# ---- pwm_decoder ----
Fig. 1: pwm_decoder, wire density map
24 x 24 tiles, from dark blue (low) to red (high), scaled to the fullest tile. Values are wire area over tile area, all layers added.
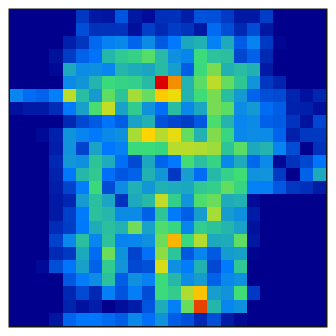
Fig. 2: pwm_decoder, placed cells, one colour a class
Fill, decap, tap and diode cells in grey.
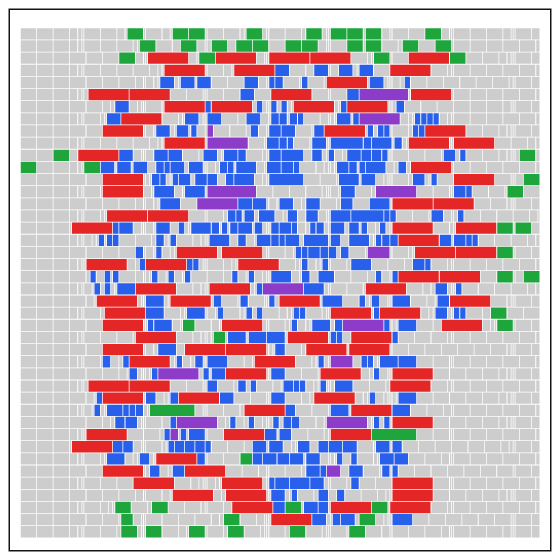
### config.mk
export PLATFORM = sky130hd
export DESIGN_NAME = pwm_decoder
export DESIGN_NICKNAME = d
export VERILOG_FILES = /design/src/rtl/pwm_decoder.sv
export SDC_FILE = /design/constraint.sdc
export NUM_CORES = 1
export LEC_CHECK = 0
export CAP_MARGIN = 20
export CORE_MARGIN = 2
export CORE_UTILIZATION = 35
export DETAILED_ROUTE_END_ITERATION = 8
export SYNTH_ARGS = -nofsm -noshare
export SYNTH_HDL_FRONTEND = slang
export SYNTH_SLANG_ARGS = --single-unit
### constraint.sdc
create_clock -name SYS_CLK -period 6.21 [get_ports SYS_CLK]
set_clock_uncertainty 0.15 [all_clocks]
set_input_delay 0.621 -clock SYS_CLK [delete_from_list [all_inputs] [get_ports SYS_CLK]]
set_output_delay 0.621 -clock SYS_CLK [all_outputs]
set_load 0.005 [all_outputs]
### src/rtl/pwm_decoder.sv
// pwm_decoder: measures one PWM line against the shared ultrasound TIME counter
// and recovers the DUTY/PHASE codes once per period. The window summary is
// latched at TIME=CYCLE-1, decoded the next cycle, and the result is registered
// so that VALID/ERR are visible while TIME=1 is on the bus.
module pwm_decoder #(
  parameter int CYCLE  = 512,
  parameter int TIME_W = $clog2(CYCLE)
) (
  input  logic              SYS_CLK,
  input  logic              RST_N,
  input  logic [TIME_W-1:0] TIME,
  input  logic              PWM_IN,
  input  logic              DUTY_OFFSET,
  output logic              VALID,
  output logic              ERR,
  output logic [TIME_W:0]   WIDTH,
  output logic [TIME_W-1:0] RISE,
  output logic [7:0]        DUTY,
  output logic [7:0]        PHASE
);

  localparam logic [TIME_W-1:0] T_LAST = TIME_W'(CYCLE - 1);
  localparam logic [TIME_W:0]   CYC_W  = (TIME_W + 1)'(CYCLE);

  // window accumulation
  logic              pwm_q, pwm_d;
  logic [TIME_W-1:0] prev_time_q, prev_time_d;
  logic              prev_ok_q, prev_ok_d;
  logic              armed_q, armed_d;
  logic [1:0]        rcnt_q, rcnt_d, fcnt_q, fcnt_d;
  logic [TIME_W-1:0] r_q, r_d, f_q, f_d;
  logic              level_q, level_d;
  logic              bad_q, bad_d;
  // window summary (stage 1)
  logic              s_go_q, s_go_d;
  logic [1:0]        s_rcnt_q, s_rcnt_d, s_fcnt_q, s_fcnt_d;
  logic [TIME_W-1:0] s_r_q, s_r_d, s_f_q, s_f_d;
  logic              s_level_q, s_level_d;
  logic              s_bad_q, s_bad_d;
  // registered results (stage 2)
  logic              valid_q, valid_d, err_q, err_d;
  logic [TIME_W:0]   width_q, width_d;
  logic [TIME_W-1:0] rise_q, rise_d;
  logic [7:0]        duty_q, duty_d, phase_q, phase_d;

  // combinational helpers
  logic              rise_e, fall_e, win_start, win_end, jump;
  logic [TIME_W-1:0] exp_time, w, dd;
  logic [TIME_W:0]   wx, cx;
  logic [7:0]        dc, pc;

  // Next-state: edge detect, per-window counters, summary latch and decode.
  always_comb begin
    rise_e    = PWM_IN & ~pwm_q;
    fall_e    = ~PWM_IN & pwm_q;
    win_start = (TIME == '0);
    win_end   = (TIME == T_LAST);
    exp_time  = (prev_time_q == T_LAST) ? '0 : prev_time_q + 1'b1;
    jump      = prev_ok_q && (TIME != exp_time);

    pwm_d       = PWM_IN;
    prev_time_d = TIME;
    prev_ok_d   = 1'b1;
    armed_d     = armed_q | win_start;

    // A TIME=0 cycle opens a fresh window; its own edges count toward it.
    rcnt_d  = win_start ? 2'd0 : rcnt_q;
    fcnt_d  = win_start ? 2'd0 : fcnt_q;
    r_d     = r_q;
    f_d     = f_q;
    level_d = win_start ? PWM_IN : level_q;
    bad_d   = (win_start ? 1'b0 : bad_q) | jump;
    if (rise_e) begin
      if (rcnt_d == 2'd0) r_d = TIME;
      if (rcnt_d != 2'd3) rcnt_d = rcnt_d + 2'd1;
    end
    if (fall_e) begin
      if (fcnt_d == 2'd0) f_d = TIME;
      if (fcnt_d != 2'd3) fcnt_d = fcnt_d + 2'd1;
    end

    // Stage 1: freeze the finished window, then clear for the next one.
    s_go_d    = win_end & armed_q;
    s_rcnt_d  = s_rcnt_q;
    s_fcnt_d  = s_fcnt_q;
    s_r_d     = s_r_q;
    s_f_d     = s_f_q;
    s_level_d = s_level_q;
    s_bad_d   = s_bad_q;
    if (win_end) begin
      s_rcnt_d  = rcnt_d;
      s_fcnt_d  = fcnt_d;
      s_r_d     = r_d;
      s_f_d     = f_d;
      s_level_d = level_d;
      s_bad_d   = bad_d;
      rcnt_d    = 2'd0;
      fcnt_d    = 2'd0;
      bad_d     = 1'b0;
    end

    // Stage 2: width wraps modulo CYCLE so a pulse straddling TIME=0 still decodes.
    wx = {1'b0, s_f_q} - {1'b0, s_r_q};
    if (s_f_q < s_r_q) wx = wx + CYC_W;
    w  = wx[TIME_W-1:0];
    dd = '0;
    if (w < TIME_W'(DUTY_OFFSET)) dc = 8'd0;
    else begin
      dd = (w - TIME_W'(DUTY_OFFSET)) >> 1;
      dc = (dd > TIME_W'(255)) ? 8'hFF : dd[7:0];
    end
    cx = {1'b0, s_r_q} + {2'b0, w[TIME_W-1:1]};
    if (cx >= CYC_W) cx = cx - CYC_W;
    pc = 8'(cx[TIME_W-1:1]);

    valid_d = 1'b0;
    err_d   = 1'b0;
    width_d = width_q;
    rise_d  = rise_q;
    duty_d  = duty_q;
    phase_d = phase_q;
    if (s_go_q) begin
      if (s_bad_q) begin
        err_d = 1'b1;
      end else if (s_rcnt_q == 2'd0 && s_fcnt_q == 2'd0) begin
        valid_d = 1'b1;
        rise_d  = '0;
        phase_d = 8'd0;
        width_d = s_level_q ? CYC_W : '0;
        duty_d  = s_level_q ? 8'hFF : 8'd0;
      end else if (s_rcnt_q == 2'd1 && s_fcnt_q == 2'd1) begin
        valid_d = 1'b1;
        width_d = {1'b0, w};
        rise_d  = s_r_q;
        duty_d  = dc;
        phase_d = pc;
      end else begin
        err_d = 1'b1;
      end
    end
  end

  // State registers; reset clears every window and result register at once.
  always_ff @(posedge SYS_CLK or negedge RST_N) begin
    if (!RST_N) begin
      pwm_q       <= 1'b0;
      prev_time_q <= '0;
      prev_ok_q   <= 1'b0;
      armed_q     <= 1'b0;
      rcnt_q      <= 2'd0;
      fcnt_q      <= 2'd0;
      r_q         <= '0;
      f_q         <= '0;
      level_q     <= 1'b0;
      bad_q       <= 1'b0;
      s_go_q      <= 1'b0;
      s_rcnt_q    <= 2'd0;
      s_fcnt_q    <= 2'd0;
      s_r_q       <= '0;
      s_f_q       <= '0;
      s_level_q   <= 1'b0;
      s_bad_q     <= 1'b0;
      valid_q     <= 1'b0;
      err_q       <= 1'b0;
      width_q     <= '0;
      rise_q      <= '0;
      duty_q      <= 8'd0;
      phase_q     <= 8'd0;
    end else begin
      pwm_q       <= pwm_d;
      prev_time_q <= prev_time_d;
      prev_ok_q   <= prev_ok_d;
      armed_q     <= armed_d;
      rcnt_q      <= rcnt_d;
      fcnt_q      <= fcnt_d;
      r_q         <= r_d;
      f_q         <= f_d;
      level_q     <= level_d;
      bad_q       <= bad_d;
      s_go_q      <= s_go_d;
      s_rcnt_q    <= s_rcnt_d;
      s_fcnt_q    <= s_fcnt_d;
      s_r_q       <= s_r_d;
      s_f_q       <= s_f_d;
      s_level_q   <= s_level_d;
      s_bad_q     <= s_bad_d;
      valid_q     <= valid_d;
      err_q       <= err_d;
      width_q     <= width_d;
      rise_q      <= rise_d;
      duty_q      <= duty_d;
      phase_q     <= phase_d;
    end
  end

  assign VALID = valid_q;
  assign ERR   = err_q;
  assign WIDTH = width_q;
  assign RISE  = rise_q;
  assign DUTY  = duty_q;
  assign PHASE = phase_q;

endmodule

==> results.toml <==
# generated from flow reports
[synthesis]
syn_avg_cell_area_um2 = 10.45
synthCells = 458

[cells_and_area]
sh_seq_area_pct = 41.97
num-nonclk-buffers = 55
finalNonFillerCells = 687
antenna_cells = 0
comb_share_pct = 37.67

[timing]
slew_headroom_pct = 27.43
worst_slack_ns = 2.563

[worst_setup_path]
crit_path_start_kind = "flop"
crit_path_end_kind = "flop"

[pwr]
p_clk_uw = 611
p_sw_uw = 426.8

[run_status]
status = "completed"

[global_route]
grt_remaining_overflow = 0
grt_use_met2_pct = 24.68

[clock_tree]
holdBufCountCts = 1
clk_latency_ns = 0.34
Notes on Fig. 1 above:
The densest ninth of the die: middle. The emptiest ninth of the die: bottom right. The fullest tile reaches 0.52. 9.0% of the tiles are over half the peak.

Notes on Fig. 2 above:
Key: red = flops [cells 98, share of their area 44%]; blue = combinational and other logic [cells 342, share of their area 40%]; purple = clock drivers and dummy loads [cells 16, share of their area 5.9%]; green = other buffers and delay cells [cells 55, share of their area 10%]

-- cell families (layout without fill, tap and decap cells) --
kind of cell / after synthesis / count (layout) / synth area share [%]
buffers and inverters: 35 / 88 / 2.927
other: 1 / 1 / 0.07834
XOR/XNOR: 30 / 30 / 5.489
AND-OR/OR-AND: 91 / 91 / 13.67
adder cells (fa/ha/maj): 20 / 20 / 5.541
flip-flops: 98 / 98 / 51.23
multiplexers: 21 / 21 / 4.888
AND/OR/NAND/NOR: 162 / 162 / 16.18

# ---- branch_commit_trainer ----
Fig. 3: branch_commit_trainer, wire density map
23 x 23 tiles, from dark blue (low) to red (high), scaled to the fullest tile. Values are wire area over tile area, all layers added.
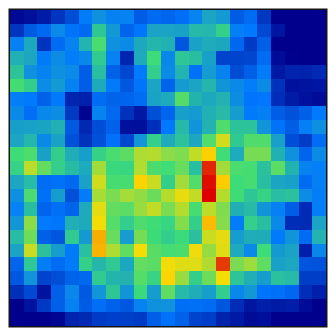
Fig. 4: branch_commit_trainer, wires at chosen ports, followed through buffers
The bar under the picture is 20 um long.
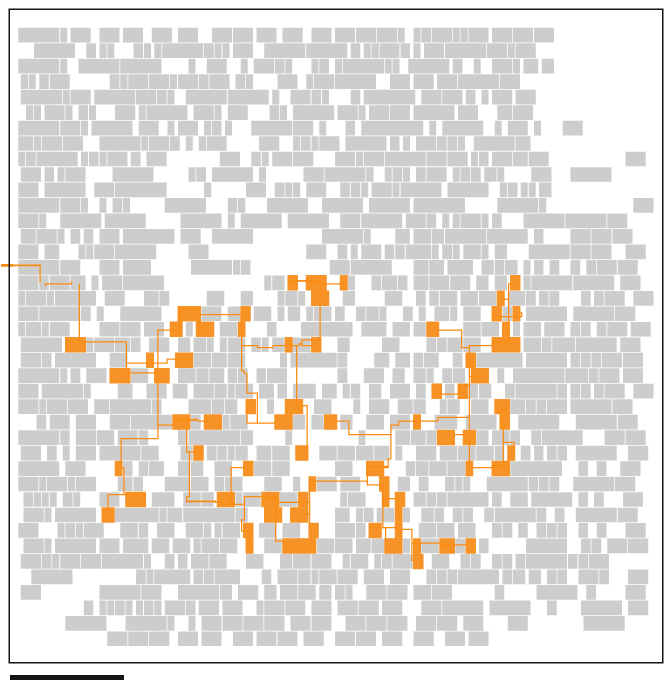
--- src/rtl/branch_commit_trainer.sv ---
// rtl/branch_commit_trainer.sv - commit-side branch training, mispredict flush and recovery hold-off
// Optional PRED_STATS_EN adds saturating branch/mispredict counters.
module branch_commit_trainer #(
  parameter int FLUSH_CYCLES = 2
) (
  input  logic        clk,
  input  logic        rst,
  input  logic        rdy,
  input  logic        commit_valid,
  output logic        commit_ready,
  input  logic [31:0] commit_pc,
  input  logic [31:0] commit_ins,
  input  logic        commit_taken,
  input  logic [31:0] commit_target,
  input  logic [31:0] commit_pred_pc,
  output logic        enable_to_pred,
  output logic        if_jump,
  output logic [31:0] code,
  output logic [31:0] train_pc,
  output logic        flush_out,
  output logic [31:0] redirect_pc
`ifdef PRED_STATS_EN
  ,
  output logic [31:0] stat_branches,
  output logic [31:0] stat_mispred
`endif
);

  localparam logic [6:0] OP_BR   = 7'b1100011;
  localparam logic [6:0] OP_JAL  = 7'b1101111;
  localparam logic [6:0] OP_JALR = 7'b1100111;
  localparam logic [3:0] FLUSH_CNT = 4'(FLUSH_CYCLES);

  typedef enum logic [1:0] {
    IDLE    = 2'd0,
    FLUSH   = 2'd1,
    RECOVER = 2'd2
  } state_t;

  state_t      state_q, state_d;
  logic [3:0]  cnt_q, cnt_d;
  logic        ready_q, ready_d;
  logic        en_q, en_d;
  logic        if_jump_q, if_jump_d;
  logic [31:0] code_q, code_d;
  logic [31:0] train_pc_q, train_pc_d;
  logic        flush_q, flush_d;
  logic [31:0] redirect_q, redirect_d;

  logic [6:0]  opcode;
  logic        is_br;
  logic        is_ctrl;
  logic        acc;
  logic        mispred;
  logic [31:0] npc;

`ifdef PRED_STATS_EN
  logic [31:0] stat_br_q, stat_br_d;
  logic [31:0] stat_mp_q, stat_mp_d;
`endif

  always_comb begin
    opcode  = commit_ins[6:0];
    is_br   = (opcode == OP_BR);
    is_ctrl = is_br || (opcode == OP_JAL) || (opcode == OP_JALR);
    npc     = commit_taken ? commit_target : (commit_pc + 32'd4);
    acc     = commit_valid & ready_q & rdy;
    mispred = acc & is_ctrl & (commit_pred_pc != npc);

    state_d    = state_q;
    cnt_d      = cnt_q;
    ready_d    = ready_q;
    en_d       = en_q;
    if_jump_d  = if_jump_q;
    code_d     = code_q;
    train_pc_d = train_pc_q;
    flush_d    = flush_q;
    redirect_d = redirect_q;

    // With rdy low every register holds, so a pending pulse survives until rdy returns.
    if (rdy) begin
      en_d    = acc & is_br;
      flush_d = 1'b0;
      if (acc && is_br) begin
        if_jump_d  = commit_taken;
        code_d     = commit_ins;
        train_pc_d = commit_pc;
      end

      unique case (state_q)
        IDLE: begin
          if (mispred) begin
            state_d    = FLUSH;
            cnt_d      = FLUSH_CNT;
            flush_d    = 1'b1;
            redirect_d = npc;
          end
        end
        FLUSH: begin
          state_d = RECOVER;
        end
        RECOVER: begin
          cnt_d = cnt_q - 4'd1;
          if (cnt_q <= 4'd1) begin
            state_d = IDLE;
            cnt_d   = 4'd0;
          end
        end
        default: begin
          state_d = IDLE;
          cnt_d   = 4'd0;
        end
      endcase

      ready_d = (state_d == IDLE);
    end
  end

`ifdef PRED_STATS_EN
  always_comb begin
    stat_br_d = stat_br_q;
    stat_mp_d = stat_mp_q;
    if (acc && is_ctrl && (stat_br_q != 32'hFFFF_FFFF)) begin
      stat_br_d = stat_br_q + 32'd1;
    end
    if (mispred && (stat_mp_q != 32'hFFFF_FFFF)) begin
      stat_mp_d = stat_mp_q + 32'd1;
    end
  end

  always_ff @(posedge clk) begin
    if (rst) begin
      stat_br_q <= 32'd0;
      stat_mp_q <= 32'd0;
    end else begin
      stat_br_q <= stat_br_d;
      stat_mp_q <= stat_mp_d;
    end
  end

  assign stat_branches = stat_br_q;
  assign stat_mispred  = stat_mp_q;
`endif

  always_ff @(posedge clk) begin
    if (rst) begin
      state_q    <= IDLE;
      cnt_q      <= 4'd0;
      ready_q    <= 1'b1;
      en_q       <= 1'b0;
      if_jump_q  <= 1'b0;
      code_q     <= 32'd0;
      train_pc_q <= 32'd0;
      flush_q    <= 1'b0;
      redirect_q <= 32'd0;
    end else begin
      state_q    <= state_d;
      cnt_q      <= cnt_d;
      ready_q    <= ready_d;
      en_q       <= en_d;
      if_jump_q  <= if_jump_d;
      code_q     <= code_d;
      train_pc_q <= train_pc_d;
      flush_q    <= flush_d;
      redirect_q <= redirect_d;
    end
  end

  assign commit_ready   = ready_q;
  assign enable_to_pred = en_q & rdy;
  assign flush_out      = flush_q & rdy;
  assign if_jump        = if_jump_q;
  assign code           = code_q;
  assign train_pc       = train_pc_q;
  assign redirect_pc    = redirect_q;

endmodule
--- config.mk ---
export PLATFORM = sky130hd
export DESIGN_NAME = branch_commit_trainer
export DESIGN_NICKNAME = d
export VERILOG_FILES = /design/src/rtl/branch_commit_trainer.sv
export SDC_FILE = /design/constraint.sdc
export NUM_CORES = 1
export LEC_CHECK = 0
export CORE_UTILIZATION = 49
export DETAILED_ROUTE_END_ITERATION = 12
export PLACE_DENSITY = 0.93
export SYNTH_ARGS = -nofsm -noshare
export SYNTH_HDL_FRONTEND = slang
export SYNTH_SLANG_ARGS = --single-unit
export TNS_END_PERCENT = 1
--- constraint.sdc ---
create_clock -name clk -period 8.7 [get_ports clk]
set_input_delay 1.305 -clock clk [delete_from_list [all_inputs] [get_ports clk]]
set_output_delay 1.305 -clock clk [all_outputs]
set_load 0.1 [all_outputs]
==> results.toml <==
# generated from flow reports
[run_status]
status = "completed"

[timing]
slew_headroom_pct = 24.75
maxSlewViolCount = 0
fin_tns_setup_ns = 0

[route]
drt_iter0_drc = 832
vias = 6922
totalWireLength_um = 21460

[worst_setup_path]
cp.depth = 11
cpMostUsedCell = "or3_1"
criticalPathCategory = "input pin to flop"
rrSetupSlack_ns = 6.07
reg2reg_depth = 6
critPathArrivalTime_ns = 5.84
timing.critical_path.cells = "clkdlybuf4s50_1 > ha_1 > nand4_1 > or3_1 > nor3_1 > xnor3_1 > a31oi_1 > or4_1 > or3_1 > nand2_1 > a221o_1"

[floorplanning]
dieArea_um2 = 13130
die_w_um = 114.6

[cells_and_area]
sh_seq_area_pct = 24.14
lay_top_count = "clkdlybuf4s50_1"
fill_cells = 946
area_growth_pct = 41.52

[global_route]
grtUsageMet3_pct = 7.358

[clock_tree]
holdBufCountCts = 0
clock_sinks = 106

[job]
maxCapViolations = 0

[worst_hold_path]
min_to = "code[29]"

[synthesis]
synthAoiAreaFrac_pct = 21.96
synth_seq_share_pct = 34.17
About Fig. 3:
4.9% of the tiles are nearly empty. The fullest tile reaches 0.83. The mean over all tiles is 0.28. The densest ninth of the die: middle. The emptiest ninth of the die: top right. 21% of the tiles are over half the peak.

About Fig. 4:
Key: orange = `commit_taken` [direction input, end cells 77, buffers 2, wire 507 um]

[per-stage QoR]
stage | setup slack [ns] | util, % | area [um^2] | hold WS [ns] | power, mW
after floorplan | 4.502 | - | 6211 | 0.4317 | 0.5974
after global placement | 2.995 | 69.72 | 8479 | 0.4405 | 0.6940
after detailed placement | 2.843 | 69.72 | 8479 | 0.4459 | 0.6953
after CTS | 3.192 | 72.27 | 8790 | 0.4561 | 1.120
after global routing | 2.863 | 72.27 | 8790 | 0.4694 | 1.158
final | 3.110 | 72.27 | 8790 | 0.4552 | 1.123

# ---- relu_vec ----
**config.mk**
```make
export PLATFORM = sky130hd
export DESIGN_NAME = relu_vec
export DESIGN_NICKNAME = d
export VERILOG_FILES = /design/src/rtl/relu_vec.sv
export SDC_FILE = /design/constraint.sdc
export NUM_CORES = 1
export LEC_CHECK = 0
export ABC_AREA = 1
export CAP_MARGIN = 10
export CORE_MARGIN = 4
export CORE_UTILIZATION = 47
export CTS_BUF_LIST = sky130_fd_sc_hd__clkbuf_4 sky130_fd_sc_hd__clkbuf_8
export CTS_CLUSTER_DIAMETER = 60
export DETAILED_ROUTE_END_ITERATION = 8
export PLACE_DENSITY = 0.72
export SLEW_MARGIN = 20
export SYNTH_ARGS = -nofsm -noshare
export SYNTH_HDL_FRONTEND = slang
export SYNTH_SLANG_ARGS = --single-unit
```
**constraint.sdc**
```tcl
create_clock -name clk -period 5.7 [get_ports clk]
set_input_delay 0.57 -clock clk [delete_from_list [all_inputs] [get_ports clk]]
set_output_delay 0.57 -clock clk [all_outputs]
set_load 0.01 [all_outputs]
```
**src/rtl/relu_vec.sv**
```systemverilog
// relu_vec: two-stage pipelined vector activation unit over LANES float32 lanes.
//   Modes: 00 bypass, 01 ReLU, 10 leaky ReLU (slope 2^-LEAK_SHIFT), 11 clipped ReLU.
//   S1 captures the beat plus a per-lane class (NaN, Inf, zero/denormal, sign);
//   S2 holds the mapped lanes. stat_cnt counts clipped or flushed lanes (saturating).
// Ports:
//   clk, rst_n           clock, asynchronous active-low reset
//   en                   0 forces all lanes of the beat to +0 and suppresses counting
//   mode                 activation select, sampled with each accepted beat
//   in_valid/in_ready    input handshake; in_data lane i at [32i+31:32i]
//   out_valid/out_ready  output handshake; out_data has the same packing
//   stat_cnt, stat_clr   statistics counter and its synchronous clear (clear wins)
module relu_vec #(
  parameter int unsigned LANES      = 4,
  parameter int unsigned LEAK_SHIFT = 3,
  parameter logic [31:0] CLIP_VAL   = 32'h40C00000,
  parameter int unsigned CNT_W      = 16
) (
  input  logic                  clk,
  input  logic                  rst_n,
  input  logic                  en,
  input  logic [1:0]            mode,
  input  logic                  in_valid,
  output logic                  in_ready,
  input  logic [32*LANES-1:0]   in_data,
  output logic                  out_valid,
  input  logic                  out_ready,
  output logic [32*LANES-1:0]   out_data,
  output logic [CNT_W-1:0]      stat_cnt,
  input  logic                  stat_clr
);

  localparam int unsigned W    = 32 * LANES;
  localparam int unsigned SumW = CNT_W + 5;
  localparam logic [7:0]  LeakExp = 8'(LEAK_SHIFT);
  localparam logic [31:0] QNaN    = 32'h7FC00000;

  typedef enum logic [1:0] {
    ModeBypass = 2'b00,
    ModeRelu   = 2'b01,
    ModeLeaky  = 2'b10,
    ModeClip   = 2'b11
  } mode_e;

  logic             s1_valid_q, s1_en_q;
  mode_e            s1_mode_q;
  logic [W-1:0]     s1_data_q;
  logic [LANES-1:0] s1_nan_q, s1_inf_q, s1_zero_q, s1_sign_q;
  logic [LANES-1:0] nan_d, inf_d, zero_d, sign_d;

  logic             s2_valid_q;
  logic [W-1:0]     s2_data_q;

  logic [CNT_W-1:0] cnt_q, cnt_d;
  logic [SumW-1:0]  cnt_sum;

  logic             s1_load, s1_adv;
  logic [W-1:0]     map_data;
  logic [4:0]       hit_cnt;
  logic [31:0]      lane, res;
  logic             hit;

  // S2 is the last stage, so it drains whenever out_ready is high.
  assign s1_adv   = s1_valid_q && (!s2_valid_q || out_ready);
  assign in_ready = !s1_valid_q || s1_adv;
  assign s1_load  = in_valid && in_ready;

  assign out_valid = s2_valid_q;
  assign out_data  = s2_data_q;
  assign stat_cnt  = cnt_q;

  always_comb begin
    nan_d  = '0;
    inf_d  = '0;
    zero_d = '0;
    sign_d = '0;
    for (int i = 0; i < LANES; i++) begin
      nan_d[i]  = (in_data[32*i+23 +: 8] == 8'hFF) && (in_data[32*i +: 23] != '0);
      inf_d[i]  = (in_data[32*i+23 +: 8] == 8'hFF) && (in_data[32*i +: 23] == '0);
      zero_d[i] = (in_data[32*i+23 +: 8] == 8'h00);
      sign_d[i] = in_data[32*i+31];
    end
  end

  always_ff @(posedge clk or negedge rst_n) begin
    if (!rst_n) begin
      s1_valid_q <= 1'b0;
      s1_en_q    <= 1'b0;
      s1_mode_q  <= ModeBypass;
      s1_data_q  <= '0;
      s1_nan_q   <= '0;
      s1_inf_q   <= '0;
      s1_zero_q  <= '0;
      s1_sign_q  <= '0;
    end else begin
      if (s1_load) begin
        s1_valid_q <= 1'b1;
        s1_en_q    <= en;
        s1_mode_q  <= mode_e'(mode);
        s1_data_q  <= in_data;
        s1_nan_q   <= nan_d;
        s1_inf_q   <= inf_d;
        s1_zero_q  <= zero_d;
        s1_sign_q  <= sign_d;
      end else if (s1_adv) begin
        s1_valid_q <= 1'b0;
      end
    end
  end

  // Per-lane mapping; hit marks a lane that was clipped or flushed to zero.
  always_comb begin
    map_data = '0;
    hit_cnt  = '0;
    lane     = '0;
    res      = '0;
    hit      = 1'b0;
    for (int i = 0; i < LANES; i++) begin
      lane = s1_data_q[32*i +: 32];
      res  = lane;
      hit  = 1'b0;
      if (!s1_en_q) begin
        res = '0;
      end else if (s1_mode_q != ModeBypass && s1_nan_q[i]) begin
        res = QNaN;
      end else begin
        case (s1_mode_q)
          ModeRelu: begin
            if (s1_sign_q[i]) res = '0;
          end
          ModeLeaky: begin
            // -Inf passes through unchanged; other negatives scale by exponent.
            if (s1_sign_q[i] && !s1_inf_q[i]) begin
              if (lane[30:23] <= LeakExp) begin
                res = '0;
                hit = !(s1_zero_q[i] && lane[22:0] == '0);
              end else begin
                res = {1'b1, lane[30:23] - LeakExp, lane[22:0]};
              end
            end
          end
          ModeClip: begin
            if (s1_sign_q[i]) begin
              res = '0;
            end else if (lane[30:0] > CLIP_VAL[30:0]) begin
              res = CLIP_VAL;
              hit = 1'b1;
            end
          end
          default: ;
        endcase
      end
      map_data[32*i +: 32] = res;
      hit_cnt = hit_cnt + 5'(hit);
    end
  end

  always_comb begin
    cnt_sum = {5'b0, cnt_q} + SumW'(hit_cnt);
    cnt_d   = cnt_q;
    if (stat_clr) begin
      cnt_d = '0;
    end else if (s1_adv) begin
      cnt_d = (cnt_sum[SumW-1:CNT_W] != '0) ? '1 : cnt_sum[CNT_W-1:0];
    end
  end

  always_ff @(posedge clk or negedge rst_n) begin
    if (!rst_n) begin
      s2_valid_q <= 1'b0;
      s2_data_q  <= '0;
      cnt_q      <= '0;
    end else begin
      cnt_q <= cnt_d;
      if (s1_adv) begin
        s2_valid_q <= 1'b1;
        s2_data_q  <= map_data;
      end else if (out_ready) begin
        s2_valid_q <= 1'b0;
      end
    end
  end

endmodule

```
Fig. 5: relu_vec, supply network
The bar under the picture is 50 um long. Pins as bars on the die edge. Tap cells in grey.
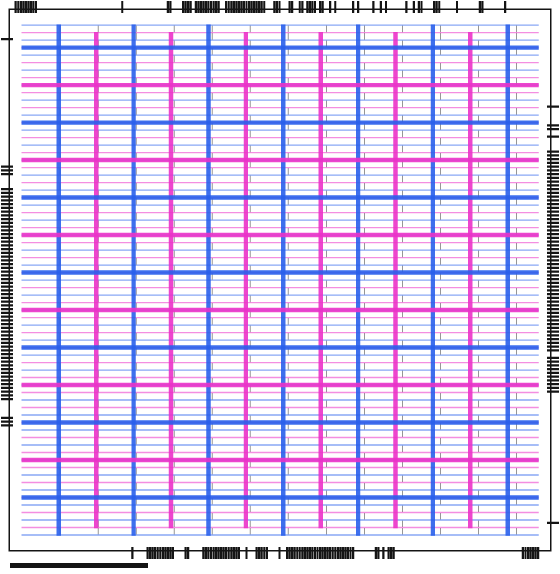
Key: magenta = VDD; blue = VSS
13 straps on met5. 13 straps on met4. 455 tap cells.
Die X: 195.9 um
height of the die: 195.9 um
Worst VDD drop: 0.1950 mV
Core Area: 34,710 um^2

==> per-layer routing <==
layer | track usage (%) | part of all wire, % | routed length, um
met4 | 9.206 | 3.2 | 1638
met5 | 0 | 0.052 | 27
met1 | 34.72 | 42 | 21800
met3 | 5.770 | 7.9 | 4067
met2 | 42.24 | 47 | 24090
==> cell type report <==
cell class,count,share of cell area (%)
Clock buffer,80,4.938
Sequential cell,289,35.02
Inverter,285,5.187
Timing Repair Buffer,290,14.03
Multi-Input combinational cell,1733,37.63
Clock inverter,10,0.4181
Antenna cell,1,0.01212
Tap cell,455,2.757
==> results.toml <==
# generated from flow reports
[run_status]
status = "completed"

[pwr]
p_clk_mw = 2.08
total_power_mw = 6.904
seq-power_mw = 2.69
p_int_mw = 4.440
cellLeakagePower_nw = 10.37
p_sw_share_pct = 35.70
p_per_area_nw_per_um2 = 334.3

[timing]
maxSlewViolCount = 0
fin_crit_sh_pct = 68.88
slew_headroom_pct = 28.82
fin_tns_setup_ns = 0

[synthesis]
synthMuxAreaShare_pct = 0
most_common_cell = "nand2_1"
ys_cells = 2418
simple_gate_share_pct = 30.94
ys_warn_count = 0
ys_top_cells_by_area = "dfrtp_1 (44%), nand2_1 (20%), inv_1 (6.1%)"
synthCells = 2418
yosysUniqueCellTypes = 38
synth-area-yosys_um2 = 16590
syn_avg_cell_area_um2 = 6.861

[clock_tree]
cts-root-buf = "clkbuf_8"
htree_levels = 2
post_cts_resized = 0
cts_post_setup_buffers_inserted = 0

[worst_setup_path]
crit_path_start_kind = "flop"
crit_slowest_cell = "fa_1"
startpoint = "s1_data_q[56]"
crit_end = "stat_cnt[2]"
timing.critical_path.cells = "inv_1 > ha_1 > nand2_1 > nor2_1 > nand3_1 > nand2_1 > nand2_1 > inv_1 > nand3_1 > nand2_1 > nand2_1 > fa_1 > inv_1 > fa_1 > fa_1 > nand3_2 > nor3_2 > nand2_2 > nor2_4 > nand2_2 > inv_2 > o21ai_0 > nand2_1"
max_stage_delay_ns = 0.52
reg2reg_to = "stat_cnt[2]"
path_max_fanout = 11
cp.depth = 23

[cells_and_area]
logic_area_um2 = 7771
most-common-layout-cells = "nand2_1 (881), dfrtp_1 (289), clkdlybuf4s50_1 (280), inv_1 (269), nor2_1 (220)"

[floorplanning]
fp_util_pct = 47.79

[placed_design]
gp_congestion = 0.9365
place_inst = 3052

[route]
vias = 16560

[global_route]
antenna_found_initial = 3
grt_max_degree = 219

[job]
warning_count = 36

# ---- systolic_feed_ctrl ----
Fig. 6: systolic_feed_ctrl, placement view
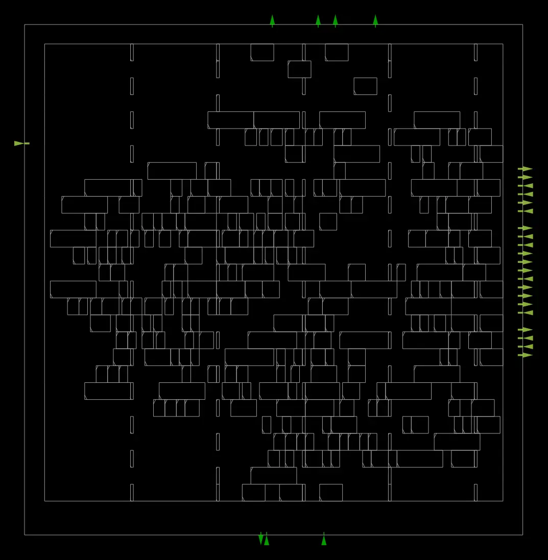
Fig. 7: systolic_feed_ctrl, wire density map
16 x 16 tiles, from dark blue (low) to red (high), scaled to the fullest tile. Values are wire area over tile area, all layers added.
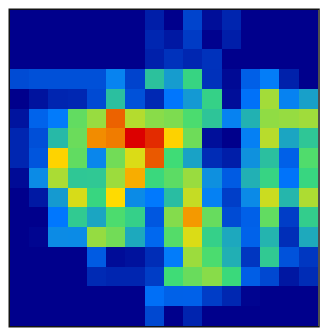
Fig. 8: systolic_feed_ctrl, wires at chosen ports, followed through buffers
The bar under the picture is 20 um long.
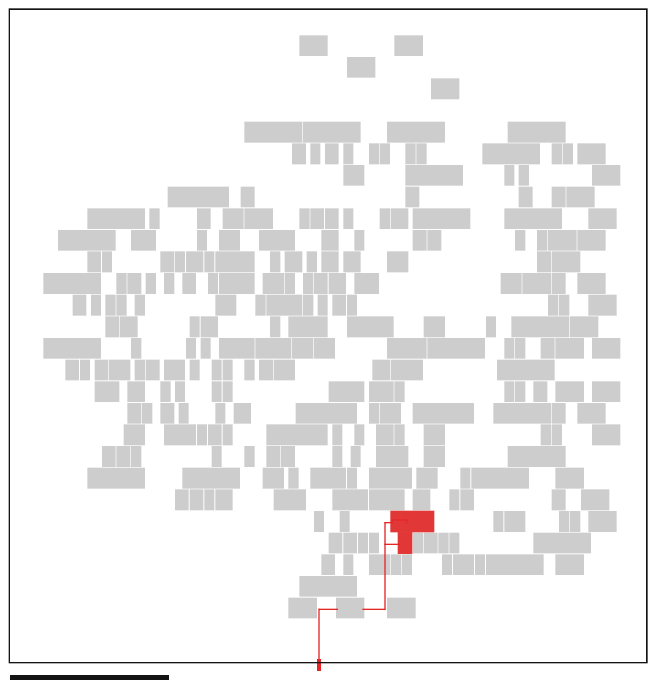
<file path="src/rtl/systolic_feed_ctrl.sv">
// Sequencer for MEM_FIFO: loads memory into the lane FIFOs, then issues skewed read enables.
// Latency: init 1 cycle after start; rd_en[0] 1 cycle after com; done DEPTH+LANES-1 cycles later.
// Backpressure: optional FEED_STALL_EN macro adds a stall input that freezes the wavefront in STREAM.
module systolic_feed_ctrl #(
  parameter int LANES        = 5,
  parameter int DEPTH        = 5,
  parameter int ADDR_W       = 8,
  parameter int LOAD_TIMEOUT = 255
) (
  input  logic              clk,
  input  logic              rst,
  input  logic              start,
  input  logic [ADDR_W-1:0] base_in,
  input  logic              com,
`ifdef FEED_STALL_EN
  input  logic              stall,
`endif
  output logic              init,
  output logic [ADDR_W-1:0] base_address,
  output logic [LANES-1:0]  rd_en,
  output logic              busy,
  output logic              done,
  output logic              err
);

  // One counter serves both the load timeout and the stream step, so it is
  // sized for whichever of the two needs more range.
  localparam int CNT_MAX = (LOAD_TIMEOUT > DEPTH + LANES) ? LOAD_TIMEOUT : DEPTH + LANES;
  localparam int CNT_W   = $clog2(CNT_MAX + 1);

  localparam logic [CNT_W-1:0] LOAD_LAST = CNT_W'(LOAD_TIMEOUT - 1);
  localparam logic [CNT_W-1:0] STEP_LAST = CNT_W'(DEPTH + LANES - 2);

  localparam logic [1:0] S_IDLE   = 2'd0;
  localparam logic [1:0] S_LOAD   = 2'd1;
  localparam logic [1:0] S_STREAM = 2'd2;
  localparam logic [1:0] S_FINISH = 2'd3;

  logic [1:0]       state;
  logic [CNT_W-1:0] cnt;
  logic             stream_hold;

`ifdef FEED_STALL_EN
  assign stream_hold = stall;
`else
  assign stream_hold = 1'b0;
`endif

  // Lane i reads while i <= t < i+DEPTH, giving the diagonal wavefront.
  function automatic logic [LANES-1:0] wave(input logic [CNT_W-1:0] t);
    logic [LANES-1:0] v;
    v = '0;
    for (int i = 0; i < LANES; i++) begin
      v[i] = (CNT_W'(i) <= t) && (t < CNT_W'(i + DEPTH));
    end
    return v;
  endfunction

  // Control FSM; every output is a register so MEM_FIFO sees glitch-free enables.
  // In STREAM, cnt holds the step currently driven on rd_en.
  always_ff @(posedge clk) begin
    if (!rst) begin
      state        <= S_IDLE;
      cnt          <= '0;
      init         <= 1'b0;
      base_address <= '0;
      rd_en        <= '0;
      busy         <= 1'b0;
      done         <= 1'b0;
      err          <= 1'b0;
    end else begin
      done <= 1'b0;
      case (state)
        S_IDLE: begin
          if (start) begin
            state        <= S_LOAD;
            base_address <= base_in;
            err          <= 1'b0;
            cnt          <= '0;
            init         <= 1'b1;
            busy         <= 1'b1;
          end
        end
        S_LOAD: begin
          // com takes priority over a timeout landing on the same cycle.
          if (com) begin
            state <= S_STREAM;
            init  <= 1'b0;
            cnt   <= '0;
            rd_en <= wave('0);
          end else if (cnt == LOAD_LAST) begin
            state <= S_IDLE;
            init  <= 1'b0;
            busy  <= 1'b0;
            err   <= 1'b1;
            cnt   <= '0;
          end else begin
            cnt <= cnt + CNT_W'(1);
          end
        end
        S_STREAM: begin
          // A stall blanks the enables but keeps the step, so the skew survives.
          if (stream_hold) begin
            rd_en <= '0;
          end else if (cnt == STEP_LAST) begin
            state <= S_FINISH;
            rd_en <= '0;
            done  <= 1'b1;
            cnt   <= '0;
          end else begin
            cnt   <= cnt + CNT_W'(1);
            rd_en <= wave(cnt + CNT_W'(1));
          end
        end
        S_FINISH: begin
          state <= S_IDLE;
          busy  <= 1'b0;
        end
        default: begin
          state <= S_IDLE;
          init  <= 1'b0;
          rd_en <= '0;
          busy  <= 1'b0;
        end
      endcase
    end
  end

endmodule

</file>
<file path="config.mk">
export PLATFORM = sky130hd
export DESIGN_NAME = systolic_feed_ctrl
export DESIGN_NICKNAME = d
export VERILOG_FILES = /design/src/rtl/systolic_feed_ctrl.sv
export SDC_FILE = /design/constraint.sdc
export NUM_CORES = 1
export LEC_CHECK = 0
export ABC_AREA = 1
export CAP_MARGIN = 30
export CORE_AREA = 3 3 77 79
export DETAILED_ROUTE_END_ITERATION = 6
export DIE_AREA = 0 0 80 82
export GPL_ROUTABILITY_DRIVEN = 0
export PLACE_DENSITY = 0.51
export SLEW_MARGIN = 20
export SYNTH_ARGS = -nofsm -noshare
export SYNTH_HDL_FRONTEND = slang
export SYNTH_SLANG_ARGS = --single-unit
export TNS_END_PERCENT = 1
</file>
<file path="constraint.sdc">
create_clock -name clk -period 1.7 [get_ports clk]
set_input_delay 0.34 -clock clk [delete_from_list [all_inputs] [get_ports clk]]
set_output_delay 0.34 -clock clk [all_outputs]
set_load 0.02 [all_outputs]
</file>
==> results.toml <==
# generated from flow reports
[floorplanning]
nWellTaps = 72
die_h_um = 82
die_w_um = 80

[worst_setup_path]
max_stage_delay_ns = 0.63
reg2reg_to = "rd_en[1]"
critPathArrivalTime_ns = 1.24
path_delay_family = "buffers and inverters"

[cells_and_area]
stdcell_area_um2 = 2046
clock_area_share_pct = 2.385
drive_above_1_share_pct = 17.12
largest_class = "multi-input combinational cells"
final_util_pct = 37.85
layout.nets = 280

[synthesis]
simple_gate_share_pct = 32.85
ys_warn_count = 0
synth_seq_share_pct = 36.58
ys.flop_type = "dfxtp_1"
ys_cells = 211
ys_seq_elements = 27

[clock_tree]
clock_sinks = 27
cts_post_setup_buffers_inserted = 0
cts_made_buffers = 3
htree_levels = 1

[global_route]
grt.met1_usage_pct = 14.89

[pwr]
pg_comb_mw = 1.24

[placed_design]
dp_slack_ns = -0.03604
placed_area_um2 = 1949

[route]
top_layer_used = "met4"

[job]
maxCapViolations = 0

[timing]
fin_tns_setup_ns = 0
hold_viol = 0

[run_status]
status = "completed"
## Picture notes: Fig. 6
Row Count: 27
Finished Layout Cells: 329
flip-flops: 27
fraction of area in registers: 26.67%

## Picture notes: Fig. 7
The fullest tile reaches 0.35. The densest ninth of the die: middle. The mean over all tiles is 0.085. 30% of the tiles are nearly empty.
final WL: 3586 um
vias: 1,410
WL per Instance: 10.90 um
Tot GR Track Use: 11.86%

## Picture notes: Fig. 8
Key: red = `com` [direction input, end cells 3, buffers 1, wire 27.5 um]
Ports: 29
I/O Buffers: 28

-- synth_stat cells (2+ instances only) --
cell type | count | area (um^2)
nand2_1 | 36 | 135.1
nor2_1 | 36 | 135.1
dfxtp_1 | 27 | 540.5
inv_1 | 26 | 97.59
nand3_1 | 16 | 80.08
a21oi_1 | 15 | 75.07
o21ai_0 | 14 | 70.07
ha_1 | 10 | 125.1
nand4_1 | 5 | 31.28
nand2_2 | 3 | 18.77
nor2_4 | 3 | 33.78
a31oi_1 | 2 | 12.51
clkbuf_1 | 2 | 7.510
o21ai_1 | 2 | 10.01

# ---- cjtag_packet_rx ----
### config.mk
export PLATFORM = sky130hd
export DESIGN_NAME = cjtag_packet_rx
export DESIGN_NICKNAME = d
export VERILOG_FILES = /design/src/rtl/cjtag_packet_rx.sv
export SDC_FILE = /design/constraint.sdc
export NUM_CORES = 1
export LEC_CHECK = 0
export CELL_PAD_IN_SITES_DETAIL_PLACEMENT = 0
export CELL_PAD_IN_SITES_GLOBAL_PLACEMENT = 1
export CORE_MARGIN = 2
export CORE_UTILIZATION = 30
export CTS_BUF_LIST = sky130_fd_sc_hd__clkbuf_2
export CTS_CLUSTER_DIAMETER = 60
export DETAILED_ROUTE_END_ITERATION = 8
export GPL_ROUTABILITY_DRIVEN = 0
export PLACE_DENSITY_LB_ADDON = 0.1
export REMOVE_ABC_BUFFERS = 1
export SETUP_SLACK_MARGIN = 0.5
export SYNTH_ARGS = -nofsm -noshare
export SYNTH_HDL_FRONTEND = slang
export SYNTH_SLANG_ARGS = --single-unit
export TNS_END_PERCENT = 5
### constraint.sdc
create_clock -name clk -period 2.8 [get_ports clk]
set_input_delay 0.56 -clock clk [delete_from_list [all_inputs] [get_ports clk]]
set_output_delay 0.56 -clock clk [all_outputs]
set_load 0.01 [all_outputs]
### src/rtl/cjtag_packet_rx.sv
// cjtag_packet_rx: deframes a serial TMSC bit stream into length, payload bytes, CRC byte and parity bit.
// Ports: clk, rst_n (sync, active-low); bit_in/bit_valid serial input (MSB first);
// data_out/data_valid/data_last byte stream to the checker; crc_expected/crc_check and
// parity_expected/parity_check compare strobes; pkt_len, pkt_done, frame_error, busy status.
module cjtag_packet_rx #(
    parameter int MAX_LEN        = 16,
    parameter int TIMEOUT_CYCLES = 255
) (
    input  logic       clk,
    input  logic       rst_n,
    input  logic       bit_in,
    input  logic       bit_valid,
    output logic [7:0] data_out,
    output logic       data_valid,
    output logic       data_last,
    output logic [7:0] crc_expected,
    output logic       crc_check,
    output logic       parity_expected,
    output logic       parity_check,
    output logic [7:0] pkt_len,
    output logic       pkt_done,
    output logic       frame_error,
    output logic       busy
);
    typedef enum logic [2:0] {IDLE, LEN, PAYLOAD, CRC, PARITY, CLOSE} state_t;
    state_t      state, state_nx;
    logic [7:0]  shift;
    logic [2:0]  bit_cnt;
    logic [7:0]  byte_cnt;
    logic [15:0] idle_cnt;
    logic [7:0]  byte_val;
    logic        byte_done, timing, timeout, len_ok;
    logic        data_valid_d, data_last_d, crc_check_d, parity_check_d, pkt_done_d, frame_error_d;

    assign byte_val  = {shift[6:0], bit_in};
    assign byte_done = bit_valid && bit_cnt == 3'd7;
    assign timing    = state inside {LEN, PAYLOAD, CRC, PARITY};
    // a bit arriving on the limit cycle keeps the packet alive
    assign timeout   = timing && !bit_valid && idle_cnt == 16'(TIMEOUT_CYCLES - 1);
    assign len_ok    = byte_val != 8'd0 && byte_val <= 8'(MAX_LEN);

    always_ff @(posedge clk) begin
        if (!rst_n) begin
            state           <= IDLE;
            shift           <= '0;
            bit_cnt         <= '0;
            byte_cnt        <= '0;
            idle_cnt        <= '0;
            data_out        <= '0;
            data_valid      <= 1'b0;
            data_last       <= 1'b0;
            crc_expected    <= '0;
            crc_check       <= 1'b0;
            parity_expected <= 1'b0;
            parity_check    <= 1'b0;
            pkt_len         <= '0;
            pkt_done        <= 1'b0;
            frame_error     <= 1'b0;
            busy            <= 1'b0;
        end else begin
            state        <= state_nx;
            shift        <= bit_valid ? byte_val : shift;
            // the parity bit ends the frame, so the next length byte starts from bit 0
            bit_cnt      <= (timeout || (state == PARITY && bit_valid)) ? 3'd0 : bit_cnt + 3'(bit_valid);
            byte_cnt     <= (timeout || state == LEN) ? 8'd0 : byte_cnt + 8'(data_valid_d);
            idle_cnt     <= (bit_valid || !timing || timeout) ? 16'd0 : idle_cnt + 16'd1;
            pkt_len      <= (state == LEN && byte_done && len_ok) ? byte_val : pkt_len;
            data_out     <= data_valid_d ? byte_val : data_out;
            crc_expected <= crc_check_d ? byte_val : crc_expected;
            parity_expected <= parity_check_d ? bit_in : parity_expected;
            data_valid   <= data_valid_d;
            data_last    <= data_last_d;
            crc_check    <= crc_check_d;
            parity_check <= parity_check_d;
            pkt_done     <= pkt_done_d;
            frame_error  <= frame_error_d;
            busy         <= state_nx != IDLE;
        end
    end

    always_comb begin
        state_nx = state;
        if (timeout) state_nx = IDLE;
        else begin
            case (state)
                IDLE:    state_nx = bit_valid ? LEN : IDLE;
                LEN:     state_nx = byte_done ? (len_ok ? PAYLOAD : IDLE) : LEN;
                PAYLOAD: state_nx = (byte_done && 8'(byte_cnt + 8'd1) == pkt_len) ? CRC : PAYLOAD;
                CRC:     state_nx = byte_done ? PARITY : CRC;
                PARITY:  state_nx = bit_valid ? CLOSE : PARITY;
                CLOSE:   state_nx = bit_valid ? LEN : IDLE;
                default: state_nx = IDLE;
            endcase
        end
    end

    always_comb begin
        data_valid_d   = state == PAYLOAD && byte_done;
        crc_check_d    = state == CRC && byte_done;
        parity_check_d = state == PARITY && bit_valid;
        pkt_done_d     = state == CLOSE;
        // an illegal length never reached the checker, so only later aborts reset it
        data_last_d    = state == CLOSE || (timeout && state != LEN);
        frame_error_d  = timeout || (state == LEN && byte_done && !len_ok);
    end
endmodule
Fig. 9: cjtag_packet_rx, placed cells, one colour a class
Fill, decap, tap and diode cells in grey.
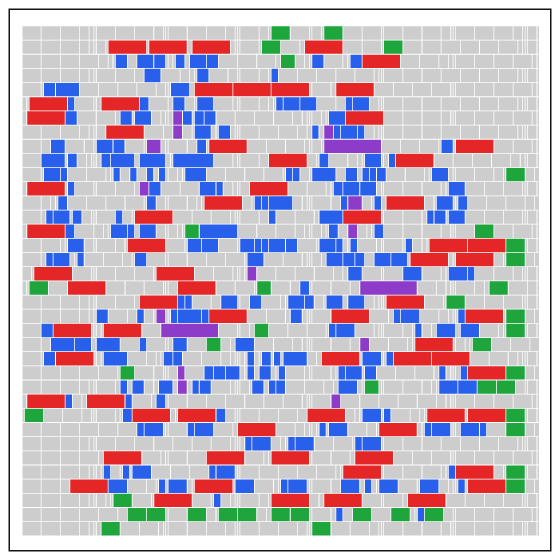
Key: purple = clock drivers and dummy loads [cells 16, share of their area 4.6%]; blue = combinational and other logic [cells 229, share of their area 44%]; red = flops [cells 69, share of their area 40%]; green = other buffers and delay cells [cells 42, share of their area 12%]

==> results.toml <==
# generated from flow reports
[synthesis]
synthCells = 309
yosys.area.top_type_share_pct = 46.33
ys_warn_count = 0

[global_route]
busiest_layer = "met2"
grt_max_degree = 34
antenna_found_initial = 0

[run_status]
status = "completed"

[cells_and_area]
clockBufferCount = 9
sh_seq_area_pct = 37.96

[clock_tree]
cts_tree = "built"
clock_sinks = 69

[placed_design]
place_inst = 473

[pwr]
total_power_mw = 1.812
pg_comb_uw = 64.9

[route]
wl_met3_um = 218

[timing]
slew_headroom_pct = 53.81
Fig. 10: cjtag_packet_rx, supply network
The bar under the picture is 20 um long. Pins as bars on the die edge. Tap cells in grey.
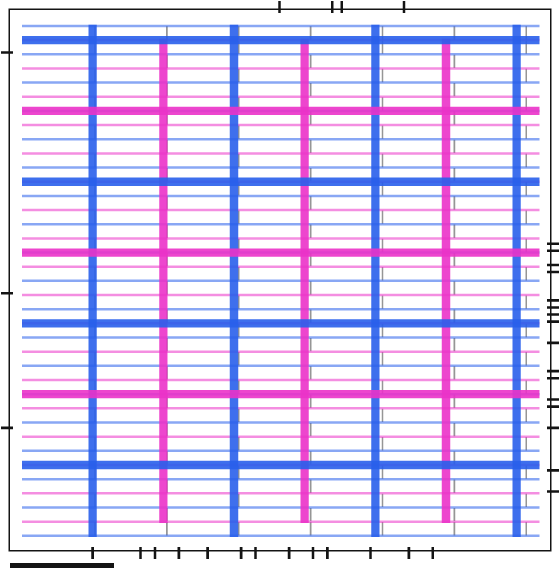
Key: blue = VSS; magenta = VDD
133 tap cells. 7 straps on met5. 37 met1 rails follow the rows. 36 signal pins sit on the boundary.

worst max-delay path, stage by stage:
cell	delay, ns
clkdlybuf4s50_1	0.51
nand4_2	0.10
or4b_1	0.53
buf_4	0.22
nor4b_1	0.30
a31oi_1	0.18
o211ai_2	0.16
how the worst max path moves through the flow:
stage                    from          end  slack [ns]
global route        bit_valid         busy        0.55
finish              bit_valid         busy        0.66
detailed placement  bit_valid         busy        0.10
CTS                 bit_valid         busy        0.67
global placement    bit_valid  byte_cnt[6]        0.12
floorplan           bit_valid  byte_cnt[6]        0.51

# ---- byte_striping_param ----
### src/rtl/byte_striping_param.sv
// Round-robin byte striper: gathers LANES serial words into one lane-parallel
// group with valid/ready output, padded partial-group flush and sticky drop flag.
module byte_striping_param #(
  parameter int                WIDTH = 8,
  parameter int                LANES = 4,
  parameter logic [WIDTH-1:0]  PAD   = 8'hBC
) (
  input  logic                         clk1Mhz,
  input  logic                         reset,
  input  logic                         ENB,
  input  logic [WIDTH-1:0]             byteStripingIN,
  input  logic                         laneVLD,
  input  logic                         flush,
  input  logic                         outREADY,
  output logic                         inREADY,
  output logic [LANES*WIDTH-1:0]       stripedLanes,
  output logic [LANES-1:0]             stripedMask,
  output logic                         byteStripingVLD,
  output logic [$clog2(LANES)-1:0]     counter,
  output logic                         dropErr
);

  localparam int             CW   = $clog2(LANES);
  localparam int             NW   = CW + 1;
  localparam logic [CW-1:0]  LAST = CW'(LANES - 1);

  // Handshake: an input word transfers on an edge where laneVLD && inREADY;
  // an output group transfers on an edge where byteStripingVLD && outREADY,
  // and the group stays stable until that edge.

  logic [WIDTH-1:0]       gather   [LANES];
  logic [WIDTH-1:0]       gather_n [LANES];
  logic                   flush_pend;
  logic                   out_free;
  logic                   accept;
  logic                   grp_full;
  logic                   flush_act;
  logic                   flush_go;
  logic [NW-1:0]          fill_cnt;
  logic [LANES*WIDTH-1:0] lanes_n;
  logic [LANES-1:0]       mask_n;

  assign out_free  = !byteStripingVLD || outREADY;
  assign inREADY   = ENB && ((counter != LAST) || out_free);
  assign accept    = laneVLD && inREADY;
  assign grp_full  = accept && (counter == LAST);
  // fill_cnt counts the lanes holding real data once this edge's word lands.
  assign fill_cnt  = {1'b0, counter} + {{CW{1'b0}}, accept};
  assign flush_act = flush || flush_pend;
  assign flush_go  = flush_act && !grp_full && (fill_cnt != '0) && out_free;

  // The outgoing group is built from the gather buffer as it will look after
  // this edge, so a full group and a flushed partial share one path.
  always_comb begin
    gather_n = gather;
    lanes_n  = '0;
    mask_n   = '0;
    if (accept) gather_n[counter] = byteStripingIN;
    for (int i = 0; i < LANES; i++) begin
      if (NW'(i) < fill_cnt) begin
        lanes_n[i*WIDTH +: WIDTH] = gather_n[i];
        mask_n[i]                 = 1'b1;
      end else begin
        lanes_n[i*WIDTH +: WIDTH] = PAD;
      end
    end
  end

  always_ff @(posedge clk1Mhz) begin
    if (reset) begin
      counter         <= '0;
      flush_pend      <= 1'b0;
      byteStripingVLD <= 1'b0;
      stripedLanes    <= '0;
      stripedMask     <= '0;
      dropErr         <= 1'b0;
      for (int i = 0; i < LANES; i++) gather[i] <= '0;
    end else begin
      gather <= gather_n;
      if (ENB && laneVLD && !inREADY) dropErr <= 1'b1;

      if (grp_full || flush_go) begin
        stripedLanes    <= lanes_n;
        stripedMask     <= mask_n;
        byteStripingVLD <= 1'b1;
        counter         <= '0;
      end else begin
        if (accept) counter <= counter + 1'b1;
        if (byteStripingVLD && outREADY) byteStripingVLD <= 1'b0;
      end

      // A pending flush survives only while data is waiting on a full output.
      if (grp_full || flush_go)
        flush_pend <= 1'b0;
      else if (flush_act && (fill_cnt == '0))
        flush_pend <= 1'b0;
      else if (flush)
        flush_pend <= 1'b1;
    end
  end

endmodule

### config.mk
export PLATFORM = sky130hd
export DESIGN_NAME = byte_striping_param
export DESIGN_NICKNAME = d
export VERILOG_FILES = /design/src/rtl/byte_striping_param.sv
export SDC_FILE = /design/constraint.sdc
export NUM_CORES = 1
export LEC_CHECK = 0
export ABC_CLOCK_PERIOD_IN_PS = 3700
export CAP_MARGIN = 20
export CELL_PAD_IN_SITES_DETAIL_PLACEMENT = 1
export CELL_PAD_IN_SITES_GLOBAL_PLACEMENT = 1
export CORE_ASPECT_RATIO = 0.7
export CORE_UTILIZATION = 39
export CTS_BUF_LIST = sky130_fd_sc_hd__clkbuf_8 sky130_fd_sc_hd__clkbuf_16
export DETAILED_ROUTE_END_ITERATION = 12
export PLACE_DENSITY_LB_ADDON = 0.08
export SYNTH_ARGS = -nofsm -noshare
export SYNTH_HDL_FRONTEND = slang
export SYNTH_SLANG_ARGS = --single-unit
### constraint.sdc
create_clock -name clk1Mhz -period 3.7 [get_ports clk1Mhz]
set_input_delay 0.925 -clock clk1Mhz [delete_from_list [all_inputs] [get_ports clk1Mhz]]
set_output_delay 0.925 -clock clk1Mhz [all_outputs]
set_load 0.01 [all_outputs]
Fig. 11: byte_striping_param, wire density map
21 x 14 tiles, from dark blue (low) to red (high), scaled to the fullest tile. Values are wire area over tile area, all layers added.
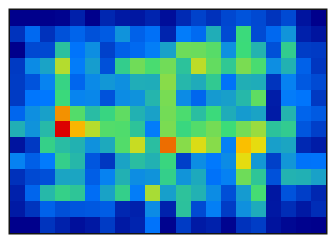
The fullest tile reaches 0.51. The mean over all tiles is 0.15. The densest ninth of the die: middle. 4.8% of the tiles are nearly empty. 14% of the tiles are over half the peak.

==> results.toml <==
# generated from flow reports
[run_status]
status = "completed"

[synthesis]
synthCells = 267
synth_area_um2 = 2766
synthMuxAreaShare_pct = 11.94
yosys.area.top_type_share_pct = 52.83
ys.flop_type = "dfxtp_1"
synth-area-yosys_um2 = 2766

[placed_design]
place_inst = 417

[timing]
rsz0062_at_grt = "false"
maxSlewViolCount = 0

[floorplanning]
die_w_um = 102.7

[cells_and_area]
lay_top_count = "dfxtp_1"
drive_above_1_share_pct = 12.98

[worst_setup_path]
startpoint = "outREADY"
reg2reg_from = "counter[0]"
crit_slowest_cell = "clkdlybuf4s50_1"
reg2reg_depth = 11

[global_route]
grt_pass1_wl_um = 11640
busiest_layer = "met2"

[route]
totalWireLength_um = 7179
wl_met1_um = 3558

[worst_hold_path]
min_to = "stripedMask[3]"
Fig. 12: byte_striping_param, placed cells, one colour a class
Fill, decap, tap and diode cells in grey.
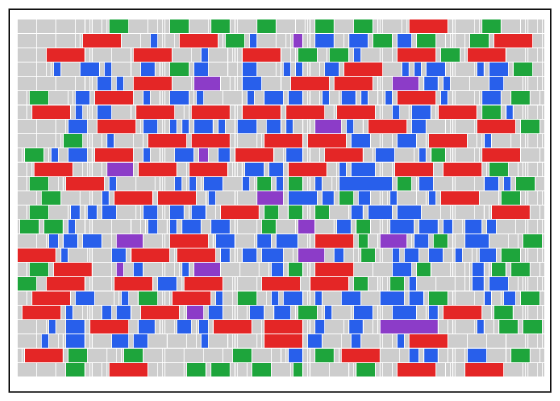
Key: green = other buffers and delay cells [cells 72, share of their area 19%]; blue = combinational and other logic [cells 179, share of their area 35%]; purple = clock drivers and dummy loads [cells 15, share of their area 5.2%]; red = flops [cells 73, share of their area 41%]

layout make-up:
type / count / area, um^2
fill: 787 / 3166
sequential: 73 / 1461
multi-input combinational: 176 / 1210
timing repair buffer: 72 / 668.1
clock buffer: 9 / 123.9
tap: 94 / 117.6
clock inverter: 6 / 61.31
inverter: 3 / 11.26
where the power goes:
group	total [mW]	switching (mW)	leakage [nW]	internal, mW
combinational	0.235	0.118	0.606	0.117
clock	0.596	0.291	0.100	0.305
sequential	0.842	0.0202	0.593	0.822
total	1.67	0.429	1.30	1.24

# ---- l2_cache_control ----
Fig. 13: l2_cache_control, supply network
The bar under the picture is 20 um long. Pins as bars on the die edge. Tap cells in grey.
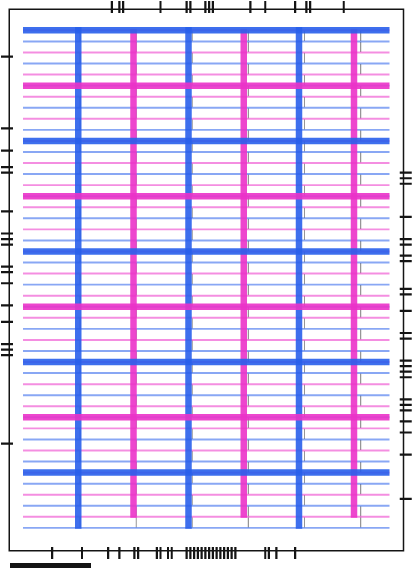
Fig. 14: l2_cache_control, placed cells, one colour a class
Fill, decap, tap and diode cells in grey.
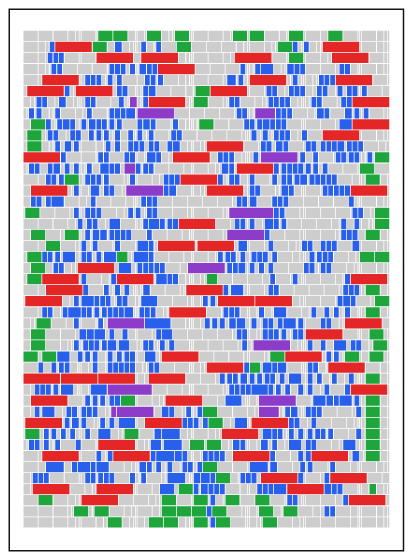
Fig. 15: l2_cache_control, wires at chosen ports, followed through buffers
The bar under the picture is 20 um long.
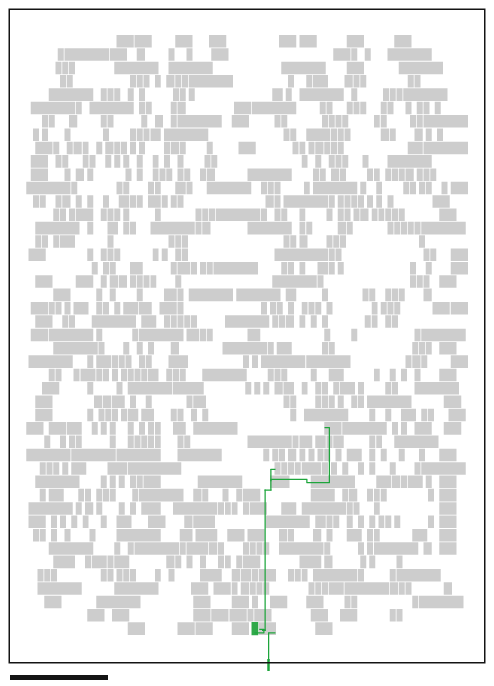
$ cat src/rtl/l2_cache_control.sv
// Control FSM for a 2-way set-associative L2 cache with 256-bit lines.
// Sequences tag compare, hit response, dirty-victim writeback and line
// allocate, and drives the L2 datapath strobes. Keeps saturating hit/miss
// performance counters.
//
// Ports:
//   clk, rst_n                    clock, asynchronous active-low reset
//   mem_read, mem_write, mem_resp L1-side line request / completion pulse
//   pmem_read, pmem_write,
//   pmem_resp                     physical memory request / completion pulse
//   hit1, hit2, dirty1, dirty2,
//   lru                           per-set status from the datapath arrays
//   ld_way1, ld_way2, data_sel,
//   dirty_in, lru_ld, lru_in,
//   pmem_addr_sel                 datapath load/select strobes
//   hit_count, miss_count         saturating performance counters
module l2_cache_control #(
  parameter int unsigned CNT_W = 32
) (
  input  logic             clk,
  input  logic             rst_n,
  input  logic             mem_read,
  input  logic             mem_write,
  output logic             mem_resp,
  output logic             pmem_read,
  output logic             pmem_write,
  input  logic             pmem_resp,
  input  logic             hit1,
  input  logic             hit2,
  input  logic             dirty1,
  input  logic             dirty2,
  input  logic             lru,
  output logic             ld_way1,
  output logic             ld_way2,
  output logic             data_sel,
  output logic             dirty_in,
  output logic             lru_ld,
  output logic             lru_in,
  output logic [1:0]       pmem_addr_sel,
  output logic [CNT_W-1:0] hit_count,
  output logic [CNT_W-1:0] miss_count
);

  typedef enum logic [1:0] {
    StIdle,
    StCompare,
    StWriteback,
    StAllocate
  } state_e;

  state_e           state_q, state_d;
  logic             victim_q, victim_d;
  logic [CNT_W-1:0] hit_count_q, miss_count_q;
  logic             hit_inc, miss_inc;

  always_comb begin
    state_d       = state_q;
    victim_d      = victim_q;
    hit_inc       = 1'b0;
    miss_inc      = 1'b0;
    mem_resp      = 1'b0;
    pmem_read     = 1'b0;
    pmem_write    = 1'b0;
    ld_way1       = 1'b0;
    ld_way2       = 1'b0;
    data_sel      = 1'b0;
    dirty_in      = 1'b0;
    lru_ld        = 1'b0;
    lru_in        = 1'b0;
    pmem_addr_sel = 2'd0;

    unique case (state_q)
      StIdle: begin
        if (mem_read || mem_write) state_d = StCompare;
      end

      StCompare: begin
        if (!(mem_read || mem_write)) begin
          // Request dropped during a miss: the fill is done, just go home.
          state_d = StIdle;
        end else if (hit1 || hit2) begin
          mem_resp = 1'b1;
          lru_ld   = 1'b1;
          // Way 1 wins if both report a hit; the other way becomes victim.
          lru_in   = hit1;
          hit_inc  = 1'b1;
          if (mem_write) begin
            ld_way1  = hit1;
            ld_way2  = !hit1;
            data_sel = 1'b0;
            dirty_in = 1'b1;
          end
          state_d = StIdle;
        end else begin
          victim_d = lru;
          miss_inc = 1'b1;
          state_d  = (lru ? dirty2 : dirty1) ? StWriteback : StAllocate;
        end
      end

      StWriteback: begin
        pmem_write    = 1'b1;
        pmem_addr_sel = victim_q ? 2'd2 : 2'd1;
        if (pmem_resp) state_d = StAllocate;
      end

      StAllocate: begin
        pmem_read = 1'b1;
        if (pmem_resp) begin
          // Fill the registered victim; later LRU changes cannot redirect it.
          ld_way1  = !victim_q;
          ld_way2  = victim_q;
          data_sel = 1'b1;
          dirty_in = 1'b0;
          state_d  = StCompare;
        end
      end

      default: state_d = StIdle;
    endcase
  end

  always_ff @(posedge clk or negedge rst_n) begin
    if (!rst_n) begin
      state_q      <= StIdle;
      victim_q     <= 1'b0;
      hit_count_q  <= '0;
      miss_count_q <= '0;
    end else begin
      state_q  <= state_d;
      victim_q <= victim_d;
      if (hit_inc && (hit_count_q != '1)) hit_count_q <= hit_count_q + 1'b1;
      if (miss_inc && (miss_count_q != '1)) miss_count_q <= miss_count_q + 1'b1;
    end
  end

  assign hit_count  = hit_count_q;
  assign miss_count = miss_count_q;

endmodule

$ cat config.mk
export PLATFORM = sky130hd
export DESIGN_NAME = l2_cache_control
export DESIGN_NICKNAME = d
export VERILOG_FILES = /design/src/rtl/l2_cache_control.sv
export SDC_FILE = /design/constraint.sdc
export NUM_CORES = 1
export LEC_CHECK = 0
export ABC_AREA = 1
export CORE_ASPECT_RATIO = 1.4
export CORE_MARGIN = 3
export CORE_UTILIZATION = 40
export CTS_CLUSTER_DIAMETER = 100
export CTS_CLUSTER_SIZE = 10
export DETAILED_ROUTE_END_ITERATION = 12
export PLACE_DENSITY_LB_ADDON = 0.1
export SETUP_SLACK_MARGIN = 0.2
export SLEW_MARGIN = 40
export SYNTH_ARGS = -nofsm -noshare
export SYNTH_HDL_FRONTEND = slang
export SYNTH_SLANG_ARGS = --single-unit
$ cat constraint.sdc
create_clock -name clk -period 3.55 [get_ports clk]
set_input_delay 0.71 -clock clk [delete_from_list [all_inputs] [get_ports clk]]
set_output_delay 0.71 -clock clk [all_outputs]
set_load 0.01 [all_outputs]
==> results.toml <==
# generated from flow reports
[run_status]
status = "completed"

[cells_and_area]
lay_top_count = "nand2_1"
finalNonFillerCells = 970

[timing]
whs_ns = 0.3641
slew_headroom_pct = 61.72
worst_slack_ns = 0.3801

[pwr]
p_sw_share_pct = 30.91
seq-power_uw = 906
p_sw_uw = 765.2
seq_power_share_pct = 36.6
total_power_mw = 2.476
pwr-share-clk_pct = 40.2

[clock_tree]
cts-root-buf = "clkbuf_16"
cts_tree = "built"
cts.clk_slew.worst_paths_ns = 0.06
cts.path.max_buffers = 2
cts_made_buffers = 9
post_cts_resized = 0

[worst_setup_path]
criticalPathCategory = "input pin to output port"
path_max_fanout = 4
reg2reg_to = "hit_count[26]"
cp.buffers_inverters = 3
crit_end = "lru_ld"
crit_slowest_cell = "clkdlybuf4s50_1"
max_stage_delay_ns = 0.66

[route]
viasPerCell = 4.811
drt_pass1_iterations = 4
drc = 0
ant_nets = 0

[floorplanning]
dieArea_um2 = 12830

[synthesis]
most_common_cell = "nand2_1"
simple_gate_share_pct = 48.75
synthCells = 735
yosysUniqueCellTypes = 30
ys.flop_type = "dfrtp_1"

[placed_design]
placed_area_um2 = 5552
dp_slack_ns = 0.4282
dpl.hpwl_um = 10360

[job]
warning_count = 29

[global_route]
track_usage_pct = 21.21
## Picture notes: Fig. 13
Key: blue = VSS; magenta = VDD
85 signal pins sit on the boundary. 46 met1 rails follow the rows. The core has 45 rows.
Core Area: 11,040 um^2
Worst VDD drop: 0.2834 mV
height of the die: 132.8 um

## Picture notes: Fig. 14
Key: blue = combinational and other logic [cells 659, share of their area 50%]; purple = clock drivers and dummy loads [cells 16, share of their area 5.8%]; red = flops [cells 67, share of their area 29%]; green = other buffers and delay cells [cells 87, share of their area 15%]
fraction of area in registers: 28.51%
Row Count: 45
final design utilization: 53.29%

## Picture notes: Fig. 15
Key: green = `mem_resp` [direction output, end cells 1, buffers 1, wire 70.8 um]
I/O Buffers: 84
Ports: 85

## metal layers
metal	track usage, %	wire length (um)	part of all wire, %
met5	0	0	0
met4	11.55	554	4.1
met3	3.112	398	3.0
met2	40.13	7209	54
met1	22.19	5203	39
## cell type report
| cell class | instances | area [um^2] | area share, % |
|---|---|---|---|
| well taps | 141 | 176.4 | 3.000 |
| flip-flops and latches | 67 | 1677 | 28.51 |
| repair buffers | 87 | 858.3 | 14.60 |
| multi-input cells | 598 | 2609 | 44.36 |
| inverters | 61 | 231.5 | 3.936 |
| clock buffers | 12 | 256.5 | 4.362 |
| clock inverters | 4 | 72.57 | 1.234 |

# ---- anim_sequencer ----
**src/rtl/anim_pkg.sv**
```systemverilog
// Shared types, widths and helpers for the sprite animation sequencer.
package anim_pkg;

    // Play mode per animation channel
    typedef enum logic [1:0] {
        AM_LOOP     = 2'd0,
        AM_ONESHOT  = 2'd1,
        AM_PINGPONG = 2'd2,
        AM_HOLD     = 2'd3
    } anim_mode_t;

    localparam int unsigned MAX_FRAMES = 8;
    localparam int unsigned MAX_DIV    = 16;
    localparam int unsigned FRAME_SIZE = 90;

    localparam int unsigned FW = $clog2(MAX_FRAMES);
    localparam int unsigned DW = $clog2(MAX_DIV + 1);
    localparam int unsigned AW = $clog2(FRAME_SIZE * MAX_FRAMES);

    // Index of the final frame; a count of 0 or 1 is a single still frame
    function automatic logic [FW-1:0] last_frame(input logic [FW-1:0] frames);
        return (frames <= FW'(1)) ? '0 : frames - FW'(1);
    endfunction

    // Divider reload value: effective divide ratio minus one, 0 behaves as 1
    function automatic logic [DW-1:0] div_reload(input logic [DW-1:0] div);
        return (div == '0) ? '0 : div - DW'(1);
    endfunction

endpackage

```
**src/rtl/anim_channel.sv**
```systemverilog
// One animation channel: vsync divider, frame stepping, busy/done and ROM base.
module anim_channel
    import anim_pkg::*;
(
    input  logic          clk,
    input  logic          reset,
    input  logic          tick,
    input  logic [FW-1:0] frames,
    input  logic [DW-1:0] div,
    input  anim_mode_t    mode,
    input  logic          start,
    output logic [FW-1:0] frame,
    output logic [AW-1:0] base,
    output logic          busy,
    output logic          done
);

    logic [DW-1:0] cnt;
    logic          going_down;

    logic [FW-1:0] last_c;
    logic [DW-1:0] reload_c;
    logic [FW:0]   frame_inc_c;
    logic [FW-1:0] next_frame_c;
    logic          next_down_c;
    logic          finish_c;

    assign last_c      = last_frame(frames);
    assign reload_c    = div_reload(div);
    assign frame_inc_c = (FW+1)'(frame) + (FW+1)'(1);

    // Frame and direction that a divider step would produce in the current mode
    always_comb begin
        next_frame_c = frame;
        next_down_c  = going_down;
        finish_c     = 1'b0;
        case (mode)
            AM_LOOP: begin
                next_frame_c = (frame >= last_c) ? '0 : frame + FW'(1);
            end
            AM_ONESHOT: begin
                if (busy) begin
                    if ((last_c == '0) || (frame_inc_c >= (FW+1)'(last_c))) begin
                        next_frame_c = last_c;
                        finish_c     = 1'b1;
                    end else begin
                        next_frame_c = frame + FW'(1);
                    end
                end
            end
            AM_PINGPONG: begin
                if (!going_down) begin
                    if (frame >= last_c) begin
                        next_down_c  = 1'b1;
                        next_frame_c = (last_c == '0) ? '0 : last_c - FW'(1);
                    end else begin
                        next_frame_c = frame + FW'(1);
                    end
                end else begin
                    if (frame == '0) begin
                        next_down_c  = 1'b0;
                        next_frame_c = (last_c == '0) ? '0 : FW'(1);
                    end else begin
                        next_frame_c = frame - FW'(1);
                    end
                end
            end
            default: begin
                next_frame_c = frame;
            end
        endcase
    end

    // Divider, frame state, oneshot handshake and registered ROM base address
    always_ff @(posedge clk) begin
        if (reset) begin
            cnt        <= '0;
            frame      <= '0;
            going_down <= 1'b0;
            busy       <= 1'b0;
            done       <= 1'b0;
            base       <= '0;
        end else begin
            done <= 1'b0;
            base <= AW'(frame) * AW'(FRAME_SIZE);
            if (mode != AM_ONESHOT) begin
                busy <= 1'b0;
            end
            if (start) begin
                frame      <= '0;
                going_down <= 1'b0;
                cnt        <= reload_c;
                busy       <= (mode == AM_ONESHOT);
            end else if (tick) begin
                if (cnt == '0) begin
                    cnt        <= reload_c;
                    frame      <= next_frame_c;
                    going_down <= next_down_c;
                    if (finish_c) begin
                        busy <= 1'b0;
                        done <= 1'b1;
                    end
                end else begin
                    cnt <= cnt - DW'(1);
                end
            end
        end
    end

endmodule

```
**src/rtl/anim_sequencer.sv**
```systemverilog
// Multi-channel sprite animation sequencer: shared vsync tick, independent channels.
module anim_sequencer
    import anim_pkg::*;
#(
    parameter int unsigned CHANNELS = 4
) (
    input  logic                         clk,
    input  logic                         reset,
    input  logic                         vsync,
    input  logic [CHANNELS-1:0][FW-1:0]  frames,
    input  logic [CHANNELS-1:0][DW-1:0]  div,
    input  logic [CHANNELS-1:0][1:0]     mode,
    input  logic [CHANNELS-1:0]          start,
    output logic                         tick,
    output logic [CHANNELS-1:0][FW-1:0]  frame,
    output logic [CHANNELS-1:0][AW-1:0]  base,
    output logic [CHANNELS-1:0]          busy,
    output logic [CHANNELS-1:0]          done
);

    logic vs_d;

    // Rising-edge detect on the raw vsync level
    always_ff @(posedge clk) begin
        if (reset) begin
            vs_d <= 1'b0;
            tick <= 1'b0;
        end else begin
            vs_d <= vsync;
            tick <= vsync & ~vs_d;
        end
    end

    for (genvar g = 0; g < int'(CHANNELS); g++) begin : g_ch
        anim_channel u_ch (
            .clk    (clk),
            .reset  (reset),
            .tick   (tick),
            .frames (frames[g]),
            .div    (div[g]),
            .mode   (anim_mode_t'(mode[g])),
            .start  (start[g]),
            .frame  (frame[g]),
            .base   (base[g]),
            .busy   (busy[g]),
            .done   (done[g])
        );
    end

endmodule

```
**config.mk**
```make
export PLATFORM = sky130hd
export DESIGN_NAME = anim_sequencer
export DESIGN_NICKNAME = d
export VERILOG_FILES = /design/src/rtl/anim_pkg.sv /design/src/rtl/anim_channel.sv /design/src/rtl/anim_sequencer.sv
export SDC_FILE = /design/constraint.sdc
export NUM_CORES = 1
export LEC_CHECK = 0
export CORE_MARGIN = 2
export CORE_UTILIZATION = 45
export DETAILED_ROUTE_END_ITERATION = 6
export PLACE_DENSITY_LB_ADDON = 0.1
export SLEW_MARGIN = 20
export SYNTH_ARGS = -nofsm -noshare
export SYNTH_HDL_FRONTEND = slang
export SYNTH_SLANG_ARGS = --single-unit
```
**constraint.sdc**
```tcl
create_clock -name clk -period 4.7 [get_ports clk]
set_input_delay 0.47 -clock clk [delete_from_list [all_inputs] [get_ports clk]]
set_output_delay 0.47 -clock clk [all_outputs]
set_load 0.02 [all_outputs]
```
Fig. 16: anim_sequencer, placement view
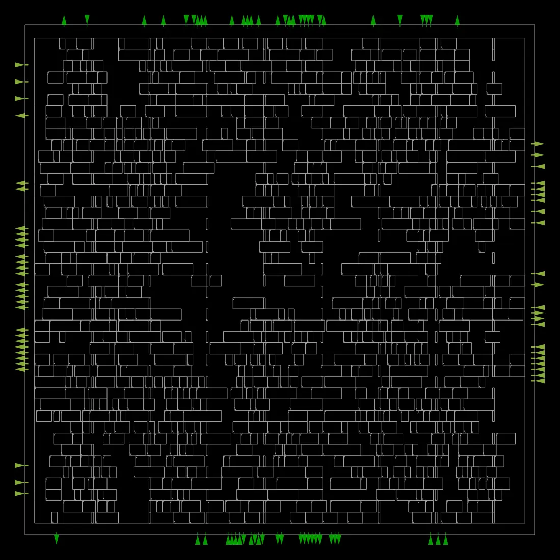
Row Count: 43
Finished Layout Cells: 1,054
final design utilization: 56.26%

==> results.toml <==
# generated from flow reports
[run_status]
status = "completed"

[placed_design]
dpl.hpwl_um = 11210
dp_slack_ns = 1.057

[cells_and_area]
sh_seq_area_pct = 21.10
flops = 82
clock_area_share_pct = 3.748
drive_above_1_share_pct = 4.920

[floorplanning]
core_um2 = 13830
nWellTaps = 180

[pwr]
p_sw_share_pct = 29.54
p_per_area_nw_per_um2 = 239.3

[route]
drt_iter0_drc = 336
wl_met1_um = 6981

[synthesis]
logic_family = "simple AND/OR/NAND/NOR gates"
synthAoiAreaFrac_pct = 20.30
synthXorXnorAreaFrac_pct = 4.135
ys_cells = 777

[worst_setup_path]
max_stage_delay_ns = 0.54
crit_path_end_kind = "flop"

[timing]
fin_tns_setup_ns = 0
period_needed_ns = 3.305

[global_route]
grtUsageMet3_pct = 4.554
## synth_stat cells, types with 9 or more instances
cell      instances  area (um^2)
a21o_1            9        67.56
dfxtp_1          82         1642
nand3_1          14        70.07
nor3_1           27        135.1
nor4_1            9        56.30
a211oi_1          9        67.56
nor2b_1          30        187.7
ha_1             92         1151
nand2_1          52        195.2
inv_1            77        289.0
a31oi_1          13        81.33
nand3b_1         10        75.07
xnor2_1          23        201.4
a21oi_1          53        265.3
clkbuf_1         12        45.04
buf_4            12        90.09
o21ai_0          32        160.2
o211ai_1         13        97.59
nor2_1           72        270.3


==> layout pictures side by side <==
Placement view.
Plate I
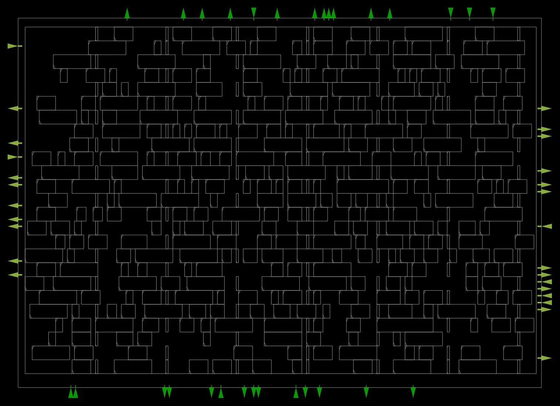
Plate II
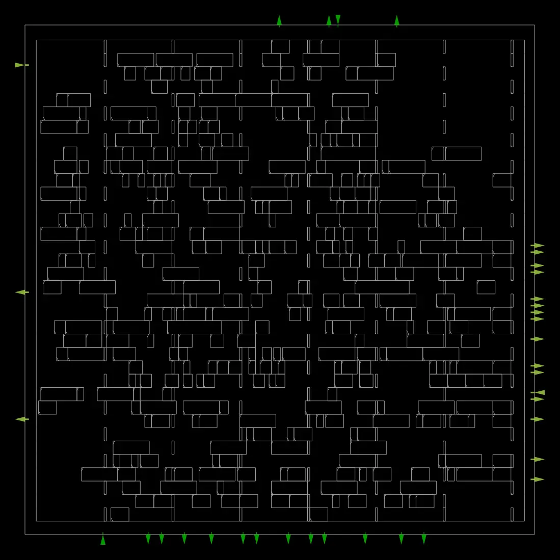
Plate III
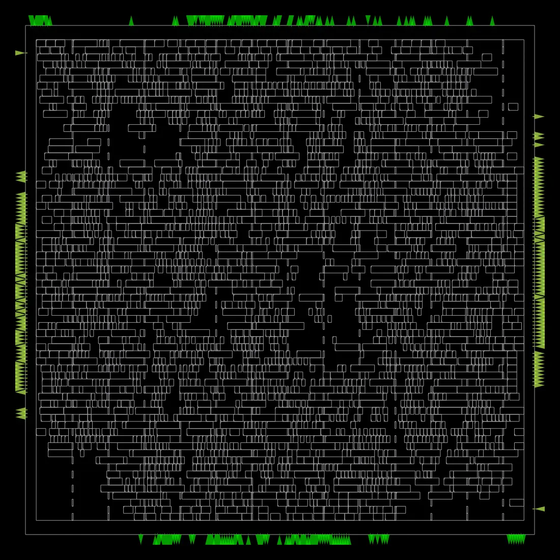
Plate IV
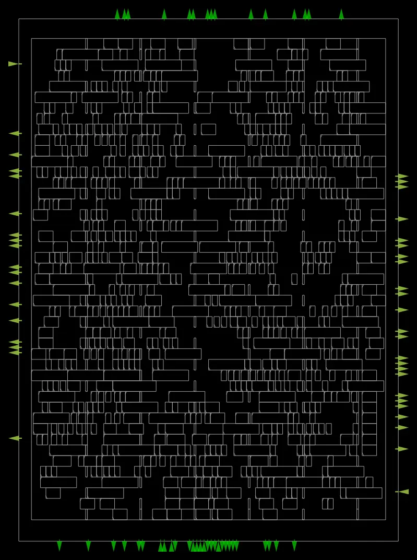
Plate V
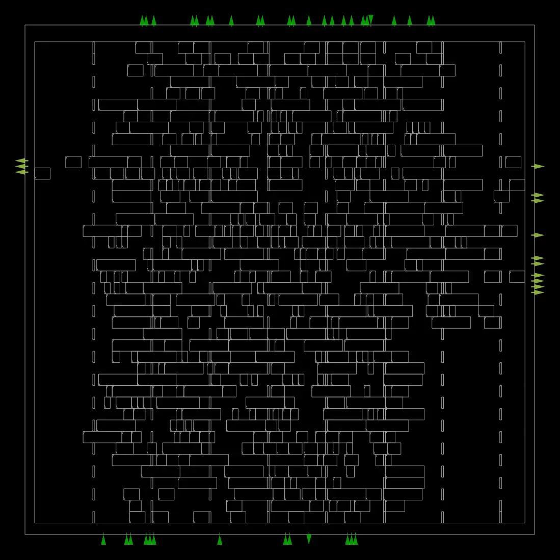
Plate VI
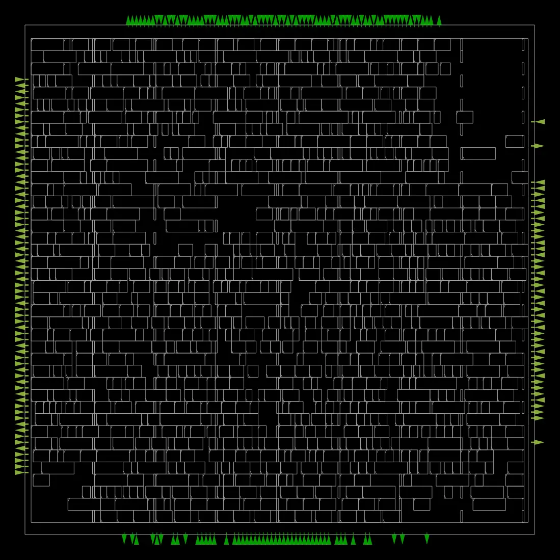
relu_vec is Plate III.
byte_striping_param is Plate I.
cjtag_packet_rx is Plate II.
branch_commit_trainer is Plate VI.
pwm_decoder is Plate V.
l2_cache_control is Plate IV.
- highest utilization: Plate VI
- most cells: Plate III


==> gallery <==
Supply network.
The bar under the picture is 20 um long. Pins as bars on the die edge. Tap cells in grey.
picture 1
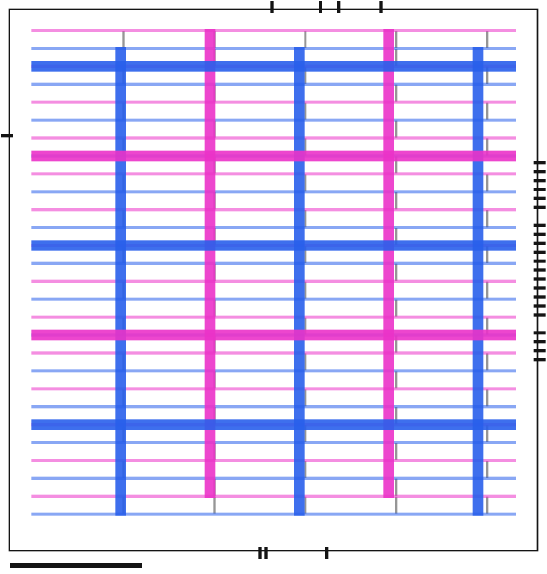
picture 2
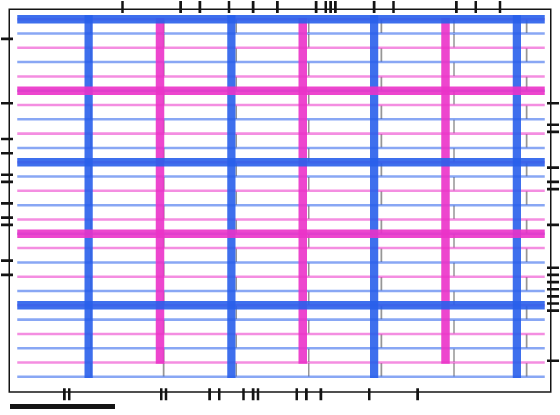
picture 3
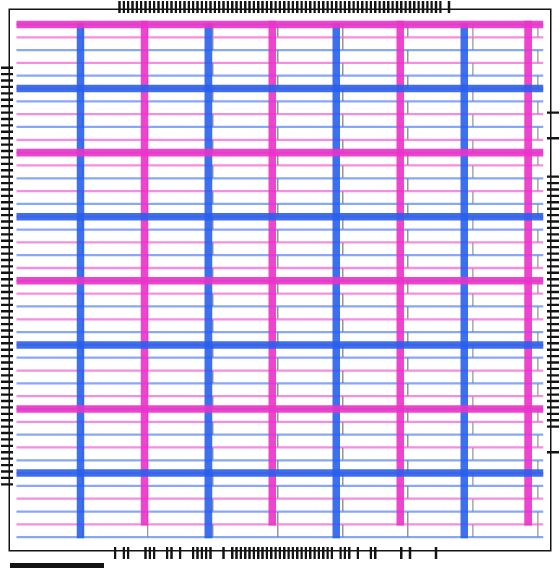
picture 4
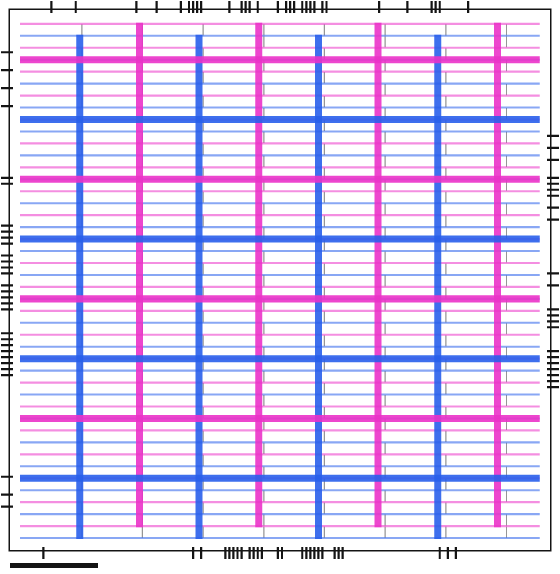
picture 5
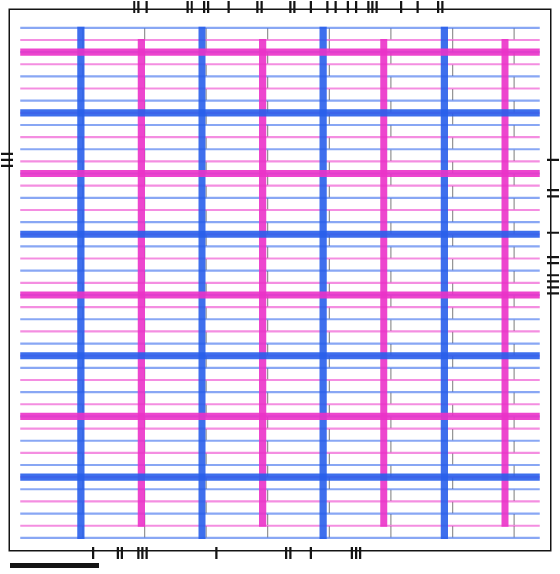
systolic_feed_ctrl: picture 1
byte_striping_param: picture 2
pwm_decoder: picture 5
branch_commit_trainer: picture 3
anim_sequencer: picture 4
Of these, fewest pins: picture 1
Of these, most pins: picture 3

Key to picture 5:
Key: magenta = VDD; blue = VSS
8 straps on met5. 43 met1 rails follow the rows. 8 straps on met4.

Power is estimated from default activity; no workload was simulated.
